# ---- design 1 ----
**src/rtl/serial_comparator.sv**
```systemverilog
// Bit-serial magnitude comparator: captures two operands, walks them one bit pair per cycle,
// and reports a registered one-hot gt/eq/lt verdict with a single-cycle done pulse.
//
// state | meaning
// IDLE  | waiting for start; result flags hold the last verdict
// SHIFT | examining one bit pair per cycle
// DONE  | one-cycle result strobe, always returns to IDLE
module serial_comparator #(
  parameter int WIDTH     = 8,
  parameter int MSB_FIRST = 1,
  parameter int SIGNED    = 0
) (
  input  logic             clk,
  input  logic             rst_n,
  input  logic             start,
  input  logic [WIDTH-1:0] a,
  input  logic [WIDTH-1:0] b,
  output logic             busy,
  output logic             done,
  output logic             gt,
  output logic             eq,
  output logic             lt
);

  localparam int             CW       = $clog2(WIDTH);
  localparam logic [CW-1:0]  LAST_IDX = CW'(WIDTH - 1);

  typedef enum logic [1:0] {IDLE, SHIFT, DONE} state_t;

  state_t           state_q, state_d;
  logic [WIDTH-1:0] a_sh_q, a_sh_d;
  logic [WIDTH-1:0] b_sh_q, b_sh_d;
  logic [CW-1:0]    cnt_q, cnt_d;
  logic             run_gt_q, run_gt_d;
  logic             run_lt_q, run_lt_d;
  logic             busy_q, busy_d;
  logic             done_q, done_d;
  logic             gt_q, gt_d;
  logic             eq_q, eq_d;
  logic             lt_q, lt_d;

  logic bit_a, bit_b, is_msb, diff, pair_gt, pair_lt;
  logic new_gt, new_lt, finish;

  always_comb begin
    bit_a   = (MSB_FIRST != 0) ? a_sh_q[WIDTH-1] : a_sh_q[0];
    bit_b   = (MSB_FIRST != 0) ? b_sh_q[WIDTH-1] : b_sh_q[0];
    is_msb  = (MSB_FIRST != 0) ? (cnt_q == '0) : (cnt_q == LAST_IDX);
    diff    = bit_a ^ bit_b;
    // The sign bit of a two's-complement operand carries negative weight.
    pair_gt = ((SIGNED != 0) && is_msb) ? (~bit_a & bit_b) : (bit_a & ~bit_b);
    pair_lt = diff & ~pair_gt;
    new_gt  = diff ? pair_gt : run_gt_q;
    new_lt  = diff ? pair_lt : run_lt_q;
    finish  = (cnt_q == LAST_IDX) || ((MSB_FIRST != 0) && diff);

    state_d  = state_q;
    a_sh_d   = a_sh_q;
    b_sh_d   = b_sh_q;
    cnt_d    = cnt_q;
    run_gt_d = run_gt_q;
    run_lt_d = run_lt_q;
    busy_d   = busy_q;
    done_d   = done_q;
    gt_d     = gt_q;
    eq_d     = eq_q;
    lt_d     = lt_q;

    case (state_q)
      IDLE: begin
        done_d = 1'b0;
        if (start) begin
          state_d  = SHIFT;
          a_sh_d   = a;
          b_sh_d   = b;
          cnt_d    = '0;
          run_gt_d = 1'b0;
          run_lt_d = 1'b0;
          busy_d   = 1'b1;
        end
      end
      SHIFT: begin
        a_sh_d   = (MSB_FIRST != 0) ? (a_sh_q << 1) : (a_sh_q >> 1);
        b_sh_d   = (MSB_FIRST != 0) ? (b_sh_q << 1) : (b_sh_q >> 1);
        cnt_d    = cnt_q + CW'(1);
        run_gt_d = new_gt;
        run_lt_d = new_lt;
        if (finish) begin
          state_d = DONE;
          done_d  = 1'b1;
          gt_d    = new_gt;
          lt_d    = new_lt;
          eq_d    = ~(new_gt | new_lt);
        end
      end
      DONE: begin
        state_d = IDLE;
        done_d  = 1'b0;
        busy_d  = 1'b0;
      end
      default: begin
        state_d = IDLE;
        done_d  = 1'b0;
        busy_d  = 1'b0;
      end
    endcase
  end

  always_ff @(posedge clk or negedge rst_n) begin
    if (!rst_n) begin
      state_q  <= IDLE;
      a_sh_q   <= '0;
      b_sh_q   <= '0;
      cnt_q    <= '0;
      run_gt_q <= 1'b0;
      run_lt_q <= 1'b0;
      busy_q   <= 1'b0;
      done_q   <= 1'b0;
      gt_q     <= 1'b0;
      eq_q     <= 1'b0;
      lt_q     <= 1'b0;
    end else begin
      state_q  <= state_d;
      a_sh_q   <= a_sh_d;
      b_sh_q   <= b_sh_d;
      cnt_q    <= cnt_d;
      run_gt_q <= run_gt_d;
      run_lt_q <= run_lt_d;
      busy_q   <= busy_d;
      done_q   <= done_d;
      gt_q     <= gt_d;
      eq_q     <= eq_d;
      lt_q     <= lt_d;
    end
  end

  assign busy = busy_q;
  assign done = done_q;
  assign gt   = gt_q;
  assign eq   = eq_q;
  assign lt   = lt_q;

endmodule

```
**config.mk**
```make
export PLATFORM = sky130hd
export DESIGN_NAME = serial_comparator
export DESIGN_NICKNAME = d
export VERILOG_FILES = /design/src/rtl/serial_comparator.sv
export SDC_FILE = /design/constraint.sdc
export NUM_CORES = 1
export LEC_CHECK = 0
export CELL_PAD_IN_SITES_DETAIL_PLACEMENT = 1
export CELL_PAD_IN_SITES_GLOBAL_PLACEMENT = 1
export CORE_ASPECT_RATIO = 0.9
export CORE_UTILIZATION = 40
export DETAILED_ROUTE_END_ITERATION = 7
export HOLD_SLACK_MARGIN = 0.15
export PLACE_DENSITY_LB_ADDON = 0.1
export RECOVER_POWER = 25
export SLEW_MARGIN = 25
export SYNTH_ARGS = -nofsm -noshare
export SYNTH_HDL_FRONTEND = slang
export SYNTH_SLANG_ARGS = --single-unit
```
**constraint.sdc**
```tcl
create_clock -name clk -period 1.4 [get_ports clk]
set_input_delay 0.28 -clock clk [delete_from_list [all_inputs] [get_ports clk]]
set_output_delay 0.28 -clock clk [all_outputs]
set_load 0.01 [all_outputs]
```
==> results.cfg <==
; yosys + openroad results
[global_route]
grt_max_degree = 29
grt_pass1_wl_mm = 5.76

[sta]
fin_skew_ps = 7.10
setup_viol = 0
holdWs_ps = 498
finalCritPeriodShare_pct = 94.2
rsz0062_at_grt = false
layout_setup_ws_ps = 81.3
tightest_slew_ps = 710
finalCriticalPeriod_ps = 1320

[cells_and_area]
clk_share_pct = 4.08
logic_gates = 89
clock_buffers = 3
reg_top3 = a_sh_q: 8 flops, b_sh_q: 8 flops, cnt_q: 3 flops
area_growth_pct = 29.4
n_fill_cell = 364
n_all_inverters = 3
fin_cells = 200

[power_and_ir_drop]
powerComb_mw = 1.65
switchingPower_mw = 1.36
finalPower_mw = 3.69
powerClk_uw = 644

[drt]
drtPass1Iterations = 4
vias_per_cell = 5.51

[clocking]
cts_tree = built
cts-root-buf = clkbuf_8
holdBufCountCts = 0
cts.sinks = 28

[floorplanning]
fp_util_pct = 43.1
die_h_um = 57.1
core_um2 = 3140

[setup_path]
slowest_delay_ps = 410
end_kind = register
rr_startpoint = a_sh_q[7]

[logic_synthesis]
postSynthAreaPerCell_um2 = 10.6
ys_cells = 128
syn_inst = 128

[run_status]
status = finished, final reports clean

[place]
place_ws_ps = -138
placed_area_um2 = 1680

[flow_run]
max_cap_violations = 0

[worst_hold_path]
hold_path.class = reg2reg
metal layers:
layer,part of all wire [%],wire length (um),GRT usage [%]
met5,0,0,0
met4,0.70,24,4.87
met3,4.2,143,4.80
met2,49,1680,35.0
met1,46,1590,26.8
synthesized netlist by cell type (4+ instances only):
| cell type | number |
|---|---|
| buf_2 | 4 |
| a21oi_1 | 7 |
| o21ai_1 | 12 |
| nor2_1 | 6 |
| a22o_1 | 4 |
| o21ai_0 | 6 |
| nand2_1 | 19 |
| a22oi_1 | 8 |
| dfrtp_1 | 28 |
Figure 1. Port wiring (design 1).
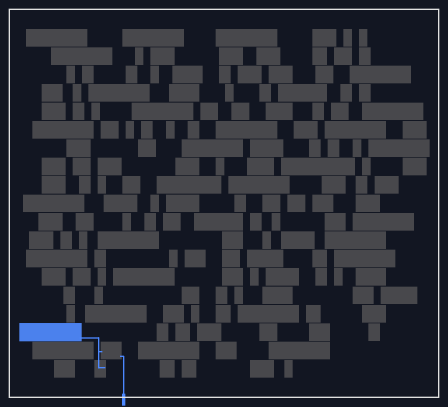
eq: in blue, bits 1, direction output, edge south, end cells 1, buffers 1, wire 14.6 um.
I/O pin count: 24
port bufs: 23

Figure 2. Placed cells, one colour a class (design 1).
Fill, decap, tap and diode cells in grey.
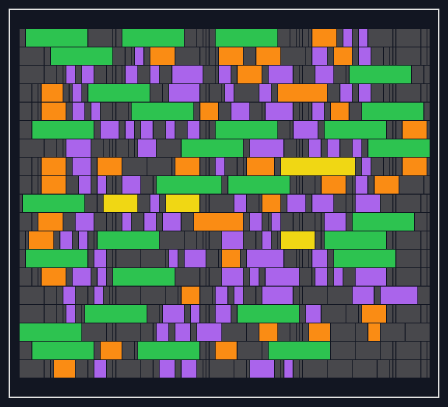
clock drivers and dummy loads: in yellow, cells 4. registers: in green, cells 28. remaining logic cells: in purple, cells 92. remaining buffers and delay cells: in orange, cells 34.


# ---- design 2 ----
Figure 3. Placed cells, one colour a class (design 2).
Fill, decap, tap and diode cells in grey.
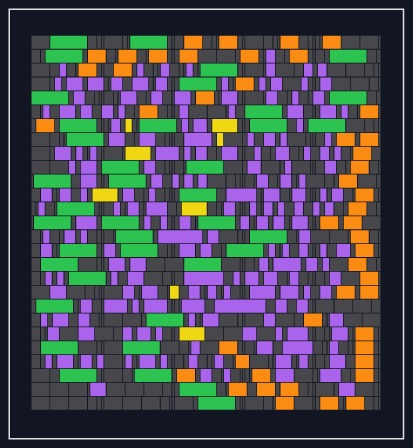
Figure 4. M3 wires (design 2).
Scale bar: 20 um.
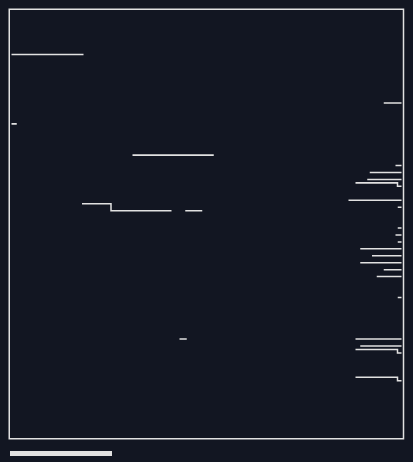
Figure 5. Cell outlines without signal wires (design 2).
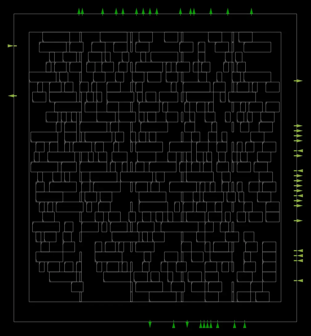
[config.mk]
export PLATFORM = sky130hd
export DESIGN_NAME = multicycle_ctrl
export DESIGN_NICKNAME = d
export VERILOG_FILES = /design/src/rtl/multicycle_ctrl.sv
export SDC_FILE = /design/constraint.sdc
export NUM_CORES = 1
export LEC_CHECK = 0
export CAP_MARGIN = 40
export CELL_PAD_IN_SITES_DETAIL_PLACEMENT = 1
export CELL_PAD_IN_SITES_GLOBAL_PLACEMENT = 1
export CORE_ASPECT_RATIO = 1.1
export CORE_MARGIN = 4
export CORE_UTILIZATION = 40
export DETAILED_ROUTE_END_ITERATION = 8
export PLACE_DENSITY_LB_ADDON = 0.1
export SLEW_MARGIN = 40
export SYNTH_ARGS = -nofsm -noshare
export SYNTH_HDL_FRONTEND = slang
export SYNTH_SLANG_ARGS = --single-unit
[constraint.sdc]
create_clock -name clk -period 3.9 [get_ports clk]
set_input_delay 0.585 -clock clk [delete_from_list [all_inputs] [get_ports clk]]
set_output_delay 0.585 -clock clk [all_outputs]
set_load 0.05 [all_outputs]
[src/rtl/multicycle_ctrl.sv]
// Multicycle LEGv8 control FSM: sequences fetch, decode, execute, memory and write-back; 3-5 cycles per instruction.
// Memory stalls hold the current state until mem_ack; a wait past TIMEOUT or an illegal opcode latches a sticky fault.
module multicycle_ctrl #(
  parameter int CNT_W   = 16,
  parameter int TIMEOUT = 255
) (
  input  logic             clk,
  input  logic             reset,
  input  logic             run,
  input  logic [10:0]      Op,
  input  logic             zero,
  input  logic             mem_ack,
  output logic             mem_read,
  output logic             mem_write,
  output logic             iord,
  output logic             ir_write,
  output logic             pc_write,
  output logic             pc_src,
  output logic             reg2loc,
  output logic             alu_src,
  output logic [1:0]       alu_op,
  output logic             reg_write,
  output logic             mem_to_reg,
  output logic             retire,
  output logic [CNT_W-1:0] retired_cnt,
  output logic [1:0]       fault
);

  typedef enum logic [3:0] {
    S_FETCH, S_DECODE, S_EXEC_R, S_WB_R, S_ADDR_L, S_ADDR_S,
    S_MEM_RD, S_WB_M, S_MEM_WR, S_BRANCH, S_FAULT
  } state_t;

  localparam logic [15:0] TO_LAST = 16'(TIMEOUT - 1);

  state_t           state_q, state_d;
  logic [15:0]      wait_cnt_q, wait_cnt_d;
  logic             fetch_req_q, fetch_req_d;
  logic [CNT_W-1:0] cnt_q, cnt_d;
  logic [1:0]       fault_q, fault_d;
  logic             waiting;

  always_comb begin
    state_d     = state_q;
    wait_cnt_d  = wait_cnt_q;
    fetch_req_d = fetch_req_q;
    cnt_d       = cnt_q;
    fault_d     = fault_q;
    waiting     = 1'b0;
    mem_read    = 1'b0;
    mem_write   = 1'b0;
    iord        = 1'b0;
    ir_write    = 1'b0;
    pc_write    = 1'b0;
    pc_src      = 1'b0;
    reg2loc     = 1'b0;
    alu_src     = 1'b0;
    alu_op      = 2'b00;
    reg_write   = 1'b0;
    mem_to_reg  = 1'b0;
    retire      = 1'b0;

    case (state_q)
      S_FETCH: begin
        // run only gates issuing the request; an issued fetch is held until ack or timeout
        if (run || fetch_req_q) begin
          mem_read = 1'b1;
          if (mem_ack) begin
            ir_write = 1'b1;
            pc_write = 1'b1;
            state_d  = S_DECODE;
          end else begin
            waiting     = 1'b1;
            fetch_req_d = 1'b1;
          end
        end
      end
      S_DECODE: begin
        casez (Op)
          11'b11111000010: state_d = S_ADDR_L;
          11'b11111000000: state_d = S_ADDR_S;
          11'b10110100???: state_d = S_BRANCH;
          11'b10001011000,
          11'b11001011000,
          11'b10001010000,
          11'b10101010000: state_d = S_EXEC_R;
          default: begin
            state_d = S_FAULT;
            fault_d = 2'b01;
          end
        endcase
      end
      S_EXEC_R: begin
        alu_op  = 2'b10;
        state_d = S_WB_R;
      end
      S_WB_R: begin
        reg_write = 1'b1;
        alu_op    = 2'b10;
        retire    = 1'b1;
        state_d   = S_FETCH;
      end
      S_ADDR_L: begin
        alu_src = 1'b1;
        state_d = S_MEM_RD;
      end
      S_ADDR_S: begin
        alu_src = 1'b1;
        reg2loc = 1'b1;
        state_d = S_MEM_WR;
      end
      S_MEM_RD: begin
        mem_read = 1'b1;
        iord     = 1'b1;
        alu_src  = 1'b1;
        if (mem_ack) state_d = S_WB_M;
        else         waiting = 1'b1;
      end
      S_WB_M: begin
        reg_write  = 1'b1;
        mem_to_reg = 1'b1;
        retire     = 1'b1;
        state_d    = S_FETCH;
      end
      S_MEM_WR: begin
        mem_write = 1'b1;
        iord      = 1'b1;
        reg2loc   = 1'b1;
        alu_src   = 1'b1;
        if (mem_ack) begin
          retire  = 1'b1;
          state_d = S_FETCH;
        end else begin
          waiting = 1'b1;
        end
      end
      S_BRANCH: begin
        reg2loc  = 1'b1;
        alu_op   = 2'b01;
        pc_src   = 1'b1;
        pc_write = zero;
        retire   = 1'b1;
        state_d  = S_FETCH;
      end
      S_FAULT: begin
        state_d = S_FAULT;
      end
      default: state_d = S_FETCH;
    endcase

    // The TIMEOUT-th consecutive unacknowledged request cycle faults instead of waiting again
    if (waiting) begin
      if (wait_cnt_q >= TO_LAST) begin
        state_d = S_FAULT;
        fault_d = 2'b10;
      end else begin
        wait_cnt_d = wait_cnt_q + 16'd1;
      end
    end

    if (state_d != state_q) begin
      wait_cnt_d  = 16'd0;
      fetch_req_d = 1'b0;
    end

    if (retire) cnt_d = cnt_q + CNT_W'(1);
  end

  always_ff @(posedge clk) begin
    if (reset) begin
      state_q     <= S_FETCH;
      wait_cnt_q  <= 16'd0;
      fetch_req_q <= 1'b0;
      cnt_q       <= '0;
      fault_q     <= 2'b00;
    end else begin
      state_q     <= state_d;
      wait_cnt_q  <= wait_cnt_d;
      fetch_req_q <= fetch_req_d;
      cnt_q       <= cnt_d;
      fault_q     <= fault_d;
    end
  end

  assign retired_cnt = cnt_q;
  assign fault       = fault_q;

endmodule
==> results.cfg <==
; yosys + openroad results
[run_status]
status = finished, final reports clean

[setup_path]
crit_chain = nor2_1 > o21ai_0 > nor4_1 > a21o_1 > clkdlybuf4s50_1
rr_startpoint = state_q[0]
slowest_stage = clkdlybuf4s50_1
path_depth = 5

[drt]
drt_wl_total_mm = 4.87
dr_wl_met2_mm = 2.33
drt-initial-drc-count = 48

[clocking]
cts_tree = built
cts-root-buf = clkbuf_8
postCtsResizedCells = 0
holdBufCountCts = 0

[logic_synthesis]
synthDistinctLibCells = 57
floorplan.nets = 257
aoi_share_pct = 15.7

[cells_and_area]
fin_nets = 302
final_cell_mix = clkdlybuf4s50_1, dfxtp_1, nor2_1
fin_cells = 342
area_growth_pct = 27.3

[worst_hold_path]
holdPathStages = 2
hold-path-endpoint = wait_cnt_q[9]

[sta]
max_freq_mhz = 311

[power_and_ir_drop]
comb_power_share_pct = 20.3
## Picture notes: Figure 3
remaining buffers and delay cells: in orange, cells 47. remaining logic cells: in purple, cells 190. registers: in green, cells 39. clock drivers and dummy loads: in yellow, cells 8.

## Picture notes: Figure 4
23 nets have wire on it. The layer holds 3.2% of the routed length. The wires run mostly horizontal.

## Picture notes: Figure 5
Well Taps: 58
Core Region: 5030 um2

how the worst max path moves through the flow:
| stage | slack [ps] | end |
|---|---|---|
| after CTS | 690 | pc_write |
| after detailed placement | 750 | wait_cnt_q[5] |
| final | 690 | pc_write |
| after floorplan | 530 | pc_write |
| after global routing | 520 | pc_write |
| after global placement | 840 | wait_cnt_q[5] |
cell type report:
class,count,area (um2),share of cell area [%]
clock buffer,7,76.3,2.87
clock inverter,1,5.00,0.188
tap,58,72.6,2.73
inverter,13,48.8,1.83
multi-input combinational,177,1210,45.5
sequential,39,781,29.3
timing repair buffer,47,468,17.6

# ---- design 3 ----
`config.mk`:
```
export PLATFORM = sky130hd
export DESIGN_NAME = cmp_serial_ctrl
export DESIGN_NICKNAME = d
export VERILOG_FILES = /design/src/rtl/cmp_serial_ctrl.sv
export SDC_FILE = /design/constraint.sdc
export NUM_CORES = 1
export LEC_CHECK = 0
export CELL_PAD_IN_SITES_DETAIL_PLACEMENT = 2
export CELL_PAD_IN_SITES_GLOBAL_PLACEMENT = 2
export CORE_UTILIZATION = 25
export CTS_CLUSTER_DIAMETER = 120
export DETAILED_ROUTE_END_ITERATION = 10
export HOLD_SLACK_MARGIN = 0.06
export PLACE_DENSITY = 0.77
export REMOVE_ABC_BUFFERS = 1
export SLEW_MARGIN = 15
export SYNTH_ARGS = -nofsm -noshare
export SYNTH_HDL_FRONTEND = slang
export SYNTH_SLANG_ARGS = --single-unit
```
`constraint.sdc`:
```
create_clock -name clk -period 1.5 [get_ports clk]
set_clock_uncertainty 0.05 [all_clocks]
set_input_delay 0.375 -clock clk [delete_from_list [all_inputs] [get_ports clk]]
set_output_delay 0.375 -clock clk [all_outputs]
set_load 0.1 [all_outputs]
```
`src/rtl/cmp_serial_ctrl.sv`:
```
// Purpose: compares two WIDTH-bit unsigned operands through one shared 2-bit comparator slice, MSB digit first.
// Latency: done pulses k+1 cycles after the accepted start, where k (1..NSLICE) is the number of digits examined.
// Backpressure: start is sampled only in IDLE; a start seen while busy is dropped, never queued.
module cmp_serial_ctrl #(
   parameter int WIDTH = 8
) (
   input  logic             clk,
   input  logic             rst_n,
   input  logic             start,
   input  logic [WIDTH-1:0] a,
   input  logic [WIDTH-1:0] b,
   output logic [1:0]       slice_a,
   output logic [1:0]       slice_b,
   input  logic             slice_e,
   input  logic             slice_g,
   input  logic             slice_l,
   output logic             busy,
   output logic             done,
   output logic             e,
   output logic             g,
   output logic             l,
   output logic             err
);

   localparam int NSLICE = WIDTH / 2;
   localparam int IDXW   = (NSLICE > 1) ? $clog2(NSLICE) : 1;
   localparam logic [IDXW-1:0] IDX_TOP = IDXW'(NSLICE - 1);

   typedef enum logic [1:0] {
      ST_IDLE = 2'd0,
      ST_CMP  = 2'd1,
      ST_DONE = 2'd2
   } state_t;

   state_t           state_q, state_d;
   logic [WIDTH-1:0] a_q, a_d;
   logic [WIDTH-1:0] b_q, b_d;
   logic [IDXW-1:0]  idx_q, idx_d;
   logic             e_q, e_d;
   logic             g_q, g_d;
   logic             l_q, l_d;
   logic             err_q, err_d;

   logic [1:0]       dig_a;
   logic [1:0]       dig_b;
   logic             slice_onehot;

   // Select the digit pair addressed by the current index from the latched operands.
   always_comb begin
      dig_a = 2'b00;
      dig_b = 2'b00;
      for (int i = 0; i < NSLICE; i++) begin
         if (idx_q == IDXW'(i)) begin
            dig_a = a_q[2*i +: 2];
            dig_b = b_q[2*i +: 2];
         end
      end
   end

   // A healthy slice asserts exactly one of equal/greater/less.
   always_comb begin
      case ({slice_e, slice_g, slice_l})
         3'b100, 3'b010, 3'b001: slice_onehot = 1'b1;
         default:                slice_onehot = 1'b0;
      endcase
   end

   // Next-state and datapath updates; anything not assigned below holds its value.
   always_comb begin
      state_d = state_q;
      a_d     = a_q;
      b_d     = b_q;
      idx_d   = idx_q;
      e_d     = e_q;
      g_d     = g_q;
      l_d     = l_q;
      err_d   = err_q;

      case (state_q)
         ST_IDLE: begin
            if (start) begin
               a_d     = a;
               b_d     = b;
               idx_d   = IDX_TOP;
               e_d     = 1'b0;
               g_d     = 1'b0;
               l_d     = 1'b0;
               err_d   = 1'b0;
               state_d = ST_CMP;
            end
         end

         ST_CMP: begin
            if (!slice_onehot) begin
               // A broken slice result overrides any verdict.
               err_d   = 1'b1;
               e_d     = 1'b0;
               g_d     = 1'b0;
               l_d     = 1'b0;
               state_d = ST_DONE;
            end else if (slice_g) begin
               g_d     = 1'b1;
               state_d = ST_DONE;
            end else if (slice_l) begin
               l_d     = 1'b1;
               state_d = ST_DONE;
            end else if (idx_q == '0) begin
               e_d     = 1'b1;
               state_d = ST_DONE;
            end else begin
               idx_d   = idx_q - IDXW'(1);
            end
         end

         ST_DONE: begin
            // start is deliberately not sampled here.
            state_d = ST_IDLE;
         end

         default: begin
            state_d = ST_IDLE;
         end
      endcase
   end

   // State register with synchronous active-low reset taking priority everywhere.
   always_ff @(posedge clk) begin
      if (!rst_n) begin
         state_q <= ST_IDLE;
         a_q     <= '0;
         b_q     <= '0;
         idx_q   <= '0;
         e_q     <= 1'b0;
         g_q     <= 1'b0;
         l_q     <= 1'b0;
         err_q   <= 1'b0;
      end else begin
         state_q <= state_d;
         a_q     <= a_d;
         b_q     <= b_d;
         idx_q   <= idx_d;
         e_q     <= e_d;
         g_q     <= g_d;
         l_q     <= l_d;
         err_q   <= err_d;
      end
   end

   // Output decode: the slice sees a digit pair only while comparing, zeros otherwise.
   always_comb begin
      busy    = (state_q == ST_CMP) || (state_q == ST_DONE);
      done    = (state_q == ST_DONE);
      slice_a = (state_q == ST_CMP) ? dig_a : 2'b00;
      slice_b = (state_q == ST_CMP) ? dig_b : 2'b00;
      e       = e_q;
      g       = g_q;
      l       = l_q;
      err     = err_q;
   end

endmodule

```
Figure 6. Placed cells, one colour a class (design 3).
Fill, decap, tap and diode cells in grey.
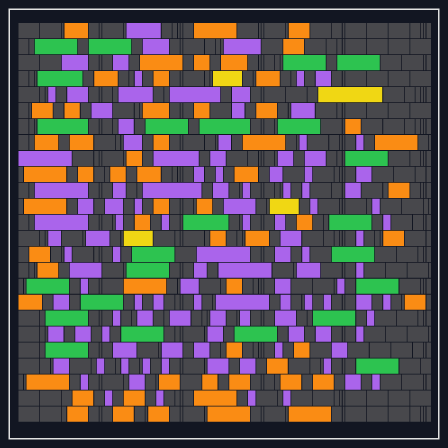
registers: in green, cells 24. clock drivers and dummy loads: in yellow, cells 4. remaining logic cells: in purple, cells 114. remaining buffers and delay cells: in orange, cells 59.

==> results.cfg <==
; yosys + openroad results
[drt]
drc = 0
dr_wl_met2_mm = 2.69
drt-initial-drc-count = 31
wire_per_inst_um = 18.2

[clocking]
cts_tree = built
cts_buffer_depth = 2
worstSkewPairLatency_ps = 280
cts_setup_buffers = 4

[global_route]
antenna_found_initial = 0
overflow = 0
met1_usage_pct = 21.4

[sta]
slew_violations = 0
layout_setup_ws_ps = -755
setup_viol = 13
rsz0062_at_grt = true

[power_and_ir_drop]
power_frac_seq_pct = 32.7
power-top-group = combinational cells

[logic_synthesis]
ys_sh_adder_pct = 6.97
syn_inst = 146
synthTopCellsByCount = nand2_1, dfxtp_1, a21boi_0
ys_cells = 146
synthDistinctLibCells = 34
synth_top_area_share_pct = 38.2

[cells_and_area]
n_fill_cell = 495
nonClkBufAreaFrac_pct = 30.1
mi_logic_area_um2 = 872
seq_share_pct = 22.0
n_all_inverters = 10

[worst_hold_path]
hold_start = a_q[6]
hold_path.class = reg2reg

[setup_path]
slowest_delay_ps = 370
slowest_stage = dfxtp_2
critPathTopFamily = AND-OR/OR-AND gates

[run_status]
status = finished with violations
violations = negative setup slack

[floorplanning]
die_area_um2 = 5310
-- cell usage in the layout (no fill, tap or decap), drive strengths merged, types with 2 or more instances in the layout --
master / Yosys / final
inv: 10 / 10
clkdlybuf4s50: 0 / 19
a21oi: 5 / 5
a21boi: 21 / 21
ha: 7 / 7
dfxtp: 24 / 24
o211a: 3 / 3
nand2: 37 / 37
and2: 2 / 2
dlymetal6s2s: 0 / 2
clkbuf: 6 / 3
nand3b: 4 / 4
buf: 2 / 38
o21ai: 2 / 2
a221o: 4 / 4
nor3b: 4 / 4

# ---- design 4 ----
**config.mk**
```make
export PLATFORM = sky130hd
export DESIGN_NAME = counter_wrap_monitor
export DESIGN_NICKNAME = d
export VERILOG_FILES = /design/src/rtl/counter_wrap_monitor.sv
export SDC_FILE = /design/constraint.sdc
export NUM_CORES = 1
export LEC_CHECK = 0
export CAP_MARGIN = 20
export CORE_MARGIN = 2
export CORE_UTILIZATION = 60
export DETAILED_ROUTE_END_ITERATION = 10
export MAX_ROUTING_LAYER = met4
export PLACE_DENSITY = 0.85
export SLEW_MARGIN = 20
export SYNTH_ARGS = -nofsm -noshare
export SYNTH_HDL_FRONTEND = slang
export SYNTH_SLANG_ARGS = --single-unit
export TNS_END_PERCENT = 30
```
**constraint.sdc**
```tcl
create_clock -name clk -period 3.8 [get_ports clk]
set_clock_uncertainty 0.1 [all_clocks]
set_input_delay 1.14 -clock clk [delete_from_list [all_inputs] [get_ports clk]]
set_output_delay 1.14 -clock clk [all_outputs]
set_load 0.01 [all_outputs]
```
**src/rtl/counter_wrap_monitor.sv**
```systemverilog
// Monitors a 4-bit up/down counter stream, classifies wraps and direction changes,
// and queues events in a FWFT FIFO. Define JUMP_CHECK_EN to also flag non-unit steps.
module counter_wrap_monitor #(
    parameter int DEPTH  = 4,
    parameter int WRAP_W = 8
) (
    input  logic                     clk,
    input  logic                     rst,
    input  logic [3:0]               din,
    input  logic                     up_in,
    input  logic                     sample_en,
    output logic                     evt_valid,
    input  logic                     evt_ready,
    output logic [1:0]               evt_code,
    output logic [3:0]               evt_value,
    output logic [WRAP_W-1:0]        wrap_cnt,
    output logic                     evt_drop,
    output logic [$clog2(DEPTH):0]   fifo_level
);

    localparam int AW = $clog2(DEPTH);
    localparam int LW = AW + 1;

    localparam logic [1:0] CODE_WRAP_UP = 2'b00;
    localparam logic [1:0] CODE_WRAP_DN = 2'b01;
    localparam logic [1:0] CODE_DIR     = 2'b10;
    localparam logic [1:0] CODE_JUMP    = 2'b11;

    localparam logic [0:0] IDLE  = 1'b0;
    localparam logic [0:0] TRACK = 1'b1;

    localparam logic [WRAP_W-1:0] WRAP_MAX = {1'b0, {(WRAP_W-1){1'b1}}};
    localparam logic [WRAP_W-1:0] WRAP_MIN = {1'b1, {(WRAP_W-1){1'b0}}};

    typedef struct packed {
        logic [1:0] code;
        logic [3:0] value;
    } evt_t;

    // Reset asserts asynchronously but releases two edges later, in step with clk.
    logic [1:0] rst_pipe;
    logic       rst_int;

    // NOTE: sequential state always uses non-blocking assignments so every flop
    // samples the pre-edge values of its neighbours.
    always_ff @(posedge clk or negedge rst) begin
        if (!rst) begin
            rst_pipe <= 2'b00;
        end else begin
            rst_pipe <= {rst_pipe[0], 1'b1};
        end
    end

    assign rst_int = rst_pipe[1];

    logic [0:0]        state;
    logic [3:0]        prev_val;
    logic              prev_up;
    logic [AW-1:0]     wr_ptr;
    logic [AW-1:0]     rd_ptr;
    logic [WRAP_W-1:0] wrap_q;
    logic              drop_q;
    logic [LW-1:0]     level_q;
    evt_t              mem [DEPTH];

    logic       sample_trk;
    logic       is_hold;
    logic       wrap_up;
    logic       wrap_dn;
    logic       dir_chg;
    logic       jump;
    logic       first_vld;
    evt_t       first_evt;
    evt_t       slot0;
    evt_t       slot1;
    logic [1:0] n_evt;
    logic [1:0] n_push;
    logic       pop;
    logic       drop_now;
    logic [LW-1:0] free_slots;

    assign sample_trk = sample_en && (state == TRACK);
    assign is_hold    = (din == prev_val);
    assign wrap_up    = sample_trk && (prev_val == 4'hF) && (din == 4'h0);
    assign wrap_dn    = sample_trk && (prev_val == 4'h0) && (din == 4'hF);
    assign dir_chg    = sample_trk && !is_hold && (up_in != prev_up);

`ifdef JUMP_CHECK_EN
    // A wrap is a legal +/-1 step modulo 16, so it never counts as a jump.
    assign jump = sample_trk && !is_hold &&
                  (din != prev_val + 4'd1) && (din != prev_val - 4'd1);
`else
    assign jump = 1'b0;
`endif

    assign first_vld = wrap_up || wrap_dn || jump;

    // NOTE: every signal driven in always_comb gets a default first, so no path
    // leaves it unassigned and no latch is inferred.
    always_comb begin
        first_evt.value = din;
        first_evt.code  = CODE_WRAP_UP;
        if (jump) begin
            first_evt.code = CODE_JUMP;
        end else if (wrap_dn) begin
            first_evt.code = CODE_WRAP_DN;
        end
    end

    // The wrap/jump event always occupies the earlier slot so it survives a
    // single free entry ahead of the direction event.
    always_comb begin
        slot0 = first_evt;
        slot1 = '{code: CODE_DIR, value: din};
        n_evt = 2'd0;
        if (first_vld) begin
            n_evt = dir_chg ? 2'd2 : 2'd1;
        end else if (dir_chg) begin
            slot0 = '{code: CODE_DIR, value: din};
            n_evt = 2'd1;
        end
    end

    assign pop        = evt_valid && evt_ready;
    assign free_slots = LW'(DEPTH) - level_q + LW'(pop);
    assign drop_now   = (LW'(n_evt) > free_slots);

    always_comb begin
        n_push = n_evt;
        if (drop_now) begin
            n_push = free_slots[1:0];
        end
    end

    always_ff @(posedge clk or negedge rst_int) begin
        if (!rst_int) begin
            state    <= IDLE;
            prev_val <= 4'h0;
            prev_up  <= 1'b0;
        end else if (sample_en) begin
            case (state)
                IDLE:    state <= TRACK;
                TRACK:   state <= TRACK;
                default: state <= IDLE;
            endcase
            prev_val <= din;
            prev_up  <= up_in;
        end
    end

    // NOTE: the storage array has no reset; the read outputs are gated by
    // evt_valid, so stale contents never become visible.
    always_ff @(posedge clk) begin
        if (n_push != 2'd0) begin
            mem[wr_ptr] <= slot0;
        end
        if (n_push == 2'd2) begin
            mem[wr_ptr + AW'(1)] <= slot1;
        end
    end

    always_ff @(posedge clk or negedge rst_int) begin
        if (!rst_int) begin
            wr_ptr  <= '0;
            rd_ptr  <= '0;
            level_q <= '0;
            drop_q  <= 1'b0;
        end else begin
            wr_ptr  <= wr_ptr + AW'(n_push);
            rd_ptr  <= rd_ptr + AW'(pop);
            level_q <= level_q + LW'(n_push) - LW'(pop);
            if (drop_now) begin
                drop_q <= 1'b1;
            end
        end
    end

    // Net wrap tally clamps at the signed limits instead of rolling over.
    always_ff @(posedge clk or negedge rst_int) begin
        if (!rst_int) begin
            wrap_q <= '0;
        end else if (wrap_up && (wrap_q != WRAP_MAX)) begin
            wrap_q <= wrap_q + WRAP_W'(1);
        end else if (wrap_dn && (wrap_q != WRAP_MIN)) begin
            wrap_q <= wrap_q - WRAP_W'(1);
        end
    end

    assign evt_valid  = (level_q != '0);
    assign evt_code   = evt_valid ? mem[rd_ptr].code  : 2'b00;
    assign evt_value  = evt_valid ? mem[rd_ptr].value : 4'h0;
    assign wrap_cnt   = wrap_q;
    assign evt_drop   = drop_q;
    assign fifo_level = level_q;

endmodule

```
Figure 7. M3 wires (design 4).
Scale bar: 20 um.
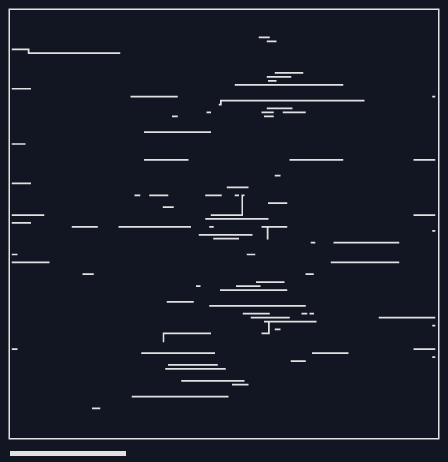
The layer holds 5.0% of the routed length. 54 nets have wire on it. The layer carries 409 um of wire. The wires run mostly horizontal. The longest straight run is 24.6 um.

Figure 8. Signal wires on met2 (design 4).
Cells faint in the background.
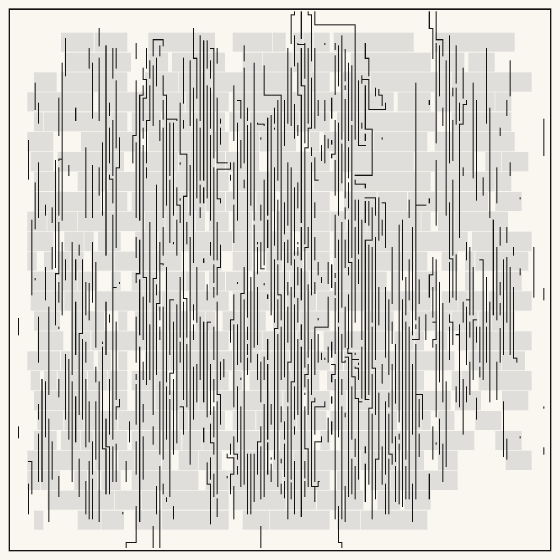
The layer carries 4,160 um of wire. The longest straight run is 32.3 um.

==> results.cfg <==
; yosys + openroad results
[clocking]
cts.reportedPaths.clkPinSlew_ps = 100
holdBufCountCts = 0
cts_tree = built
cts_buffer_depth = 2

[setup_path]
endpoint = fifo_level[2]
critPathLaunch = evt_ready
slowest_stage = clkdlybuf4s50_1
cp-start-kind = input pin
setup.worst_path.class = in2reg

[sta]
layout_setup_ws_ps = -284
slew_violations = 0
setup_viol = 38
final_hold_viol_count = 0
tightest_slew_ps = 985
relSlewSlack_pct = 34.3

[floorplanning]
die_h_um = 73.8
io_pins = 28
die_area_um2 = 5440

[power_and_ir_drop]
comb_power_share_pct = 63.3
powerClk_uw = 385
powerComb_mw = 2.29

[global_route]
antenna_found_initial = 0
grt_pass1_vias = 2538
grt-busiest-layer = met2
grt_max_degree = 23

[logic_synthesis]
xor_share_pct = 6.60
synth-simple-area-share_pct = 16.1
ys_cells = 269
synth.area.mux_share_pct = 8.83
postSynthAreaPerCell_um2 = 10.9
top_cell = nor2_1

[cells_and_area]
layout.cells.most_common = buf_4
fin_nets = 375
clk_share_pct = 2.76
regMostFlops = mem
flop-count = 48
seq_share_pct = 30.8
n_fill_cell = 230

[drt]
drtPass1Iterations = 5
ant_nets = 0
routed.top_layer = met4

[flow_run]
warnings = 29

[run_status]
status = finished with violations
violations = negative setup slack

[place]
dp_hpwl_mm = 4.75
per-stage QoR:
stage	hold WS (ps)	worst slack [ps]	instances	utilization [%]	setup TNS, ps
2_1_floorplan	180	-513	269	-	-5120
3_3_place_gp	240	-984	381	76.1	-35400
3_5_place_dp	237	-1030	381	76.1	-38730
4_1_cts	265	-222	397	81.8	-2390
5_1_grt	276	-404	406	85.9	-8890
6_report	262	-284	406	85.9	-4700
repair_timing:
action | CTS | global route
resized | 39 | 35
pin swaps | 20 | 22
setup endpoints to repair | 47 | 43
setup buffers | 8 | 9
gates cloned | 1 | 0

# ---- design 5 ----
===== config.mk =====
export PLATFORM = sky130hd
export DESIGN_NAME = rnn_result_tx
export DESIGN_NICKNAME = d
export VERILOG_FILES = /design/src/rtl/rnn_result_tx.sv
export SDC_FILE = /design/constraint.sdc
export NUM_CORES = 1
export LEC_CHECK = 0
export CAP_MARGIN = 30
export CORE_ASPECT_RATIO = 0.5
export CORE_MARGIN = 2
export CORE_UTILIZATION = 53
export DETAILED_ROUTE_END_ITERATION = 10
export PLACE_DENSITY = 0.85
export SYNTH_ARGS = -nofsm -noshare
export SYNTH_HDL_FRONTEND = slang
export SYNTH_SLANG_ARGS = --single-unit

===== constraint.sdc =====
create_clock -name clk -period 3.6 [get_ports clk]
set_input_delay 1.08 -clock clk [delete_from_list [all_inputs] [get_ports clk]]
set_output_delay 1.08 -clock clk [all_outputs]
set_load 0.05 [all_outputs]

===== src/rtl/rnn_result_tx.sv =====
// rnn_result_tx: serialises one captured RNN result frame (header, vad, band gains) onto a UART 8N1 line.
// Latency: first start bit drives uart_tx the cycle after the capture edge; a packet lasts NUM_BYTES*10*CLK_DIV cycles.
// Backpressure: result_ready is high only while idle; valid offered while a packet is in flight is ignored, not queued.
// Optional feature: define RNN_TX_CHECKSUM_EN to append an XOR checksum byte covering all preceding packet bytes.
module rnn_result_tx #(
  parameter int          CLK_DIV   = 868,
  parameter int          NUM_GAINS = 22,
  parameter int          GAIN_W    = 8,
  parameter logic [7:0]  HDR_BYTE  = 8'hA5
) (
  input  logic                          clk,
  input  logic                          rst_n,
  input  logic                          result_valid,
  output logic                          result_ready,
  input  logic [NUM_GAINS*GAIN_W-1:0]   gains,
  input  logic [GAIN_W-1:0]             vad,
  output logic                          uart_tx,
  output logic                          busy,
  output logic                          frame_done
);

  // Header + vad + gains, plus one checksum byte when enabled.
  localparam int NUM_DATA  = NUM_GAINS + 2;
`ifdef RNN_TX_CHECKSUM_EN
  localparam int NUM_BYTES = NUM_DATA + 1;
`else
  localparam int NUM_BYTES = NUM_DATA;
`endif
  localparam int BIDX_W = $clog2(NUM_BYTES);
  localparam int BAUD_W = $clog2(CLK_DIV);

  localparam logic [BAUD_W-1:0] BAUD_LAST = BAUD_W'(CLK_DIV - 1);
  localparam logic [BIDX_W-1:0] BYTE_LAST = BIDX_W'(NUM_BYTES - 1);

  typedef enum logic [1:0] {
    IDLE  = 2'd0,
    START = 2'd1,
    DATA  = 2'd2,
    STOP  = 2'd3
  } state_t;

  state_t                        state, state_nx;
  logic [BAUD_W-1:0]             baud_cnt, baud_nx;
  logic [2:0]                    bit_idx, bit_nx;
  logic [BIDX_W-1:0]             byte_idx, byte_nx;
  logic [GAIN_W-1:0]             shift_q;
  logic [GAIN_W-1:0]             vad_q;
  logic [NUM_GAINS*GAIN_W-1:0]   gains_q;
  logic                          rdy_en;
  logic                          load_frame;
  logic                          load_shift;
  logic [GAIN_W-1:0]             byte_sel;
  logic                          baud_wrap;

`ifdef RNN_TX_CHECKSUM_EN
  logic [GAIN_W-1:0]             csum_in;
  logic [GAIN_W-1:0]             csum_q;

  // XOR of every byte that precedes the checksum, taken straight from the bus at capture.
  always_comb begin
    csum_in = HDR_BYTE ^ vad;
    for (int i = 0; i < NUM_GAINS; i++) begin
      csum_in = csum_in ^ gains[i*GAIN_W +: GAIN_W];
    end
  end

  // Checksum is latched together with the frame so later bus changes cannot disturb it.
  always_ff @(posedge clk or negedge rst_n) begin
    if (!rst_n) begin
      csum_q <= '0;
    end else if (load_frame) begin
      csum_q <= csum_in;
    end
  end
`endif

  // Ready is held low during reset and rises on the first clock after release.
  always_ff @(posedge clk or negedge rst_n) begin
    if (!rst_n) begin
      rdy_en <= 1'b0;
    end else begin
      rdy_en <= 1'b1;
    end
  end

  assign result_ready = rdy_en && (state == IDLE);
  assign busy         = (state != IDLE);
  assign baud_wrap    = (baud_cnt == BAUD_LAST);

  // FSM state and bit/byte counters.
  always_ff @(posedge clk or negedge rst_n) begin
    if (!rst_n) begin
      state    <= IDLE;
      baud_cnt <= '0;
      bit_idx  <= '0;
      byte_idx <= '0;
    end else begin
      state    <= state_nx;
      baud_cnt <= baud_nx;
      bit_idx  <= bit_nx;
      byte_idx <= byte_nx;
    end
  end

  // Frame buffer is written only on an accepted handshake; the bus is free afterwards.
  always_ff @(posedge clk or negedge rst_n) begin
    if (!rst_n) begin
      vad_q   <= '0;
      gains_q <= '0;
    end else if (load_frame) begin
      vad_q   <= vad;
      gains_q <= gains;
    end
  end

  // Shift register holds the byte currently on the wire; reloaded as each start bit begins.
  always_ff @(posedge clk or negedge rst_n) begin
    if (!rst_n) begin
      shift_q <= '0;
    end else if (load_shift) begin
      shift_q <= byte_sel;
    end
  end

  // Selects the packet byte for the index the FSM is about to enter. The header is a
  // constant, so byte 0 never depends on the buffer that is being loaded on the same edge.
  always_comb begin
    byte_sel = HDR_BYTE;
    if (byte_nx == BIDX_W'(1)) begin
      byte_sel = vad_q;
    end
    for (int i = 0; i < NUM_GAINS; i++) begin
      if (byte_nx == BIDX_W'(i + 2)) begin
        byte_sel = gains_q[i*GAIN_W +: GAIN_W];
      end
    end
`ifdef RNN_TX_CHECKSUM_EN
    if (byte_nx == BIDX_W'(NUM_DATA)) begin
      byte_sel = csum_q;
    end
`endif
  end

  // Next-state, counter updates and line/pulse outputs; each bit lasts exactly CLK_DIV cycles.
  always_comb begin
    state_nx   = state;
    baud_nx    = baud_cnt;
    bit_nx     = bit_idx;
    byte_nx    = byte_idx;
    load_frame = 1'b0;
    load_shift = 1'b0;
    frame_done = 1'b0;
    uart_tx    = 1'b1;

    case (state)
      IDLE: begin
        uart_tx = 1'b1;
        if (result_valid && result_ready) begin
          state_nx   = START;
          baud_nx    = '0;
          bit_nx     = '0;
          byte_nx    = '0;
          load_frame = 1'b1;
          load_shift = 1'b1;
        end
      end

      START: begin
        uart_tx = 1'b0;
        if (baud_wrap) begin
          baud_nx  = '0;
          bit_nx   = '0;
          state_nx = DATA;
        end else begin
          baud_nx = baud_cnt + 1'b1;
        end
      end

      DATA: begin
        uart_tx = shift_q[bit_idx];
        if (baud_wrap) begin
          baud_nx = '0;
          if (bit_idx == 3'd7) begin
            state_nx = STOP;
          end else begin
            bit_nx = bit_idx + 1'b1;
          end
        end else begin
          baud_nx = baud_cnt + 1'b1;
        end
      end

      STOP: begin
        uart_tx = 1'b1;
        if (baud_wrap) begin
          baud_nx = '0;
          if (byte_idx == BYTE_LAST) begin
            // Pulse in the final stop-bit cycle; ready is still low, so no capture this cycle.
            frame_done = 1'b1;
            byte_nx    = '0;
            state_nx   = IDLE;
          end else begin
            byte_nx    = byte_idx + 1'b1;
            load_shift = 1'b1;
            state_nx   = START;
          end
        end else begin
          baud_nx = baud_cnt + 1'b1;
        end
      end

      default: begin
        state_nx = IDLE;
      end
    endcase
  end

endmodule


==> results.cfg <==
; yosys + openroad results
[setup_path]
slowest_stage = clkdlybuf4s50_1
cp.arrival_ps = 3930
setup.worst_path.class = in2reg
critPathRequiredTime_ps = 3980
critPathTopFamily = simple AND/OR/NAND/NOR gates

[logic_synthesis]
ys_ff = 213
synth.area.mux_share_pct = 21.0

[cells_and_area]
fin_nets = 1403
n_antenna_cell = 0
area_growth_pct = 36.2

[clocking]
cts_buffers = 20
holdBufCountCts = 0
cts_setup_buffers = 0
cts.reportedPaths.clkPinSlew_ps = 70

[floorplanning]
die_w_um = 203
io_pins = 191

[worst_hold_path]
hold_start = gains_q[128]
hold_path.class = reg2reg

[global_route]
grt_max_degree = 137
overflow = 0
grt_use_total_pct = 33.7
antenna_found_initial = 0

[power_and_ir_drop]
comb_power_share_pct = 5.6
powerSeq_mw = 2.39
powerClk_mw = 2.08

[sta]
relSlewSlack_pct = 45.5
final_hold_viol_count = 0
setup_viol = 0
finalCritPeriodShare_pct = 98.5

[run_status]
status = finished, final reports clean

[place]
finalWeightedCongestion = 1.02

[drt]
wl_met3_mm = 4.00
ant_nets = 0

[flow_run]
max_cap_violations = 0
-- area by class of cell --
type	instances	area (um2)	share of cell area, %
sequential	213	5330	37.2
clock buffer	25	561	3.91
multi-input combinational	639	4980	34.8
inverter	12	50.0	0.349
tap	266	333	2.32
timing repair buffer	322	3010	21.0
clock inverter	5	53.8	0.376
-- sequential cells by signal, summed over array words and instances, names as in the netlist --
name,flops
rdy_en,1
bit_idx,3
vad_q,8
state,2
shift_q,8
baud_cnt,10
byte_idx,5
gains_q,176
Figure 9. Cell outlines without signal wires (design 5).
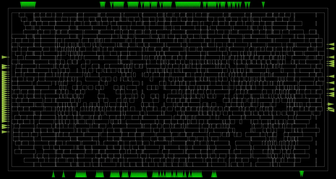
Well Taps: 266
Core Region: 19,500 um2
Cell Count, Final, Fillers Out: 1,482
Final Util: 73.6%
row count: 36

Figure 10. Port wiring (design 5).
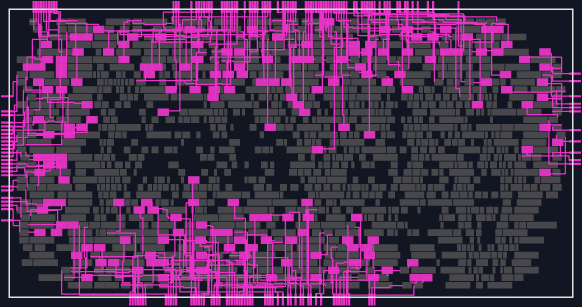
gains: in magenta, bits 176, direction input, edge 82 north, 58 south, 25 west, 11 east, end cells 176, buffers 176, wire 5,820 um.


# ---- design 6 ----
Figure 11. Cell outlines without signal wires (design 6).
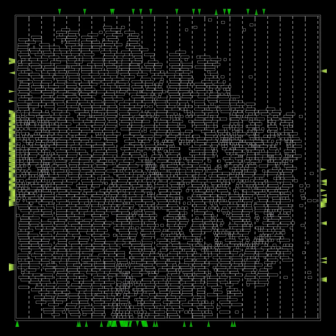
Figure 12. Placed cells, one colour a class (design 6).
Fill, decap, tap and diode cells in grey.
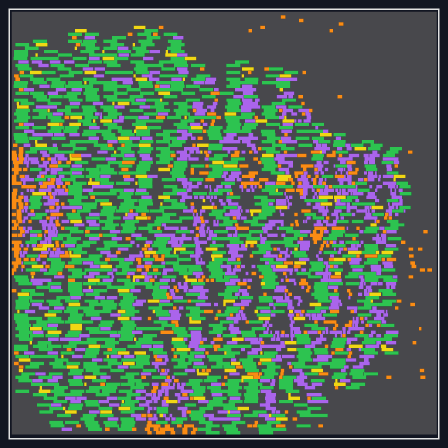
==> config.mk <==
export PLATFORM = sky130hd
export DESIGN_NAME = pc_predict_unit
export DESIGN_NICKNAME = d
export VERILOG_FILES = /design/src/rtl/pc_predict_unit.sv
export SDC_FILE = /design/constraint.sdc
export NUM_CORES = 1
export LEC_CHECK = 0
export CAP_MARGIN = 20
export CORE_MARGIN = 1
export CORE_UTILIZATION = 40
export CTS_CLUSTER_DIAMETER = 200
export DETAILED_ROUTE_END_ITERATION = 8
export REMOVE_ABC_BUFFERS = 1
export SLEW_MARGIN = 40
export SYNTH_ARGS = -nofsm -noshare
export SYNTH_HDL_FRONTEND = slang
export SYNTH_SLANG_ARGS = --single-unit
==> constraint.sdc <==
create_clock -name clk -period 5.9 [get_ports clk]
set_clock_uncertainty 0.2 [all_clocks]
set_input_delay 1.77 -clock clk [delete_from_list [all_inputs] [get_ports clk]]
set_output_delay 1.77 -clock clk [all_outputs]
set_load 0.02 [all_outputs]
==> src/rtl/pc_predict_unit.sv <==
// rtl/pc_predict_unit.sv - fetch PC register with direct-mapped BTB next-PC prediction
module pc_predict_unit #(
    parameter int              XLEN      = 32,
    parameter logic [XLEN-1:0] RESET_PC  = '0,
    parameter int              BTB_DEPTH = 16,
    localparam int             IDX_W     = $clog2(BTB_DEPTH)
) (
    input  logic            clk,
    input  logic            rst_n,
    input  logic            stall,
    input  logic            redirect_valid,
    input  logic [XLEN-1:0] redirect_pc,
    input  logic            upd_valid,
    input  logic [XLEN-1:0] upd_pc,
    input  logic            upd_taken,
    input  logic [XLEN-1:0] upd_target,
    output logic [XLEN-1:0] pc,
    output logic            pred_taken,
    output logic [XLEN-1:0] pred_target
);

    localparam int TAG_W = XLEN - IDX_W - 2;

    logic [XLEN-1:0]  pc_q, pc_d;
    logic             valid_q [BTB_DEPTH];
    logic [1:0]       ctr_q   [BTB_DEPTH];
    logic [TAG_W-1:0] tag_q   [BTB_DEPTH];
    logic [XLEN-1:0]  tgt_q   [BTB_DEPTH];

    logic [IDX_W-1:0] l_idx, u_idx;
    logic [TAG_W-1:0] l_tag, u_tag;
    logic             l_hit, u_hit;
    logic [XLEN-1:0]  pc_plus4;

    assign l_idx    = pc_q[IDX_W+1:2];
    assign l_tag    = pc_q[XLEN-1:IDX_W+2];
    assign u_idx    = upd_pc[IDX_W+1:2];
    assign u_tag    = upd_pc[XLEN-1:IDX_W+2];
    assign l_hit    = valid_q[l_idx] && (tag_q[l_idx] == l_tag);
    assign u_hit    = valid_q[u_idx] && (tag_q[u_idx] == u_tag);
    assign pc_plus4 = pc_q + XLEN'(4);

    assign pc          = pc_q;
    assign pred_taken  = l_hit && ctr_q[l_idx][1];
    assign pred_target = pred_taken ? tgt_q[l_idx] : pc_plus4;

    // A redirect is a flush and must not be swallowed by back-pressure.
    always_comb begin
        pc_d = pred_target;
        if (redirect_valid) begin
            pc_d = redirect_pc;
        end else if (stall) begin
            pc_d = pc_q;
        end
    end

    always_ff @(posedge clk or negedge rst_n) begin
        if (!rst_n) begin
            pc_q <= RESET_PC;
        end else begin
            pc_q <= pc_d;
        end
    end

    always_ff @(posedge clk or negedge rst_n) begin
        if (!rst_n) begin
            for (int i = 0; i < BTB_DEPTH; i++) begin
                valid_q[i] <= 1'b0;
                ctr_q[i]   <= 2'b01;
            end
        end else if (upd_valid) begin
            if (u_hit) begin
                if (upd_taken && ctr_q[u_idx] != 2'b11) begin
                    ctr_q[u_idx] <= ctr_q[u_idx] + 2'b01;
                end else if (!upd_taken && ctr_q[u_idx] != 2'b00) begin
                    ctr_q[u_idx] <= ctr_q[u_idx] - 2'b01;
                end
            end else if (upd_taken) begin
                valid_q[u_idx] <= 1'b1;
                ctr_q[u_idx]   <= 2'b10;
            end
        end
    end

    // Tag and target carry no reset; any taken update (hit or allocate) writes both.
    always_ff @(posedge clk) begin
        if (upd_valid && upd_taken) begin
            tag_q[u_idx] <= u_tag;
            tgt_q[u_idx] <= upd_target;
        end
    end

endmodule

==> results.cfg <==
; yosys + openroad results
[run_status]
status = finished with violations
violations = negative setup slack

[clocking]
cts_buffer_depth = 3
postCtsResizedCells = 263

[setup_path]
end_kind = output port
cp.arrival_ps = 4650
worst_r2r_path_depth = 15
cp-start-kind = register

[cells_and_area]
reg_top3 = tgt_q: 512 flops, tag_q: 416 flops
flop-count = 1008
nNonClkBuffers = 467

[floorplanning]
die_w_um = 336

[place]
placed_area_um2 = 49900
place_ws_ps = -920

[sta]
tightest_slew_ps = 825
setup_viol = 33
layout_setup_ws_ps = -715
finalCritPeriodShare_pct = 112
finalCriticalPeriod_ps = 6620

[drt]
wl_met3_mm = 12.1

[global_route]
grt_use_total_pct = 24.0
grt_max_degree = 64
met3_usage_pct = 5.15
antenna_found_initial = 10
met2_usage_pct = 38.5

[logic_synthesis]
ff_type = edfxtp_1
synthDistinctLibCells = 77

[power_and_ir_drop]
p_int_mw = 12.7
## Picture notes: Figure 11
Final Util: 49.1%
fillers: 8,987
Cell Count, Final, Fillers Out: 4,306
row count: 122
Well Taps: 1,488

## Picture notes: Figure 12
remaining logic cells: in purple, cells 1,151. registers: in green, cells 1,008. clock drivers and dummy loads: in yellow, cells 191. remaining buffers and delay cells: in orange, cells 467.

## worst max-delay path, delay by kind of cell (launching register included)
family                 cells  cell delay (ps)
multiplexers               3             1310
buffers and inverters      8             1250
flip-flops                 1              520
AND/OR/NAND/NOR            2              500
XOR/XNOR                   1              200
AND-OR/OR-AND              1              150
## kinds of logic (layout without fill, tap and decap cells)
family	after synthesis	count (layout)	share of synthesized area, %
AOI/OAI and AO/OA	216	216	3.80
xor gates and xnor gates	80	80	1.57
adders and majority gates	3	3	0.0842
buffers and inverters	178	676	1.90
DFF	1008	1008	67.0
muxes	537	537	22.1
other	0	1	0
and+or+nand+nor	297	297	3.50

# ---- design 7 ----
**config.mk**
```make
export PLATFORM = sky130hd
export DESIGN_NAME = vga_tile_decoder
export DESIGN_NICKNAME = d
export VERILOG_FILES = /design/src/rtl/vga_tile_decoder.sv
export SDC_FILE = /design/constraint.sdc
export NUM_CORES = 1
export LEC_CHECK = 0
export CORE_UTILIZATION = 51
export CTS_CLUSTER_DIAMETER = 100
export DETAILED_ROUTE_END_ITERATION = 6
export GPL_TIMING_DRIVEN = 1
export PLACE_DENSITY = 0.83
export SYNTH_ARGS = -nofsm -noshare
export SYNTH_HDL_FRONTEND = slang
export SYNTH_SLANG_ARGS = --single-unit
```
**constraint.sdc**
```tcl
create_clock -name clk -period 6.8 [get_ports clk]
set_clock_uncertainty 0.05 [all_clocks]
set_input_delay 1.02 -clock clk [delete_from_list [all_inputs] [get_ports clk]]
set_output_delay 1.02 -clock clk [all_outputs]
set_load 0.01 [all_outputs]
```
**src/rtl/vga_tile_decoder.sv**
```systemverilog
// Loopback decoder for the tile-palette VGA screen: rebuilds pixel coordinates
// from the sync edges and recovers the highlighted tile index once per frame.
module vga_tile_decoder #(
    parameter int H_OFFSET = 48,
    parameter int V_OFFSET = 34,
    parameter int H_TOTAL  = 800
) (
    input  logic       clk,
    input  logic       rst,
    input  logic       pix_en,
    input  logic       hsync,
    input  logic       vsync,
    input  logic [3:0] vgaRed,
    input  logic [3:0] vgaGreen,
    input  logic [3:0] vgaBlue,
    output logic [3:0] color_id_out,
    output logic       id_valid,
    output logic       tile_err,
    output logic       frame_done,
    output logic       sync_lost
);

    typedef enum logic [1:0] {HUNT, ACTIVE, DONE} state_t;

    // Tile k occupies bits [12k +: 12].
    localparam logic [143:0] HL_CODES = {12'hCAE, 12'hAAE, 12'hAAF, 12'hACF, 12'hADF, 12'h9FF,
                                         12'h9DC, 12'h8C8, 12'hDEA, 12'hFE9, 12'hEB8, 12'hF98};
    localparam logic [143:0] NM_CODES = {12'h83C, 12'h42B, 12'h34E, 12'h37F, 12'h3BE, 12'h3ED,
                                         12'h2B8, 12'h392, 12'hAF2, 12'hFE2, 12'hF83, 12'hE10};

    localparam logic [9:0] CNT_MAX = '1;
    localparam logic [9:0] HC_WDOG = 10'(H_TOTAL + 16);
    localparam logic [9:0] VC_END  = 10'(V_OFFSET + 480);
    localparam logic [9:0] HC_C0   = 10'(H_OFFSET + 140);
    localparam logic [9:0] HC_C1   = 10'(H_OFFSET + 260);
    localparam logic [9:0] HC_C2   = 10'(H_OFFSET + 380);
    localparam logic [9:0] HC_C3   = 10'(H_OFFSET + 500);
    localparam logic [9:0] VC_R0   = 10'(V_OFFSET + 120);
    localparam logic [9:0] VC_R1   = 10'(V_OFFSET + 240);
    localparam logic [9:0] VC_R2   = 10'(V_OFFSET + 360);

    state_t      r_state;
    logic        r_hs, r_vs;
    logic [9:0]  r_hc, r_vc;
    logic [11:0] r_hit, r_bad;
    logic        r_end, r_smp_vld, r_smp_hl, r_smp_nm;
    logic [3:0]  r_smp_idx;

    logic        w_hs_rise, w_vs_rise, w_col_ok, w_row_ok;
    logic [9:0]  w_hc_nxt, w_vc_nxt;
    logic [1:0]  w_col, w_row;
    logic [3:0]  w_idx, w_hit_cnt, w_hit_idx;
    logic [11:0] w_pix, w_hl_code, w_nm_code;

    assign w_hs_rise = pix_en & hsync & ~r_hs;
    assign w_vs_rise = pix_en & vsync & ~r_vs;
    assign w_pix     = {vgaRed, vgaGreen, vgaBlue};

    // Counter values that belong to the pixel presented on this strobe.
    assign w_hc_nxt = w_hs_rise ? '0 : ((r_hc == CNT_MAX) ? CNT_MAX : r_hc + 10'd1);
    assign w_vc_nxt = w_vs_rise ? '0 :
                      ((w_hs_rise && r_vc != CNT_MAX) ? r_vc + 10'd1 : r_vc);

    always_comb begin
        w_col_ok = 1'b1;
        w_col    = '0;
        case (w_hc_nxt)
            HC_C0:   w_col = 2'd0;
            HC_C1:   w_col = 2'd1;
            HC_C2:   w_col = 2'd2;
            HC_C3:   w_col = 2'd3;
            default: w_col_ok = 1'b0;
        endcase
        w_row_ok = 1'b1;
        w_row    = '0;
        case (w_vc_nxt)
            VC_R0:   w_row = 2'd0;
            VC_R1:   w_row = 2'd1;
            VC_R2:   w_row = 2'd2;
            default: w_row_ok = 1'b0;
        endcase
    end

    assign w_idx     = {w_row, w_col};
    assign w_hl_code = HL_CODES[12*int'(w_idx) +: 12];
    assign w_nm_code = NM_CODES[12*int'(w_idx) +: 12];

    always_comb begin
        w_hit_cnt = '0;
        w_hit_idx = '0;
        for (int unsigned k = 0; k < 12; k++) begin
            if (r_hit[k]) begin
                w_hit_cnt = w_hit_cnt + 4'd1;
                w_hit_idx = 4'(k);
            end
        end
    end

    always_ff @(posedge clk) begin
        if (!rst) begin
            r_state      <= HUNT;
            r_hs         <= 1'b1;
            r_vs         <= 1'b1;
            r_hc         <= '0;
            r_vc         <= '0;
            r_hit        <= '0;
            r_bad        <= '0;
            r_end        <= 1'b0;
            r_smp_vld    <= 1'b0;
            r_smp_hl     <= 1'b0;
            r_smp_nm     <= 1'b0;
            r_smp_idx    <= '0;
            color_id_out <= 4'hF;
            id_valid     <= 1'b0;
            tile_err     <= 1'b0;
            frame_done   <= 1'b0;
            sync_lost    <= 1'b0;
        end else begin
            frame_done <= 1'b0;
            // Sample/end events are staged one clk before they touch flags or state.
            r_end      <= w_hs_rise & ~w_vs_rise & (w_vc_nxt == VC_END);
            r_smp_vld  <= pix_en & (r_state == ACTIVE) & w_col_ok & w_row_ok;
            r_smp_idx  <= w_idx;
            r_smp_hl   <= (w_pix == w_hl_code);
            r_smp_nm   <= (w_pix == w_nm_code);

            if (pix_en) begin
                r_hs <= hsync;
                r_vs <= vsync;
                r_hc <= w_hc_nxt;
                r_vc <= w_vc_nxt;
            end

            if (r_smp_vld) begin
                if (r_smp_hl)
                    r_hit[r_smp_idx] <= 1'b1;
                else if (!r_smp_nm)
                    r_bad[r_smp_idx] <= 1'b1;
            end

            case (r_state)
                HUNT: ;
                ACTIVE: if (r_end) r_state <= DONE;
                DONE: begin
                    if (w_hit_cnt == 4'd1) begin
                        color_id_out <= w_hit_idx;
                        id_valid     <= 1'b1;
                    end else begin
                        color_id_out <= (w_hit_cnt == 4'd0) ? 4'hF : 4'hE;
                        id_valid     <= 1'b0;
                    end
                    tile_err   <= |r_bad;
                    frame_done <= 1'b1;
                    r_state    <= HUNT;
                end
                default: r_state <= HUNT;
            endcase

            if (pix_en && w_hc_nxt == HC_WDOG) begin
                sync_lost <= 1'b1;
                r_state   <= HUNT;
            end

            if (w_vs_rise) begin
                r_state   <= ACTIVE;
                r_hit     <= '0;
                r_bad     <= '0;
                sync_lost <= 1'b0;
            end
        end
    end

endmodule

```
Figure 13. Placed cells, one colour a class (design 7).
Fill, decap, tap and diode cells in grey.
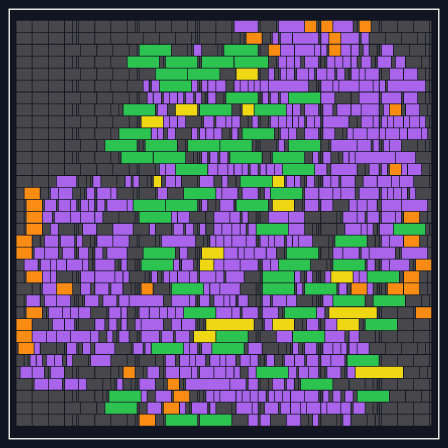
remaining buffers and delay cells: in orange, cells 35. remaining logic cells: in purple, cells 496. clock drivers and dummy loads: in yellow, cells 16. registers: in green, cells 64.

Figure 14. Cell outlines without signal wires (design 7).
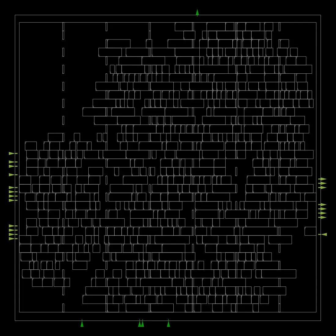
sequential portion of the cell area: 24.3%
Well Taps: 108

==> results.cfg <==
; yosys + openroad results
[power_and_ir_drop]
p_leak_nw = 1.94
peakVddDrop_v = 0.000131

[place]
dp_cells = 697
place_ws_ps = -82.9

[setup_path]
critPathLaunch = r_hit[1]
r2r_setup_slack_ps = 250
slowest_delay_ps = 360

[floorplanning]
fp_util_pct = 53.2

[run_status]
status = finished, final reports clean

[clocking]
cts_buffers = 9
worstSkewPairLatency_ps = 340

[global_route]
grt_max_degree = 34

[worst_hold_path]
hold_path.class = reg2reg

[logic_synthesis]
synth-simple-area-share_pct = 29.0
postSynthAreaPerCell_um2 = 7.87
synth.area.mux_share_pct = 3.95

[cells_and_area]
n_antenna_cell = 0

[sta]
layout_setup_ws_ps = 248
Figure 15. Signal wires on met2 (design 7).
Cells faint in the background.
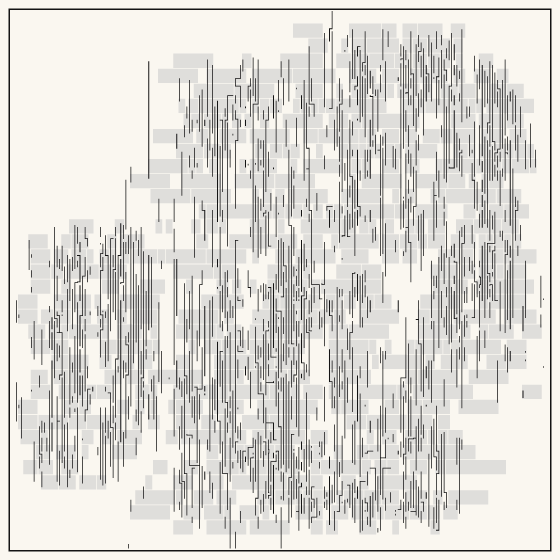
The layer carries 5,280 um of wire. 560 nets have wire on it. The wires run mostly vertical. The layer holds 48% of the routed length.
WL final: 11.1 mm
GR met2 Demand/Resource: 38.8%
vias after detailed routing: 4,494

[layer usage]
| layer | track usage (%) | share of wire, % |
|---|---|---|
| met5 | 0 | 0 |
| met4 | 6.45 | 1.9 |
| met3 | 3.31 | 5.2 |
| met2 | 38.8 | 48 |
| met1 | 29.8 | 45 |
[repair_timing]
action | CTS | global route
gates resized | 2 | 11
buffers inserted | 0 | 6
endpoints found under the setup margin | 2 | 5
pin swaps | 1 | 8
[power breakdown]
group | switching, mW | internal, mW
Clock | 0.152 | 0.244
Sequential | 0.00218 | 0.377
Combinational | 0.0213 | 0.0177
Total | 0.175 | 0.638

# ---- design 8 ----
$ cat config.mk
export PLATFORM = sky130hd
export DESIGN_NAME = cam_to_axis
export DESIGN_NICKNAME = d
export VERILOG_FILES = /design/src/rtl/cam_axis_pkg.sv /design/src/rtl/axis_fwft_fifo.sv /design/src/rtl/cam_to_axis.sv
export SDC_FILE = /design/constraint.sdc
export NUM_CORES = 1
export LEC_CHECK = 0
export CAP_MARGIN = 20
export CORE_UTILIZATION = 30
export DETAILED_ROUTE_END_ITERATION = 10
export PLACE_DENSITY_LB_ADDON = 0.05
export SYNTH_ARGS = -nofsm -noshare
export SYNTH_HDL_FRONTEND = slang
export SYNTH_SLANG_ARGS = --single-unit
$ cat constraint.sdc
create_clock -name aclk -period 3.1 [get_ports aclk]
set_input_delay 0.62 -clock aclk [delete_from_list [all_inputs] [get_ports aclk]]
set_output_delay 0.62 -clock aclk [all_outputs]
set_load 0.03 [all_outputs]
$ cat src/rtl/cam_axis_pkg.sv
// Shared types and constants for the camera-to-AXI4-Stream capture path.
package cam_axis_pkg;

  typedef enum logic [1:0] {
    WAIT_VS,
    CAPTURE,
    SKIP,
    DROP
  } cap_state_t;

  localparam int TDATA_W = 32;

  // FIFO entry layout is {tuser, tlast, pixel}: tuser at PIX_W+1, tlast at PIX_W.
  localparam int CTRL_W = 2;

endpackage

$ cat src/rtl/axis_fwft_fifo.sv
// First-word fall-through FIFO: dout is valid whenever empty=0, write-to-read latency 1 cycle.
// Push while full is accepted only if a pop frees the slot in the same cycle; otherwise it is ignored.
module axis_fwft_fifo #(
  parameter int WIDTH = 26,
  parameter int DEPTH = 16
) (
  input  logic             aclk,
  input  logic             aresetn,
  input  logic             push,
  input  logic [WIDTH-1:0] din,
  output logic             full,
  input  logic             pop,
  output logic [WIDTH-1:0] dout,
  output logic             empty
);

  localparam int AW = $clog2(DEPTH);

  logic [WIDTH-1:0] mem [DEPTH];
  logic [AW:0]      wr_ptr;
  logic [AW:0]      rd_ptr;
  logic             do_push;
  logic             do_pop;

  // The extra pointer bit distinguishes full from empty when the indices match.
  assign empty   = (wr_ptr == rd_ptr);
  assign full    = (wr_ptr[AW] != rd_ptr[AW]) && (wr_ptr[AW-1:0] == rd_ptr[AW-1:0]);
  assign do_pop  = pop && !empty;
  assign do_push = push && (!full || do_pop);
  assign dout    = mem[rd_ptr[AW-1:0]];

  always_ff @(posedge aclk) begin
    if (!aresetn) begin
      wr_ptr <= '0;
      rd_ptr <= '0;
    end else begin
      if (do_push) wr_ptr <= wr_ptr + (AW+1)'(1);
      if (do_pop)  rd_ptr <= rd_ptr + (AW+1)'(1);
    end
  end

  always_ff @(posedge aclk) begin
    if (do_push) mem[wr_ptr[AW-1:0]] <= din;
  end

endmodule

$ cat src/rtl/cam_to_axis.sv
// Camera parallel bus to AXI4-Stream video; pixel reaches m_axis 2 cycles after it is on cam_*.
// tready stalls drain the FIFO only; a pixel arriving with the FIFO full drops the rest of the frame.
module cam_to_axis
  import cam_axis_pkg::*;
#(
  parameter int IMG_W      = 640,
  parameter int IMG_H      = 480,
  parameter int PIX_W      = 24,
  parameter int FIFO_DEPTH = 16,
  parameter int CNT_W      = 16
) (
  input  logic               aclk,
  input  logic               aresetn,
  input  logic               cap_en,
  input  logic               cam_vsync,
  input  logic               cam_href,
  input  logic               cam_pix_valid,
  input  logic [PIX_W-1:0]   cam_data,
  output logic [TDATA_W-1:0] m_axis_tdata,
  output logic               m_axis_tvalid,
  input  logic               m_axis_tready,
  output logic               m_axis_tlast,
  output logic               m_axis_tuser,
  output logic [CNT_W-1:0]   frame_cnt,
  output logic [CNT_W-1:0]   drop_cnt,
  output logic               ovf_err,
  output logic               geom_err
);

  localparam int COL_W   = $clog2(IMG_W + 1);
  localparam int ROW_W   = $clog2(IMG_H + 1);
  localparam int ENTRY_W = PIX_W + CTRL_W;

  localparam logic [COL_W-1:0] COL_LIM  = COL_W'(IMG_W);
  localparam logic [COL_W-1:0] COL_LAST = COL_W'(IMG_W - 1);
  localparam logic [ROW_W-1:0] ROW_LIM  = ROW_W'(IMG_H);
  localparam logic [ROW_W-1:0] ROW_LAST = ROW_W'(IMG_H - 1);

  logic             cap_en_q;
  logic             vs_q;
  logic             vs_d;
  logic             href_q;
  logic             href_d;
  logic             pv_q;
  logic [PIX_W-1:0] data_q;

  always_ff @(posedge aclk) begin
    if (!aresetn) begin
      cap_en_q <= 1'b0;
      vs_q     <= 1'b0;
      vs_d     <= 1'b0;
      href_q   <= 1'b0;
      href_d   <= 1'b0;
      pv_q     <= 1'b0;
      data_q   <= '0;
    end else begin
      cap_en_q <= cap_en;
      vs_q     <= cam_vsync;
      vs_d     <= vs_q;
      href_q   <= cam_href;
      href_d   <= href_q;
      pv_q     <= cam_pix_valid;
      data_q   <= cam_data;
    end
  end

  cap_state_t       state;
  cap_state_t       state_nxt;
  logic [COL_W-1:0] col;
  logic [ROW_W-1:0] row;
  logic             long_line;

  logic             vs_fall;
  logic             href_fall;
  logic             pix_in;
  logic             accept;
  logic             last_pix;
  logic             full;
  logic             empty;
  logic             pop;
  logic [ENTRY_W-1:0] din;
  logic [ENTRY_W-1:0] dout;

  assign vs_fall   = vs_d && !vs_q;
  assign href_fall = href_d && !href_q;
  assign pix_in    = href_q && pv_q;
  assign accept    = (state == CAPTURE) && pix_in && (col < COL_LIM) && (row < ROW_LIM);
  assign last_pix  = (row == ROW_LAST) && (col == COL_LAST);
  assign din       = {(row == '0) && (col == '0), col == COL_LAST, data_q};

  logic       pos_clr;
  logic       line_end;
  logic       push;
  logic       frame_done;
  logic       ovf;
  logic       geom;
  logic [1:0] drop_inc;

  always_ff @(posedge aclk) begin
    if (!aresetn) state <= WAIT_VS;
    else          state <= state_nxt;
  end

  always_comb begin
    state_nxt  = state;
    pos_clr    = 1'b0;
    line_end   = 1'b0;
    push       = 1'b0;
    frame_done = 1'b0;
    ovf        = 1'b0;
    geom       = 1'b0;
    drop_inc   = 2'd0;
    if (vs_fall) begin
      pos_clr = 1'b1;
      // A new frame arriving mid-capture closes the current one as short.
      if (state == CAPTURE) begin
        geom     = 1'b1;
        drop_inc = drop_inc + 2'd1;
      end
      if (cap_en_q) begin
        state_nxt = CAPTURE;
      end else begin
        state_nxt = SKIP;
        drop_inc  = drop_inc + 2'd1;
      end
    end else if (state == CAPTURE) begin
      if (accept) begin
        if (full && !pop) begin
          ovf       = 1'b1;
          drop_inc  = 2'd1;
          state_nxt = DROP;
        end else begin
          push = 1'b1;
          if (last_pix) begin
            frame_done = 1'b1;
            state_nxt  = WAIT_VS;
          end
        end
      end
      if (href_fall) begin
        line_end = 1'b1;
        geom     = ((col != '0) && (col < COL_LIM)) || long_line;
      end
    end
  end

  // col saturates at IMG_W; any further pixel on the line marks it long.
  always_ff @(posedge aclk) begin
    if (!aresetn || pos_clr) begin
      col       <= '0;
      row       <= '0;
      long_line <= 1'b0;
    end else if (state == CAPTURE) begin
      if (line_end) begin
        if (col != '0 && row < ROW_LIM) row <= row + ROW_W'(1);
        col       <= '0;
        long_line <= 1'b0;
      end else if (pix_in) begin
        if (col < COL_LIM) col <= col + COL_W'(1);
        else               long_line <= 1'b1;
      end
    end
  end

  always_ff @(posedge aclk) begin
    if (!aresetn) begin
      frame_cnt <= '0;
      drop_cnt  <= '0;
      ovf_err   <= 1'b0;
      geom_err  <= 1'b0;
    end else begin
      frame_cnt <= frame_cnt + CNT_W'(frame_done);
      drop_cnt  <= drop_cnt + CNT_W'(drop_inc);
      ovf_err   <= ovf;
      geom_err  <= geom;
    end
  end

  axis_fwft_fifo #(
    .WIDTH (ENTRY_W),
    .DEPTH (FIFO_DEPTH)
  ) u_fifo (
    .aclk    (aclk),
    .aresetn (aresetn),
    .push    (push),
    .din     (din),
    .full    (full),
    .pop     (pop),
    .dout    (dout),
    .empty   (empty)
  );

  assign pop           = m_axis_tvalid && m_axis_tready;
  assign m_axis_tvalid = !empty;
  assign m_axis_tdata  = empty ? '0 : TDATA_W'(dout[PIX_W-1:0]);
  assign m_axis_tlast  = !empty && dout[PIX_W];
  assign m_axis_tuser  = !empty && dout[PIX_W+1];

endmodule
Figure 16. Signal wires on met2 (design 8).
Cells faint in the background.
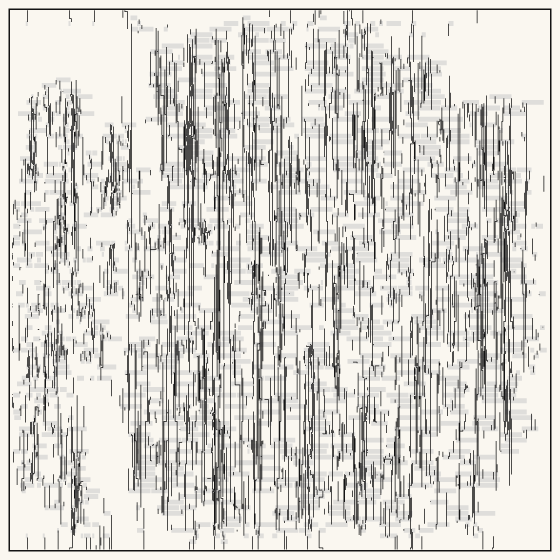
1,134 nets have wire on it. The layer holds 48% of the routed length. The layer carries 24.0 mm of wire.
GR met2 Demand/Resource: 24.5%
WL final: 50.4 mm
vias after detailed routing: 10,100

Figure 17. M3 wires (design 8).
Scale bar: 100 um.
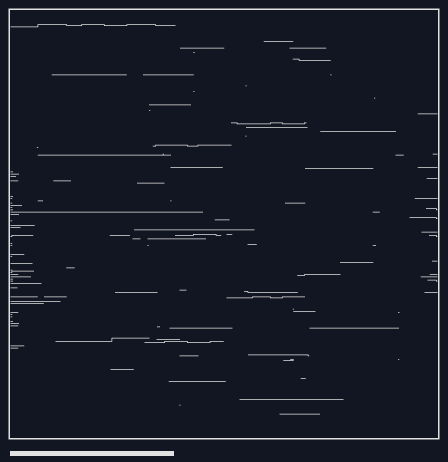
75 nets have wire on it. The wires run mostly horizontal. The layer holds 3.8% of the routed length. The layer carries 1,940 um of wire. The longest straight run is 117 um.
GR Layer Usage met3: 2.91%

Figure 18. Placed cells, one colour a class (design 8).
Fill, decap, tap and diode cells in grey.
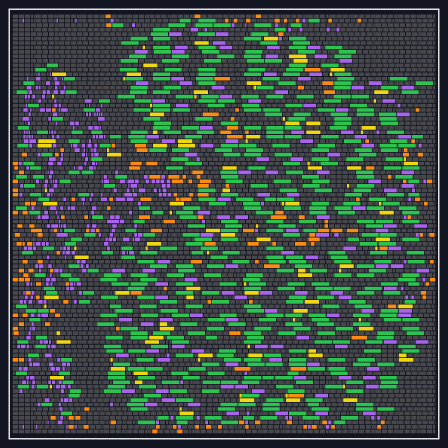
clock drivers and dummy loads: in yellow, cells 108. remaining logic cells: in purple, cells 496. remaining buffers and delay cells: in orange, cells 182. registers: in green, cells 516.
Final Util: 37.9%
row count: 94
sequential portion of the cell area: 58.0%
Core Region: 66,000 um2

==> results.cfg <==
; yosys + openroad results
[place]
placed_area_um2 = 22700
place_ws_ps = 41.4

[clocking]
cts_buffer_depth = 3
cts_tree = built
cts.sinks = 516
ctsHtreeMaxLevel = 2
worstSkewPairLatency_ps = 610
holdBufCountCts = 0
cts-root-buf = clkbuf_16
cts.reportedPaths.clkPinSlew_ps = 60

[run_status]
violations = design-rule violations, negative setup slack
status = finished with violations

[sta]
layout_setup_ws_ps = -261
finalCritPeriodShare_pct = 108
holdWs_ps = 478
max_freq_mhz = 298
rsz0062_at_grt = true
setup_viol = 26

[setup_path]
cp-start-kind = register
slowest_stage = mux4_2
slowest_delay_ps = 520
r2r_setup_slack_ps = 270
critPathTopFamily = multiplexers
critPathRequiredTime_ps = 2480
r2r-end = drop_cnt[12]

[drt]
drc = 12
drtPass1Iterations = 7
wire_per_inst_um = 23.3
routed.top_layer = met4

[logic_synthesis]
logic_family = multiplexers
async_flop_share_pct = 0
ys_ff = 516
ys_cells = 1061
top_cells_by_area = edfxtp_1, mux4_2, dfxtp_1, and2_1, xnor2_1
netlist_area_um2 = 20100
synth_top_area_share_pct = 62.2
ys_seq_share_pct = 72.1
ys_sh_adder_pct = 1.03
synthTopCellsByCount = edfxtp_1, mux4_2, dfxtp_1
synth.area.mux_share_pct = 14.8
xor_share_pct = 2.14
top_cell = edfxtp_1

[global_route]
antenna_found_initial = 1
met1_usage_pct = 21.3
grt_pass1_wl_mm = 74.6
grt_use_total_pct = 15.3
overflow = 0

[cells_and_area]
fin_area_um2 = 25000
final_cell_mix = edfxtp_1, mux4_2, dfxtp_1
fin_nets = 1300
area_growth_pct = 24.4

[flow_run]
warnings = 34

[floorplanning]
io_pins = 100
die_h_um = 261
die_w_um = 261

[worst_hold_path]
hold_start = href_q

[power_and_ir_drop]
comb_power_share_pct = 0.9
switchingPower_mw = 2.85
power_frac_clock_pct = 46.3
power-top-group = registers
finalPower_mw = 14.3
powerSeq_mw = 7.56
p_leak_nw = 8.09
layout make-up:
type,count,area [um2]
Multi-Input combinational cell,483,5340
Antenna cell,2,5.00
Tap cell,864,1080
Sequential cell,516,14500
Inverter,13,48.8
Clock inverter,19,173
Timing Repair Buffer,182,2190
Fill cell,6061,41000
Clock buffer,89,1660
logic make-up after synthesis:
| group | after synthesis |
|---|---|
| other | 1 |
| multiplexers | 135 |
| flip-flops | 516 |
| adder cells (fa/ha/maj) | 16 |
| AND/OR/NAND/NOR | 244 |
| XOR/XNOR | 49 |
| AND-OR/OR-AND | 31 |
| buffers and inverters | 69 |

# ---- design 9 ----
Figure 19. Port wiring (design 9).
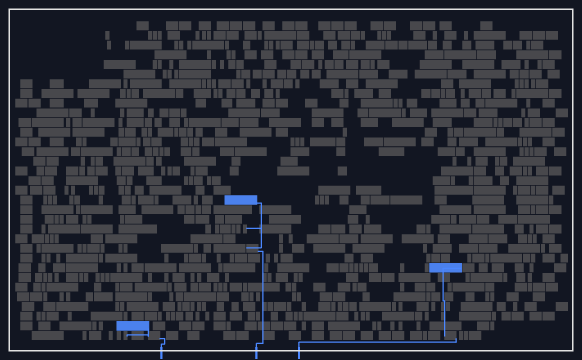
Figure 20. Signal wires on met2 (design 9).
Cells faint in the background.
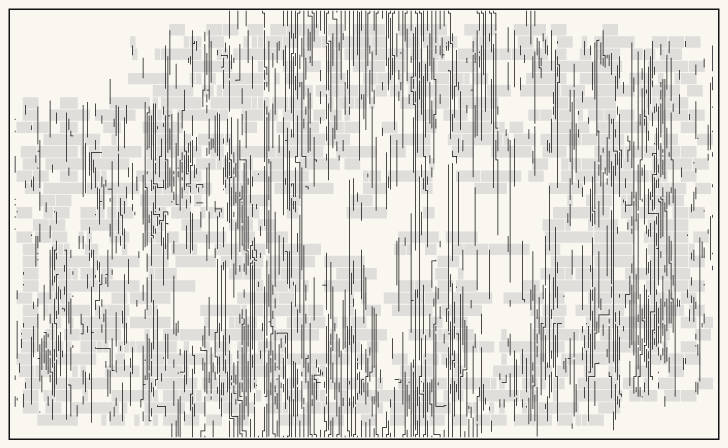
<file path="src/rtl/muldiv_issue_ctrl.sv">
// ---------------------------------------------------------------------------
// muldiv_issue_ctrl
// Issues one M-extension MUL/DIV/REM op at a time to the multi-cycle mul/div
// unit and returns the result with its destination index to writeback.
// RISC-V divide special cases (divide by zero, signed overflow) are resolved
// locally without touching the unit.
//
// Ports:
//   clock, reset          clock; asynchronous active-high reset
//   req_*                 decoded op from execute (valid/ready handshake)
//   flush                 kill the accepted/in-flight op, no writeback
//   mu_*                  unit interface; operands held stable from latches
//   wb_*                  result to writeback (valid/ready handshake)
//   busy                  controller not idle
//   last_latency          RUN cycles taken by the last completed unit op
//   err_timeout           sticky; RUN lasted longer than WAIT_LIMIT cycles
//
// Optional feature: define MULDIV_RESULT_CACHE_EN for a one-entry result
// cache that lets a repeated op bypass the unit.
// ---------------------------------------------------------------------------
module muldiv_issue_ctrl #(
   parameter int unsigned WAIT_LIMIT = 64,
   parameter int unsigned CNT_W      = 7
) (
   input  logic             clock,
   input  logic             reset,
   input  logic             req_valid,
   output logic             req_ready,
   input  logic [2:0]       req_funct3,
   input  logic [31:0]      req_rs1,
   input  logic [31:0]      req_rs2,
   input  logic [4:0]       req_rd,
   input  logic             flush,
   output logic             mu_enabled,
   output logic [2:0]       mu_funct3,
   output logic [31:0]      mu_rs1,
   output logic [31:0]      mu_rs2,
   input  logic [31:0]      mu_rd,
   input  logic             mu_wait,
   output logic             wb_valid,
   input  logic             wb_ready,
   output logic [4:0]       wb_rd,
   output logic [31:0]      wb_data,
   output logic             busy,
   output logic [CNT_W-1:0] last_latency,
   output logic             err_timeout
);

   localparam logic [1:0] S_IDLE  = 2'd0;
   localparam logic [1:0] S_RUN   = 2'd1;
   localparam logic [1:0] S_DRAIN = 2'd2;
   localparam logic [1:0] S_WB    = 2'd3;

   localparam logic [2:0] F_DIV  = 3'd4;
   localparam logic [2:0] F_DIVU = 3'd5;
   localparam logic [2:0] F_REM  = 3'd6;
   localparam logic [2:0] F_REMU = 3'd7;

   localparam logic [31:0]      INT_MIN  = 32'h8000_0000;
   localparam logic [31:0]      ALL_ONES = 32'hFFFF_FFFF;
   localparam logic [CNT_W-1:0] CNT_MAX  = '1;
   localparam logic [CNT_W-1:0] CNT_LIM  = CNT_W'(WAIT_LIMIT);

   logic [1:0]       state, state_next;
   logic [2:0]       funct3_q;
   logic [31:0]      rs1_q, rs2_q, wb_data_q;
   logic [4:0]       rd_q;
   logic [CNT_W-1:0] cnt, cnt_next, cnt_inc, last_lat_q;
   logic             err_q;

   logic             accept, result_load, lat_load, err_set;
   logic [31:0]      result_next;
   logic             special;
   logic [31:0]      special_result;
   logic             cache_hit;
   logic [31:0]      cached_result;

   assign req_ready    = (state == S_IDLE);
   assign busy         = (state != S_IDLE);
   assign mu_enabled   = (state == S_RUN) || (state == S_DRAIN);
   assign wb_valid     = (state == S_WB);
   assign mu_funct3    = funct3_q;
   assign mu_rs1       = rs1_q;
   assign mu_rs2       = rs2_q;
   assign wb_rd        = rd_q;
   assign wb_data      = wb_data_q;
   assign last_latency = last_lat_q;
   assign err_timeout  = err_q;

   // Divide special cases decoded straight from the offered request
   always_comb begin
      special        = 1'b0;
      special_result = '0;
      if (((req_funct3 == F_DIV) || (req_funct3 == F_DIVU)) && (req_rs2 == '0)) begin
         special        = 1'b1;
         special_result = ALL_ONES;
      end else if (((req_funct3 == F_REM) || (req_funct3 == F_REMU)) && (req_rs2 == '0)) begin
         special        = 1'b1;
         special_result = req_rs1;
      end else if ((req_funct3 == F_DIV) && (req_rs1 == INT_MIN) && (req_rs2 == ALL_ONES)) begin
         special        = 1'b1;
         special_result = INT_MIN;
      end else if ((req_funct3 == F_REM) && (req_rs1 == INT_MIN) && (req_rs2 == ALL_ONES)) begin
         special        = 1'b1;
         special_result = '0;
      end
   end

`ifdef MULDIV_RESULT_CACHE_EN
   logic        cache_valid;
   logic [2:0]  cache_funct3;
   logic [31:0] cache_rs1, cache_rs2, cache_data;

   assign cache_hit     = cache_valid && (cache_funct3 == req_funct3) &&
                          (cache_rs1 == req_rs1) && (cache_rs2 == req_rs2);
   assign cached_result = cache_data;
`else
   assign cache_hit     = 1'b0;
   assign cached_result = '0;
`endif

   // Saturating so a hung unit cannot wrap the counter back under the limit
   assign cnt_inc = (cnt == CNT_MAX) ? cnt : cnt + CNT_W'(1);

   // State register
   always_ff @(posedge clock or posedge reset) begin
      if (reset) state <= S_IDLE;
      else       state <= state_next;
   end

   // Next state and datapath strobes
   always_comb begin
      state_next  = state;
      accept      = 1'b0;
      result_load = 1'b0;
      result_next = wb_data_q;
      lat_load    = 1'b0;
      err_set     = 1'b0;
      cnt_next    = cnt;
      case (state)
         S_IDLE: begin
            if (req_valid && !flush) begin
               accept = 1'b1;
               if (special || cache_hit) begin
                  result_load = 1'b1;
                  result_next = special ? special_result : cached_result;
                  state_next  = (req_rd == '0) ? S_IDLE : S_WB;
               end else begin
                  cnt_next   = '0;
                  state_next = S_RUN;
               end
            end
         end
         S_RUN: begin
            cnt_next = cnt_inc;
            if (mu_wait && (cnt_inc >= CNT_LIM)) err_set = 1'b1;
            // A flush on the unit's answering cycle has nothing left to drain
            if (flush) begin
               state_next = mu_wait ? S_DRAIN : S_IDLE;
            end else if (!mu_wait) begin
               result_load = 1'b1;
               result_next = mu_rd;
               lat_load    = 1'b1;
               state_next  = (rd_q == '0) ? S_IDLE : S_WB;
            end
         end
         S_DRAIN: begin
            if (!mu_wait) state_next = S_IDLE;
         end
         S_WB: begin
            if (flush || wb_ready) state_next = S_IDLE;
         end
         default: state_next = S_IDLE;
      endcase
   end

   // Operand latches, result, latency and error registers
   always_ff @(posedge clock or posedge reset) begin
      if (reset) begin
         funct3_q   <= '0;
         rs1_q      <= '0;
         rs2_q      <= '0;
         rd_q       <= '0;
         wb_data_q  <= '0;
         cnt        <= '0;
         last_lat_q <= '0;
         err_q      <= 1'b0;
      end else begin
         if (accept) begin
            funct3_q <= req_funct3;
            rs1_q    <= req_rs1;
            rs2_q    <= req_rs2;
            rd_q     <= req_rd;
         end
         cnt <= cnt_next;
         if (result_load) wb_data_q  <= result_next;
         if (lat_load)    last_lat_q <= cnt_next;
         if (err_set)     err_q      <= 1'b1;
      end
   end

`ifdef MULDIV_RESULT_CACHE_EN
   // Filled on every undiscarded unit completion
   always_ff @(posedge clock or posedge reset) begin
      if (reset) begin
         cache_valid  <= 1'b0;
         cache_funct3 <= '0;
         cache_rs1    <= '0;
         cache_rs2    <= '0;
         cache_data   <= '0;
      end else if (lat_load) begin
         cache_valid  <= 1'b1;
         cache_funct3 <= funct3_q;
         cache_rs1    <= rs1_q;
         cache_rs2    <= rs2_q;
         cache_data   <= mu_rd;
      end
   end
`endif

endmodule

</file>
<file path="config.mk">
export PLATFORM = sky130hd
export DESIGN_NAME = muldiv_issue_ctrl
export DESIGN_NICKNAME = d
export VERILOG_FILES = /design/src/rtl/muldiv_issue_ctrl.sv
export SDC_FILE = /design/constraint.sdc
export NUM_CORES = 1
export LEC_CHECK = 0
export CORE_ASPECT_RATIO = 0.6
export CORE_MARGIN = 1
export CORE_UTILIZATION = 41
export CTS_BUF_LIST = sky130_fd_sc_hd__clkbuf_8
export CTS_CLUSTER_SIZE = 8
export DETAILED_ROUTE_END_ITERATION = 8
export PLACE_DENSITY = 0.77
export SYNTH_ARGS = -nofsm -noshare
export SYNTH_HDL_FRONTEND = slang
export SYNTH_SLANG_ARGS = --single-unit
</file>
<file path="constraint.sdc">
create_clock -name clock -period 4.9 [get_ports clock]
set_input_delay 1.47 -clock clock [delete_from_list [all_inputs] [get_ports clock]]
set_output_delay 1.47 -clock clock [all_outputs]
set_load 0.01 [all_outputs]
</file>
==> results.cfg <==
; yosys + openroad results
[run_status]
status = finished, final reports clean

[cells_and_area]
clock_buffers = 18
fin_util_pct = 62.7
seq_share_pct = 34.6
n_antenna_cell = 0
nonClkBufAreaFrac_pct = 26.8

[setup_path]
end_kind = register
endpoint = wb_data[30]

[place]
dp_cells = 1020
dp_hpwl_mm = 13.5
place_ws_ps = 422

[logic_synthesis]
ys_ff = 121
edf_count = 0
ys_seq_share_pct = 50.6

[clocking]
cts-root-buf = clkbuf_8
cts.reportedPaths.clkPinSlew_ps = 70
cts_buffers = 17

[worst_hold_path]
hold_path.class = reg2reg

[drt]
wl_met3_mm = 1.50
drt_wl_total_mm = 18.9

[global_route]
met3_usage_pct = 6.68

[flow_run]
max_cap_violations = 0

[floorplanning]
io_pins = 226
## Picture notes: Figure 19
mu_funct3: in blue, bits 3, direction output, edge south, end cells 3, buffers 3, wire 138 um.

## Picture notes: Figure 20
The wires run mostly vertical. The longest straight run is 46.2 um. The layer holds 43% of the routed length. The layer carries 8,190 um of wire. 797 nets have wire on it.

-- power by group through the flow --
stage / sequential, mW / combinational (mW) / clock [mW]
final: 1.80 / 2.58 / 0.947
after global routing: 1.86 / 2.78 / 1.01
after CTS: 1.80 / 2.60 / 0.969
after detailed placement: 1.80 / 2.59 / 0
after global placement: 1.79 / 2.54 / 0
after floorplan: 1.99 / 1.05 / 0
-- worst max-delay path, stage by stage --
cell and delay, ps:
clkdlybuf4s50_1 490, nor4_1 560, and4_1 340, nand4_1 200, o311ai_1 320, and3b_2 380, buf_12 260, mux2_2 360

# ---- design 10 ----
Figure 21. Signal wires on met2 (design 10).
Cells faint in the background.
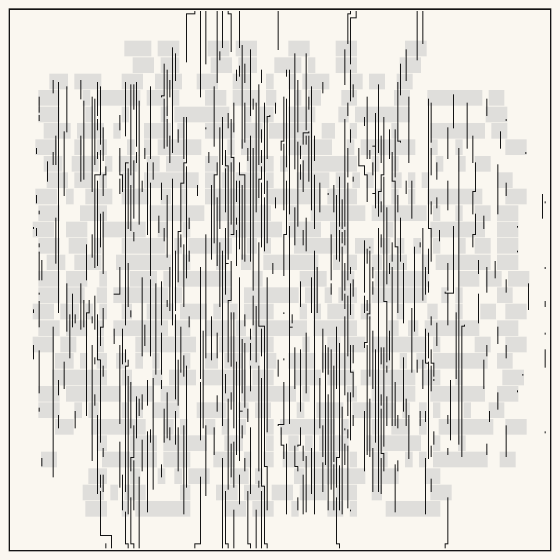
Figure 22. Placed cells, one colour a class (design 10).
Fill, decap, tap and diode cells in grey.
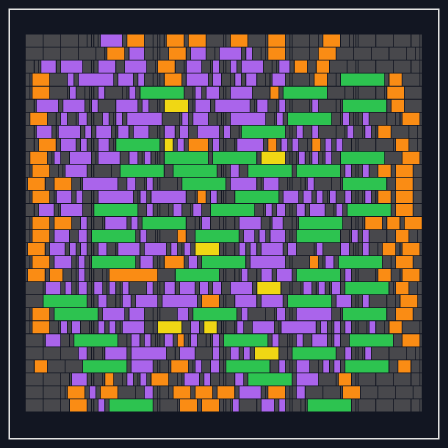
## src/rtl/cla_pipe_addsub_pkg.sv

```systemverilog
// Shared definitions for the pipelined carry-lookahead adder/subtractor:
// operation encodings, lookahead group width and operand-prep helpers.
package cla_pipe_addsub_pkg;

    typedef enum logic [1:0] {
        OP_ADD = 2'b00,
        OP_ADC = 2'b01,
        OP_SUB = 2'b10,
        OP_SBB = 2'b11
    } op_e;

    localparam int GROUP_W = 4;

    // Subtraction is done as A + ~B + carry, so SUB/SBB invert the second operand.
    function automatic logic op_inverts_b(input op_e op);
        return (op == OP_SUB) || (op == OP_SBB);
    endfunction

    function automatic logic op_carry_in(input op_e op, input logic c_in);
        case (op)
            OP_ADD:  return 1'b0;
            OP_ADC:  return c_in;
            OP_SUB:  return 1'b1;
            default: return c_in;
        endcase
    endfunction

endpackage

```

## src/rtl/cla_pipe_addsub_stage.sv

```systemverilog
// Combinational lookahead slice covering GPS 4-bit groups: group P/G, group
// carries from the incoming carry, then per-bit carries and sum.
module cla_pipe_addsub_stage
    import cla_pipe_addsub_pkg::*;
#(
    parameter int GPS = 2
) (
    input  logic [GROUP_W*GPS-1:0] a,
    input  logic [GROUP_W*GPS-1:0] b,
    input  logic                   cin,
    output logic [GROUP_W*GPS-1:0] sum,
    output logic                   cout,
    output logic                   c_into_top
);

    localparam int W = GROUP_W * GPS;

    logic [W-1:0]   p;
    logic [W-1:0]   g;
    logic [GPS-1:0] grp_p;
    logic [GPS-1:0] grp_g;
    logic [GPS:0]   grp_c;
    logic [W:0]     c;

    always_comb begin
        p     = a | b;
        g     = a & b;
        grp_p = '0;
        grp_g = '0;
        grp_c = '0;
        c     = '0;
        for (int j = 0; j < GPS; j++) begin
            grp_p[j] = &p[j*GROUP_W +: GROUP_W];
            grp_g[j] = g[j*GROUP_W+3]
                     | (p[j*GROUP_W+3] & g[j*GROUP_W+2])
                     | (p[j*GROUP_W+3] & p[j*GROUP_W+2] & g[j*GROUP_W+1])
                     | (p[j*GROUP_W+3] & p[j*GROUP_W+2] & p[j*GROUP_W+1] & g[j*GROUP_W]);
        end
        grp_c[0] = cin;
        for (int j = 0; j < GPS; j++) begin
            grp_c[j+1] = grp_g[j] | (grp_p[j] & grp_c[j]);
        end
        // Group boundaries take the lookahead carry; only the inner bits ripple locally.
        for (int j = 0; j < GPS; j++) begin
            c[j*GROUP_W] = grp_c[j];
            for (int i = 0; i < GROUP_W-1; i++) begin
                c[j*GROUP_W+i+1] = g[j*GROUP_W+i] | (p[j*GROUP_W+i] & c[j*GROUP_W+i]);
            end
        end
        c[W]       = grp_c[GPS];
        sum        = a ^ b ^ c[W-1:0];
        cout       = c[W];
        c_into_top = c[W-1];
    end

endmodule

```

## src/rtl/cla_pipe_addsub.sv

```systemverilog
// Pipelined carry-lookahead ADD/ADC/SUB/SBB with valid/ready flow control;
// each stage resolves one slice and forwards its carry and remaining operand bits.
module cla_pipe_addsub
    import cla_pipe_addsub_pkg::*;
#(
    parameter int N   = 16,
    parameter int GPS = 2
) (
    input  logic         clk,
    input  logic         rst_n,
    input  logic         in_valid,
    output logic         in_ready,
    input  logic [1:0]   op,
    input  logic [N-1:0] in1,
    input  logic [N-1:0] in2,
    input  logic         cIn,
    output logic         out_valid,
    input  logic         out_ready,
    output logic [N-1:0] out,
    output logic         cOut,
    output logic         ofl,
    output logic         zero
);

    localparam int SW = GROUP_W * GPS;
    localparam int S  = N / SW;

    logic [N-1:0]  b_prep;
    logic          cin_prep;
    logic [S-1:0]  v;
    logic [S-1:0]  load;

    logic [N-1:0]  a_src [S];
    logic [N-1:0]  b_src [S];
    logic [N-1:0]  s_src [S];
    logic          c_src [S];
    logic          v_src [S];

    logic [SW-1:0] slice_sum  [S];
    logic          slice_cout [S];
    logic          slice_ctop [S];

    logic [N-1:0]  a_r [S];
    logic [N-1:0]  b_r [S];
    logic [N-1:0]  s_r [S];
    logic          c_r [S];
    logic          cm_r;
    logic          zero_r;

    function automatic logic [N-1:0] merge_slice(input logic [N-1:0] base,
                                                 input logic [SW-1:0] sl,
                                                 input int k);
        merge_slice = base;
        merge_slice[k*SW +: SW] = sl;
    endfunction

    always_comb begin
        b_prep   = op_inverts_b(op_e'(op)) ? ~in2 : in2;
        cin_prep = op_carry_in(op_e'(op), cIn);
    end

    // Load enables ripple back from the output so a full pipe can still accept while draining.
    always_comb begin
        load = '0;
        load[S-1] = ~v[S-1] | out_ready;
        for (int k = S-2; k >= 0; k--) begin
            load[k] = ~v[k] | load[k+1];
        end
    end

    for (genvar k = 0; k < S; k++) begin : g_stage
        if (k == 0) begin : g_first
            assign a_src[k] = in1;
            assign b_src[k] = b_prep;
            assign s_src[k] = '0;
            assign c_src[k] = cin_prep;
            assign v_src[k] = in_valid;
        end else begin : g_next
            assign a_src[k] = a_r[k-1];
            assign b_src[k] = b_r[k-1];
            assign s_src[k] = s_r[k-1];
            assign c_src[k] = c_r[k-1];
            assign v_src[k] = v[k-1];
        end

        cla_pipe_addsub_stage #(.GPS(GPS)) u_stage (
            .a          (a_src[k][k*SW +: SW]),
            .b          (b_src[k][k*SW +: SW]),
            .cin        (c_src[k]),
            .sum        (slice_sum[k]),
            .cout       (slice_cout[k]),
            .c_into_top (slice_ctop[k])
        );

        always_ff @(posedge clk or negedge rst_n) begin
            if (!rst_n) begin
                v[k]   <= 1'b0;
                s_r[k] <= '0;
                c_r[k] <= 1'b0;
            end else if (load[k]) begin
                v[k]   <= v_src[k];
                s_r[k] <= merge_slice(s_src[k], slice_sum[k], k);
                c_r[k] <= slice_cout[k];
            end
        end

        if (k < S-1) begin : g_fwd
            always_ff @(posedge clk or negedge rst_n) begin
                if (!rst_n) begin
                    a_r[k] <= '0;
                    b_r[k] <= '0;
                end else if (load[k]) begin
                    a_r[k] <= a_src[k];
                    b_r[k] <= b_src[k];
                end
            end
        end else begin : g_last
            // Zero is computed from the finished sum here so it never lags the result.
            always_ff @(posedge clk or negedge rst_n) begin
                if (!rst_n) begin
                    cm_r   <= 1'b0;
                    zero_r <= 1'b0;
                end else if (load[k]) begin
                    cm_r   <= slice_ctop[k];
                    zero_r <= ~|merge_slice(s_src[k], slice_sum[k], k);
                end
            end
        end
    end

    assign in_ready  = load[0];
    assign out_valid = v[S-1];
    assign out       = s_r[S-1];
    assign cOut      = c_r[S-1];
    assign ofl       = cm_r ^ c_r[S-1];
    assign zero      = zero_r;

endmodule

```

## config.mk

```make
export PLATFORM = sky130hd
export DESIGN_NAME = cla_pipe_addsub
export DESIGN_NICKNAME = d
export VERILOG_FILES = /design/src/rtl/cla_pipe_addsub_pkg.sv /design/src/rtl/cla_pipe_addsub_stage.sv /design/src/rtl/cla_pipe_addsub.sv
export SDC_FILE = /design/constraint.sdc
export NUM_CORES = 1
export LEC_CHECK = 0
export CAP_MARGIN = 25
export CELL_PAD_IN_SITES_DETAIL_PLACEMENT = 1
export CELL_PAD_IN_SITES_GLOBAL_PLACEMENT = 1
export CORE_MARGIN = 3
export CORE_UTILIZATION = 43
export DETAILED_ROUTE_END_ITERATION = 16
export GPL_TIMING_DRIVEN = 0
export MAX_ROUTING_LAYER = met4
export PLACE_DENSITY = 0.83
export SYNTH_ARGS = -nofsm -noshare
export SYNTH_HDL_FRONTEND = slang
export SYNTH_SLANG_ARGS = --single-unit
```

## constraint.sdc

```tcl
create_clock -name clk -period 7.97 [get_ports clk]
set_input_delay 1.9925 -clock clk [delete_from_list [all_inputs] [get_ports clk]]
set_output_delay 1.9925 -clock clk [all_outputs]
set_load 0.01 [all_outputs]
```

==> results.cfg <==
; yosys + openroad results
[run_status]
status = finished, final reports clean

[power_and_ir_drop]
swShare_pct = 33.5
power_frac_seq_pct = 40.5
finalPower_uw = 822
p_leak_nw = 1.87

[logic_synthesis]
top_cells_by_area = dfrtp_1, ha_1, fa_1, nand2_1, xor2_1
syn_inst = 311
synthTopCellsByCount = nand2_1, dfrtp_1, inv_1
ys_cells = 311
ys_ff = 46
ys_sh_adder_pct = 21.4
floorplan.nets = 394

[worst_hold_path]
hold-path-endpoint = out[9]
hold_start = out[9]
hold_path.class = reg2reg

[clocking]
ctsHtreeMaxLevel = 2

[cells_and_area]
fin_util_pct = 57.9
fin_area_um2 = 3780
layout-drive-gt1-share_pct = 10.6

[drt]
dr_wl_met2_mm = 3.80
via_count = 2246
drt-initial-drc-count = 37

[sta]
rsz0062_at_grt = false
max_freq_mhz = 178
slew_violations = 0

[setup_path]
r2r_setup_slack_ps = 5030
critPathLaunch = out_ready
path_depth = 6
endpoint = in_ready
crit_chain = clkdlybuf4s50_1 > nor2b_1 > buf_4 > nand2_2 > buf_2 > clkdlybuf4s50_1
cp_max_fo = 10
critPathTopFamily = buffers and inverters

[place]
placed_area_um2 = 3690
finalWeightedCongestion = 0.852

[floorplanning]
die_h_um = 89.4
fp_util_pct = 45.7

[global_route]
met3_usage_pct = 2.49

[flow_run]
max_cap_violations = 0
About Figure 21:
The longest straight run is 49.0 um. 385 nets have wire on it.

About Figure 22:
clock drivers and dummy loads: in yellow, cells 8. remaining logic cells: in purple, cells 237. remaining buffers and delay cells: in orange, cells 87. registers: in green, cells 46.

state kept, by name, indices dropped and copies added, names as in the netlist:
signal	count
a_r	8
cOut	1
out	16
s_r	8
c_r	1
cm_r	1
v	1
b_r	8
out_valid	1
zero	1
area by class of cell:
type / instances / area [um2]
clock buffer: 6 / 82.6
inverter: 40 / 150
tap: 77 / 96.3
timing repair buffer: 59 / 603
buffer: 28 / 199
sequential: 46 / 1150
clock inverter: 2 / 12.5
multi-input combinational: 197 / 1490
fill: 750 / 2750

# ---- design 11 ----
Figure 23. Port wiring (design 11).
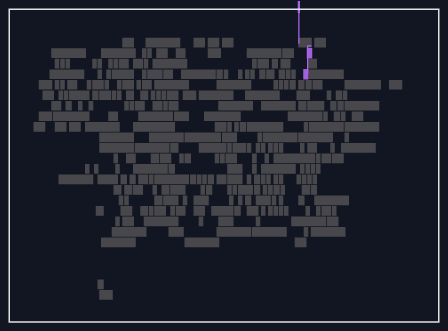
Figure 24. Signal wires on met2 (design 11).
Cells faint in the background.
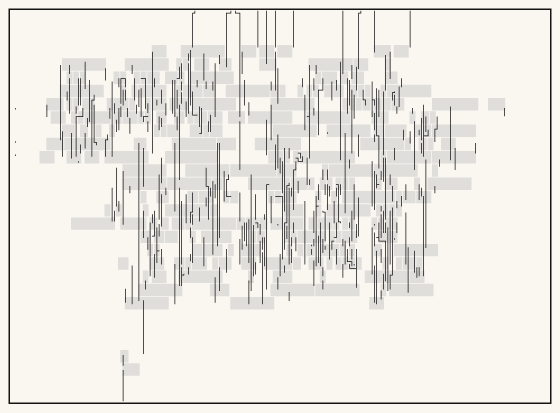
Figure 25. Cell outlines without signal wires (design 11).
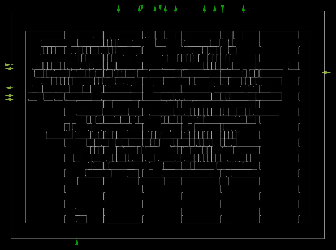
**src/rtl/wb_reset_sequencer.sv**
```systemverilog
// Reset sequencer: key debounce, PLL lock qualification and software reset merged into a
// glitch-free, minimum-width active-high Wishbone reset, with last-cause and event counter.
module wb_reset_sequencer #(
  parameter int SYNC_STAGES     = 2,
  parameter int DEBOUNCE_CYCLES = 240000,
  parameter int HOLD_CYCLES     = 16,
  parameter int CNT_WIDTH       = 18
) (
  input  logic       wb_clk_i,
  input  logic       rst_n_i,
  input  logic       key_n_i,
  input  logic       pll_locked_i,
  input  logic       sw_req_i,
  output logic       wb_rst_o,
  output logic [1:0] state_o,
  output logic [1:0] cause_o,
  output logic [7:0] rst_count_o
);

  localparam int HOLD_W = (HOLD_CYCLES > 1) ? $clog2(HOLD_CYCLES) : 1;
  localparam logic [HOLD_W-1:0]    HOLD_LAST = HOLD_W'(HOLD_CYCLES - 1);
  localparam logic [CNT_WIDTH-1:0] DB_LAST   = CNT_WIDTH'(DEBOUNCE_CYCLES - 1);

  localparam logic [1:0] CAUSE_POR = 2'd0;
  localparam logic [1:0] CAUSE_KEY = 2'd1;
  localparam logic [1:0] CAUSE_PLL = 2'd2;
  localparam logic [1:0] CAUSE_SW  = 2'd3;

  typedef enum logic [1:0] {
    ST_ASSERT    = 2'd0,
    ST_WAIT_LOCK = 2'd1,
    ST_STRETCH   = 2'd2,
    ST_RUN       = 2'd3
  } state_t;

  logic [SYNC_STAGES-1:0] r_key_sync;
  logic [SYNC_STAGES-1:0] r_lock_sync;
  logic                   w_key_s;
  logic                   w_lock_s;

  logic                   r_key_db;
  logic [CNT_WIDTH-1:0]   r_db_cnt;

  state_t                 r_state;
  state_t                 w_state_nxt;
  logic [HOLD_W-1:0]      r_hold;
  logic [HOLD_W-1:0]      w_hold_nxt;
  logic [1:0]             r_cause;
  logic [1:0]             w_cause_nxt;
  logic                   w_enter_assert;
  logic [7:0]             r_count;
  logic                   r_wb_rst;

  // Key chain resets to "released", lock chain to "unlocked".
  always_ff @(posedge wb_clk_i or negedge rst_n_i) begin
    if (!rst_n_i) begin
      r_key_sync  <= '1;
      r_lock_sync <= '0;
    end else begin
      r_key_sync  <= {r_key_sync[SYNC_STAGES-2:0], key_n_i};
      r_lock_sync <= {r_lock_sync[SYNC_STAGES-2:0], pll_locked_i};
    end
  end

  assign w_key_s  = r_key_sync[SYNC_STAGES-1];
  assign w_lock_s = r_lock_sync[SYNC_STAGES-1];

  // A new key level is accepted only after DEBOUNCE_CYCLES consecutive differing samples.
  always_ff @(posedge wb_clk_i or negedge rst_n_i) begin
    if (!rst_n_i) begin
      r_key_db <= 1'b1;
      r_db_cnt <= '0;
    end else if (w_key_s == r_key_db) begin
      r_db_cnt <= '0;
    end else if (r_db_cnt == DB_LAST) begin
      r_key_db <= w_key_s;
      r_db_cnt <= '0;
    end else begin
      r_db_cnt <= r_db_cnt + 1'b1;
    end
  end

  always_ff @(posedge wb_clk_i or negedge rst_n_i) begin
    if (!rst_n_i) begin
      r_state  <= ST_ASSERT;
      r_hold   <= '0;
      r_cause  <= CAUSE_POR;
      r_count  <= '0;
      r_wb_rst <= 1'b1;
    end else begin
      r_state  <= w_state_nxt;
      r_hold   <= w_hold_nxt;
      r_cause  <= w_cause_nxt;
      r_wb_rst <= (w_state_nxt != ST_RUN);
      if (w_enter_assert && (r_count != 8'hFF)) begin
        r_count <= r_count + 8'd1;
      end
    end
  end

  always_comb begin
    w_state_nxt    = r_state;
    w_hold_nxt     = '0;
    w_cause_nxt    = r_cause;
    w_enter_assert = 1'b0;
    case (r_state)
      ST_ASSERT: begin
        if (r_key_db) w_state_nxt = ST_WAIT_LOCK;
      end
      ST_WAIT_LOCK: begin
        if (w_lock_s) w_state_nxt = ST_STRETCH;
      end
      ST_STRETCH: begin
        // A source dropping again beats completing the stretch.
        if (!w_lock_s || !r_key_db) begin
          w_state_nxt    = ST_ASSERT;
          w_enter_assert = 1'b1;
          w_cause_nxt    = !w_lock_s ? CAUSE_PLL : CAUSE_KEY;
        end else if (r_hold == HOLD_LAST) begin
          w_state_nxt = ST_RUN;
        end else begin
          w_hold_nxt = r_hold + 1'b1;
        end
      end
      ST_RUN: begin
        if (!w_lock_s) begin
          w_state_nxt    = ST_ASSERT;
          w_enter_assert = 1'b1;
          w_cause_nxt    = CAUSE_PLL;
        end else if (!r_key_db) begin
          w_state_nxt    = ST_ASSERT;
          w_enter_assert = 1'b1;
          w_cause_nxt    = CAUSE_KEY;
        end else if (sw_req_i) begin
          w_state_nxt    = ST_ASSERT;
          w_enter_assert = 1'b1;
          w_cause_nxt    = CAUSE_SW;
        end
      end
      default: w_state_nxt = ST_ASSERT;
    endcase
  end

  assign wb_rst_o    = r_wb_rst;
  assign state_o     = r_state;
  assign cause_o     = r_cause;
  assign rst_count_o = r_count;

endmodule

```
**config.mk**
```make
export PLATFORM = sky130hd
export DESIGN_NAME = wb_reset_sequencer
export DESIGN_NICKNAME = d
export VERILOG_FILES = /design/src/rtl/wb_reset_sequencer.sv
export SDC_FILE = /design/constraint.sdc
export NUM_CORES = 1
export LEC_CHECK = 0
export ABC_AREA = 1
export CORE_ASPECT_RATIO = 0.7
export CORE_MARGIN = 5
export CORE_UTILIZATION = 28
export CTS_BUF_LIST = sky130_fd_sc_hd__clkbuf_16
export CTS_CLUSTER_SIZE = 8
export DETAILED_ROUTE_END_ITERATION = 6
export GPL_TIMING_DRIVEN = 1
export RECOVER_POWER = 50
export SLEW_MARGIN = 20
export SYNTH_ARGS = -nofsm -noshare
export SYNTH_HDL_FRONTEND = slang
export SYNTH_SLANG_ARGS = --single-unit
```
**constraint.sdc**
```tcl
create_clock -name wb_clk_i -period 1.46 [get_ports wb_clk_i]
set_clock_uncertainty 0.05 [all_clocks]
set_input_delay 0.292 -clock wb_clk_i [delete_from_list [all_inputs] [get_ports wb_clk_i]]
set_output_delay 0.292 -clock wb_clk_i [all_outputs]
set_load 0.02 [all_outputs]
```
==> results.cfg <==
; yosys + openroad results
[place]
finalWeightedCongestion = 0.805
dp_hpwl_mm = 3.01
placed_area_um2 = 2380

[drt]
drt-initial-drc-count = 64
wl_met3_um = 187
wire_per_inst_um = 11.3
drc = 0
wl_met1_mm = 2.26
dr_wl_met2_mm = 1.80

[power_and_ir_drop]
powerComb_uw = 83.5
swShare_pct = 18.7
power-top-group = clock
finalPower_mw = 2.61
peakVddDrop_v = 0.000618
power_frac_seq_pct = 43.3
switchingPower_uw = 488
powerSeq_mw = 1.13
p_leak_nw = 1.27
powerClk_mw = 1.40

[setup_path]
end_kind = output port
path_depth = 1
rr_startpoint = r_db_cnt[1]
r2r_setup_slack_ps = 50
worst-path-buf-inv = 1
crit_chain = clkdlybuf4s15_1

[logic_synthesis]
synth-simple-area-share_pct = 33.2
ys_ff = 40
ys_seq_share_pct = 50.5
top_cells_by_area = dfrtp_1, nand2_1, nor2_1, dfstp_2, nand3_1
synth.area.mux_share_pct = 0
ys_cells = 237
ys_warn_count = 0
largest_area_cell = dfrtp_1
async_flop_share_pct = 100
ff_type = dfrtp_1
xor_share_pct = 7.04

[run_status]
status = finished, final reports clean

[global_route]
grt_max_degree = 27
grt-busiest-layer = met2
grt_pass1_wl_mm = 7.13
antenna_found_initial = 0

[floorplanning]
die_area_um2 = 8920
die_w_um = 111
core.rowCount = 25

[cells_and_area]
area_growth_pct = 35.8
layout.cells.most_common = nand2_1
final_cell_mix = nand2_1, nor2_1, dfrtp_1
layout-drive-gt1-share_pct = 23.0
n_antenna_cell = 0

[sta]
finalCriticalPeriod_ps = 1410
finalCritPeriodShare_pct = 96.9
rsz0062_at_grt = true

[clocking]
cts_buffer_depth = 2
cts-root-buf = clkbuf_16
cts.sinks = 40
cts_buffers = 5
## Picture notes: Figure 23
sw_req_i: in purple, bits 1, direction input, edge north, end cells 2, buffers 1, wire 16.5 um.
port bufs: 17
I/O pin count: 18

## Picture notes: Figure 24
The layer carries 1,800 um of wire. The longest straight run is 32.3 um. 220 nets have wire on it. The wires run mostly vertical.
WL final: 4.24 mm
GR met2 Demand/Resource: 14.6%
vias after detailed routing: 1,595

## Picture notes: Figure 25
Final Util: 39.6%
Core Region: 6820 um2
Cell Count, Final, Fillers Out: 376
fillers: 700

timing repair:
action	CTS	global route
endpoints found under the setup margin	14	28
gates cloned	0	1
hold endpoints to repair	13	0
gates resized	14	26
buffers inserted	3	2
pin swaps	1	9
hold buffers	1	0
final cells by class:
| type | instances | area [um2] |
|---|---|---|
| fill | 700 | 4120 |
| multi-input combinational | 177 | 1010 |
| clock buffer | 5 | 125 |
| clock inverter | 3 | 63.8 |
| timing repair buffer | 36 | 298 |
| inverter | 21 | 81.3 |
| sequential | 40 | 1010 |
| tap | 94 | 118 |

# ---- design 12 ----
Figure 26. Port wiring (design 12).
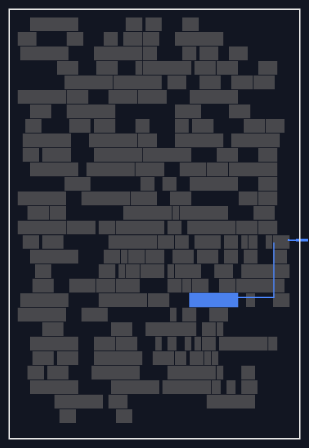
Figure 27. Cell outlines without signal wires (design 12).
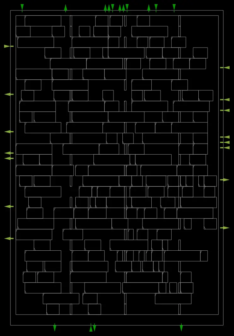
Figure 28. M3 wires (design 12).
Scale bar: 20 um.
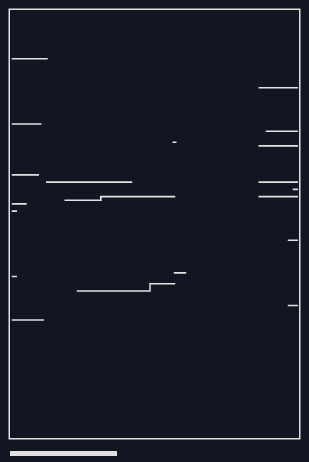
File: src/rtl/cd_spi_csr_bridge.sv
// SPI mode-0 slave bridging an external MCU onto the 8-bit CSR bus (header byte + data burst).
// Optional SPI_ADDR_INC_EN: csr_address post-increments after every strobe.
module cd_spi_csr_bridge #(
    parameter int unsigned SYNC_STAGES = 2
) (
    input  logic       clk,
    input  logic       reset,
    input  logic       sck,
    input  logic       nss,
    input  logic       mosi,
    output logic       miso,
    output logic       miso_oe,
    output logic [4:0] csr_address,
    output logic       csr_read,
    output logic       csr_write,
    output logic [7:0] csr_writedata,
    input  logic [7:0] csr_readdata
);

    typedef enum logic [1:0] {
        IDLE    = 2'd0,
        HDR     = 2'd1,
        WR_DATA = 2'd2,
        RD_DATA = 2'd3
    } state_t;

    logic [SYNC_STAGES-1:0] sck_sync;
    logic [SYNC_STAGES-1:0] nss_sync;
    logic [SYNC_STAGES-1:0] mosi_sync;
    logic                   sck_q;
    logic                   nss_q;

    state_t     state;
    logic [2:0] bit_cnt;
    logic [6:0] rx_sr;
    logic [7:0] tx_sr;

    logic       sck_s;
    logic       nss_s;
    logic       mosi_s;
    logic       sck_rise;
    logic       sck_fall;
    logic       nss_fall;
    logic [7:0] rx_next;

    assign sck_s    = sck_sync[SYNC_STAGES-1];
    assign nss_s    = nss_sync[SYNC_STAGES-1];
    assign mosi_s   = mosi_sync[SYNC_STAGES-1];
    assign sck_rise = sck_s & ~sck_q;
    assign sck_fall = ~sck_s & sck_q;
    assign nss_fall = ~nss_s & nss_q;
    assign rx_next  = {rx_sr, mosi_s};

    // Oversampling synchronizers plus one delayed copy for edge detection.
    always_ff @(posedge clk or posedge reset) begin
        if (reset) begin
            sck_sync  <= '0;
            nss_sync  <= '0;
            mosi_sync <= '0;
            sck_q     <= 1'b0;
            nss_q     <= 1'b0;
        end else begin
            sck_sync  <= {sck_sync[SYNC_STAGES-2:0], sck};
            nss_sync  <= {nss_sync[SYNC_STAGES-2:0], nss};
            mosi_sync <= {mosi_sync[SYNC_STAGES-2:0], mosi};
            sck_q     <= sck_s;
            nss_q     <= nss_s;
        end
    end

    always_ff @(posedge clk or posedge reset) begin
        if (reset) begin
            state         <= IDLE;
            bit_cnt       <= 3'd0;
            rx_sr         <= 7'd0;
            tx_sr         <= 8'd0;
            miso          <= 1'b0;
            miso_oe       <= 1'b0;
            csr_address   <= 5'd0;
            csr_read      <= 1'b0;
            csr_write     <= 1'b0;
            csr_writedata <= 8'd0;
        end else begin
            csr_read  <= 1'b0;
            csr_write <= 1'b0;
`ifdef SPI_ADDR_INC_EN
            if (csr_read || csr_write) begin
                csr_address <= csr_address + 5'd1;
            end
`endif
            // Deselect wins over any edge seen in the same clk; a partial byte is dropped.
            if (state != IDLE && nss_s) begin
                state   <= IDLE;
                bit_cnt <= 3'd0;
                miso    <= 1'b0;
                miso_oe <= 1'b0;
            end else begin
                case (state)
                    IDLE: begin
                        if (nss_fall) begin
                            state   <= HDR;
                            bit_cnt <= 3'd0;
                            miso    <= 1'b0;
                            miso_oe <= 1'b1;
                        end
                    end
                    HDR: begin
                        if (sck_rise) begin
                            rx_sr   <= rx_next[6:0];
                            bit_cnt <= bit_cnt + 3'd1;
                            if (bit_cnt == 3'd7) begin
                                csr_address <= rx_next[4:0];
                                state       <= rx_next[7] ? WR_DATA : RD_DATA;
                            end
                        end
                    end
                    WR_DATA: begin
                        if (sck_rise) begin
                            rx_sr   <= rx_next[6:0];
                            bit_cnt <= bit_cnt + 3'd1;
                            if (bit_cnt == 3'd7) begin
                                csr_writedata <= rx_next;
                                csr_write     <= 1'b1;
                            end
                        end
                    end
                    RD_DATA: begin
                        if (sck_rise) begin
                            rx_sr   <= rx_next[6:0];
                            bit_cnt <= bit_cnt + 3'd1;
                            if (bit_cnt == 3'd7) begin
                                csr_read <= 1'b1;
                            end
                        end else if (sck_fall) begin
                            // The fall at a byte boundary loads fresh read data; later falls shift.
                            if (bit_cnt == 3'd0) begin
                                tx_sr <= {csr_readdata[6:0], 1'b0};
                                miso  <= csr_readdata[7];
                            end else begin
                                tx_sr <= {tx_sr[6:0], 1'b0};
                                miso  <= tx_sr[7];
                            end
                        end
                    end
                    default: state <= IDLE;
                endcase
            end
        end
    end

endmodule

File: config.mk
export PLATFORM = sky130hd
export DESIGN_NAME = cd_spi_csr_bridge
export DESIGN_NICKNAME = d
export VERILOG_FILES = /design/src/rtl/cd_spi_csr_bridge.sv
export SDC_FILE = /design/constraint.sdc
export NUM_CORES = 1
export LEC_CHECK = 0
export CORE_ASPECT_RATIO = 1.5
export CORE_UTILIZATION = 45
export CTS_CLUSTER_SIZE = 20
export DETAILED_ROUTE_END_ITERATION = 8
export GPL_TIMING_DRIVEN = 0
export HOLD_SLACK_MARGIN = 0.03
export PLACE_DENSITY_LB_ADDON = 0.05
export SETUP_SLACK_MARGIN = 0.15
export SLEW_MARGIN = 20
export SYNTH_ARGS = -nofsm -noshare
export SYNTH_HDL_FRONTEND = slang
export SYNTH_SLANG_ARGS = --single-unit
File: constraint.sdc
create_clock -name clk -period 1.9 [get_ports clk]
set_clock_uncertainty 0.15 [all_clocks]
set_input_delay 0.57 -clock clk [delete_from_list [all_inputs] [get_ports clk]]
set_output_delay 0.57 -clock clk [all_outputs]
set_load 0.005 [all_outputs]
==> results.cfg <==
; yosys + openroad results
[run_status]
status = finished with violations
violations = negative setup slack

[cells_and_area]
mi_logic_area_um2 = 724
n_all_inverters = 6
layout.cells.most_common = dfrtp_1
nonClkBufAreaFrac_pct = 17.1
largest_reg_flops = 8

[clocking]
cts-root-buf = clkbuf_8
holdBufCountCts = 0

[sta]
layout_setup_ws_ps = -27.1
final_hold_viol_count = 0
relSlewSlack_pct = 37.9
setup_viol = 8

[drt]
wl_met3_um = 123

[setup_path]
slowest_stage = or4_4

[logic_synthesis]
ys_ff = 44
Notes on Figure 26 above:
csr_read: in blue, bits 1, direction output, edge east, end cells 1, buffers 1, wire 18.9 um.

Notes on Figure 27 above:
row count: 28
Cell Count, Final, Fillers Out: 223

Notes on Figure 28 above:
The longest straight run is 15.9 um. The wires run mostly horizontal. 16 nets have wire on it. The layer holds 3.8% of the routed length.

==> logic make-up (layout without fill, tap and decap cells) <==
| family | after synthesis | in the layout | share of synthesized area, % |
|---|---|---|---|
| compound gates | 14 | 14 | 5.25 |
| mux | 35 | 35 | 22.3 |
| fa+ha+maj | 4 | 4 | 2.73 |
| flops | 44 | 44 | 60.0 |
| buf+inv | 11 | 60 | 3.00 |
| xor+xnor | 1 | 1 | 0.478 |
| simple gates | 20 | 20 | 6.21 |
==> per-layer routing <==
metal,up-vias,track usage [%]
met3,6,5.11
met4,0,6.92
li1,545,-
met2,20,28.0
met5,-,0
met1,577,19.0


==> notes/layouts.md <==
Pictures saved along the way, in no particular order.

Placed cells, one colour a class.
Fill, decap, tap and diode cells in grey.
shot_01.png
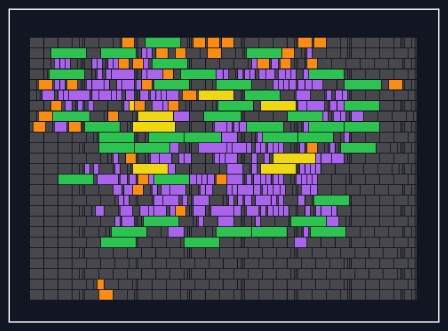
shot_02.png
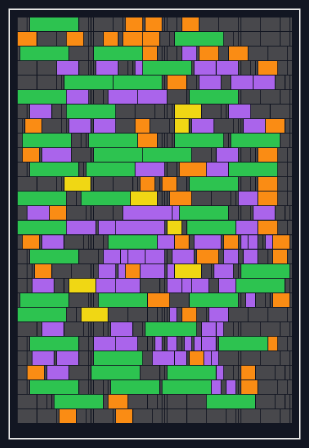
shot_03.png
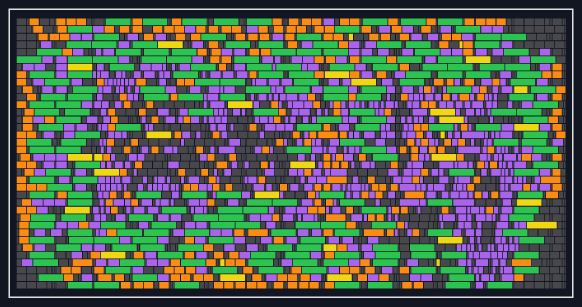
shot_04.png
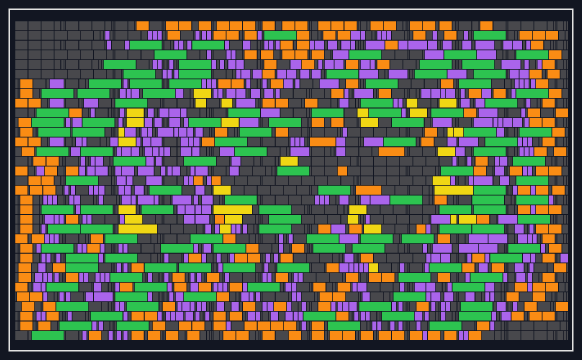
shot_05.png
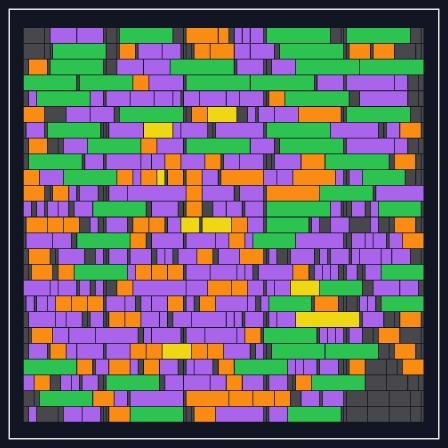
For design 4, see shot_05.png.
For design 11, see shot_01.png.
For design 12, see shot_02.png.
For design 5, see shot_03.png.
For design 9, see shot_04.png.
The one with the highest utilization is shot_05.png.

Key to shot_04.png:
remaining buffers and delay cells: in orange, cells 233. clock drivers and dummy loads: in yellow, cells 32. registers: in green, cells 121. remaining logic cells: in purple, cells 474.


==> notes/layouts.md <==
Pictures saved along the way, in no particular order.

Port wiring.
Plate I
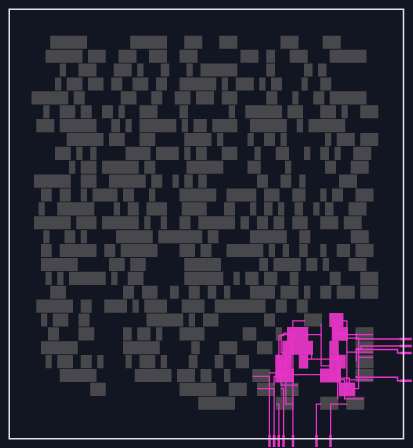
Plate II
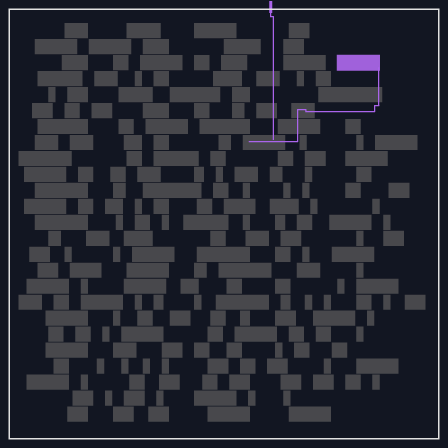
Plate III
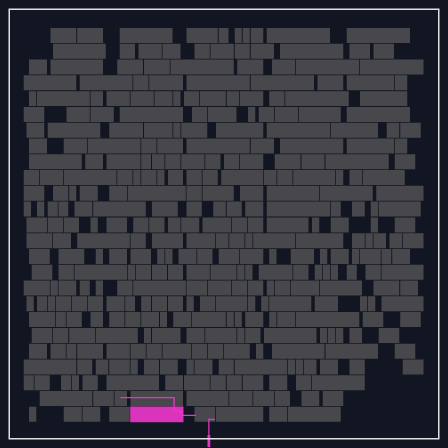
Plate IV
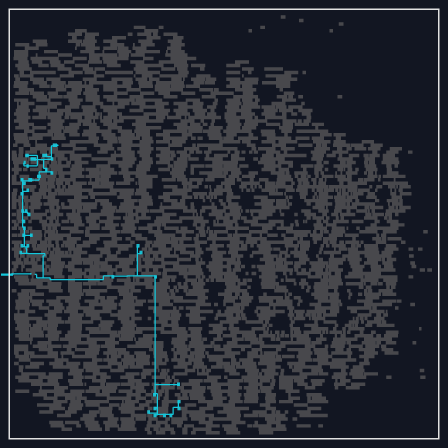
Plate V
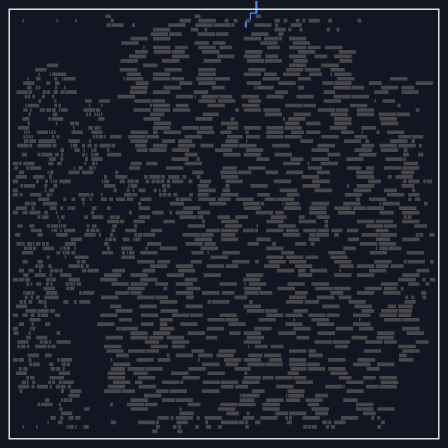
Plate VI
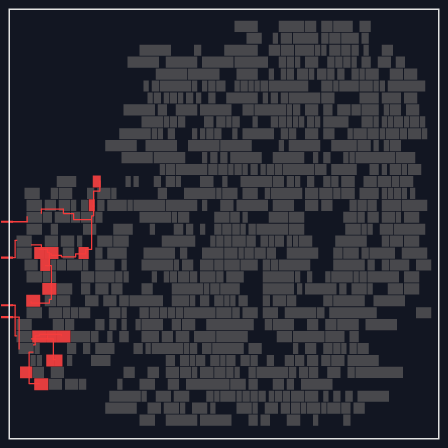
Plate VI: design 7
Plate III: design 4
Plate II: design 3
Plate IV: design 6
Plate I: design 2
Plate V: design 8
Of these, fewest cells: Plate II

Key to Plate V:
m_axis_tvalid: in blue, bits 1, direction output, edge north, end cells 1, buffers 1, wire 10.8 um.

Power is estimated from default activity; no workload was simulated.
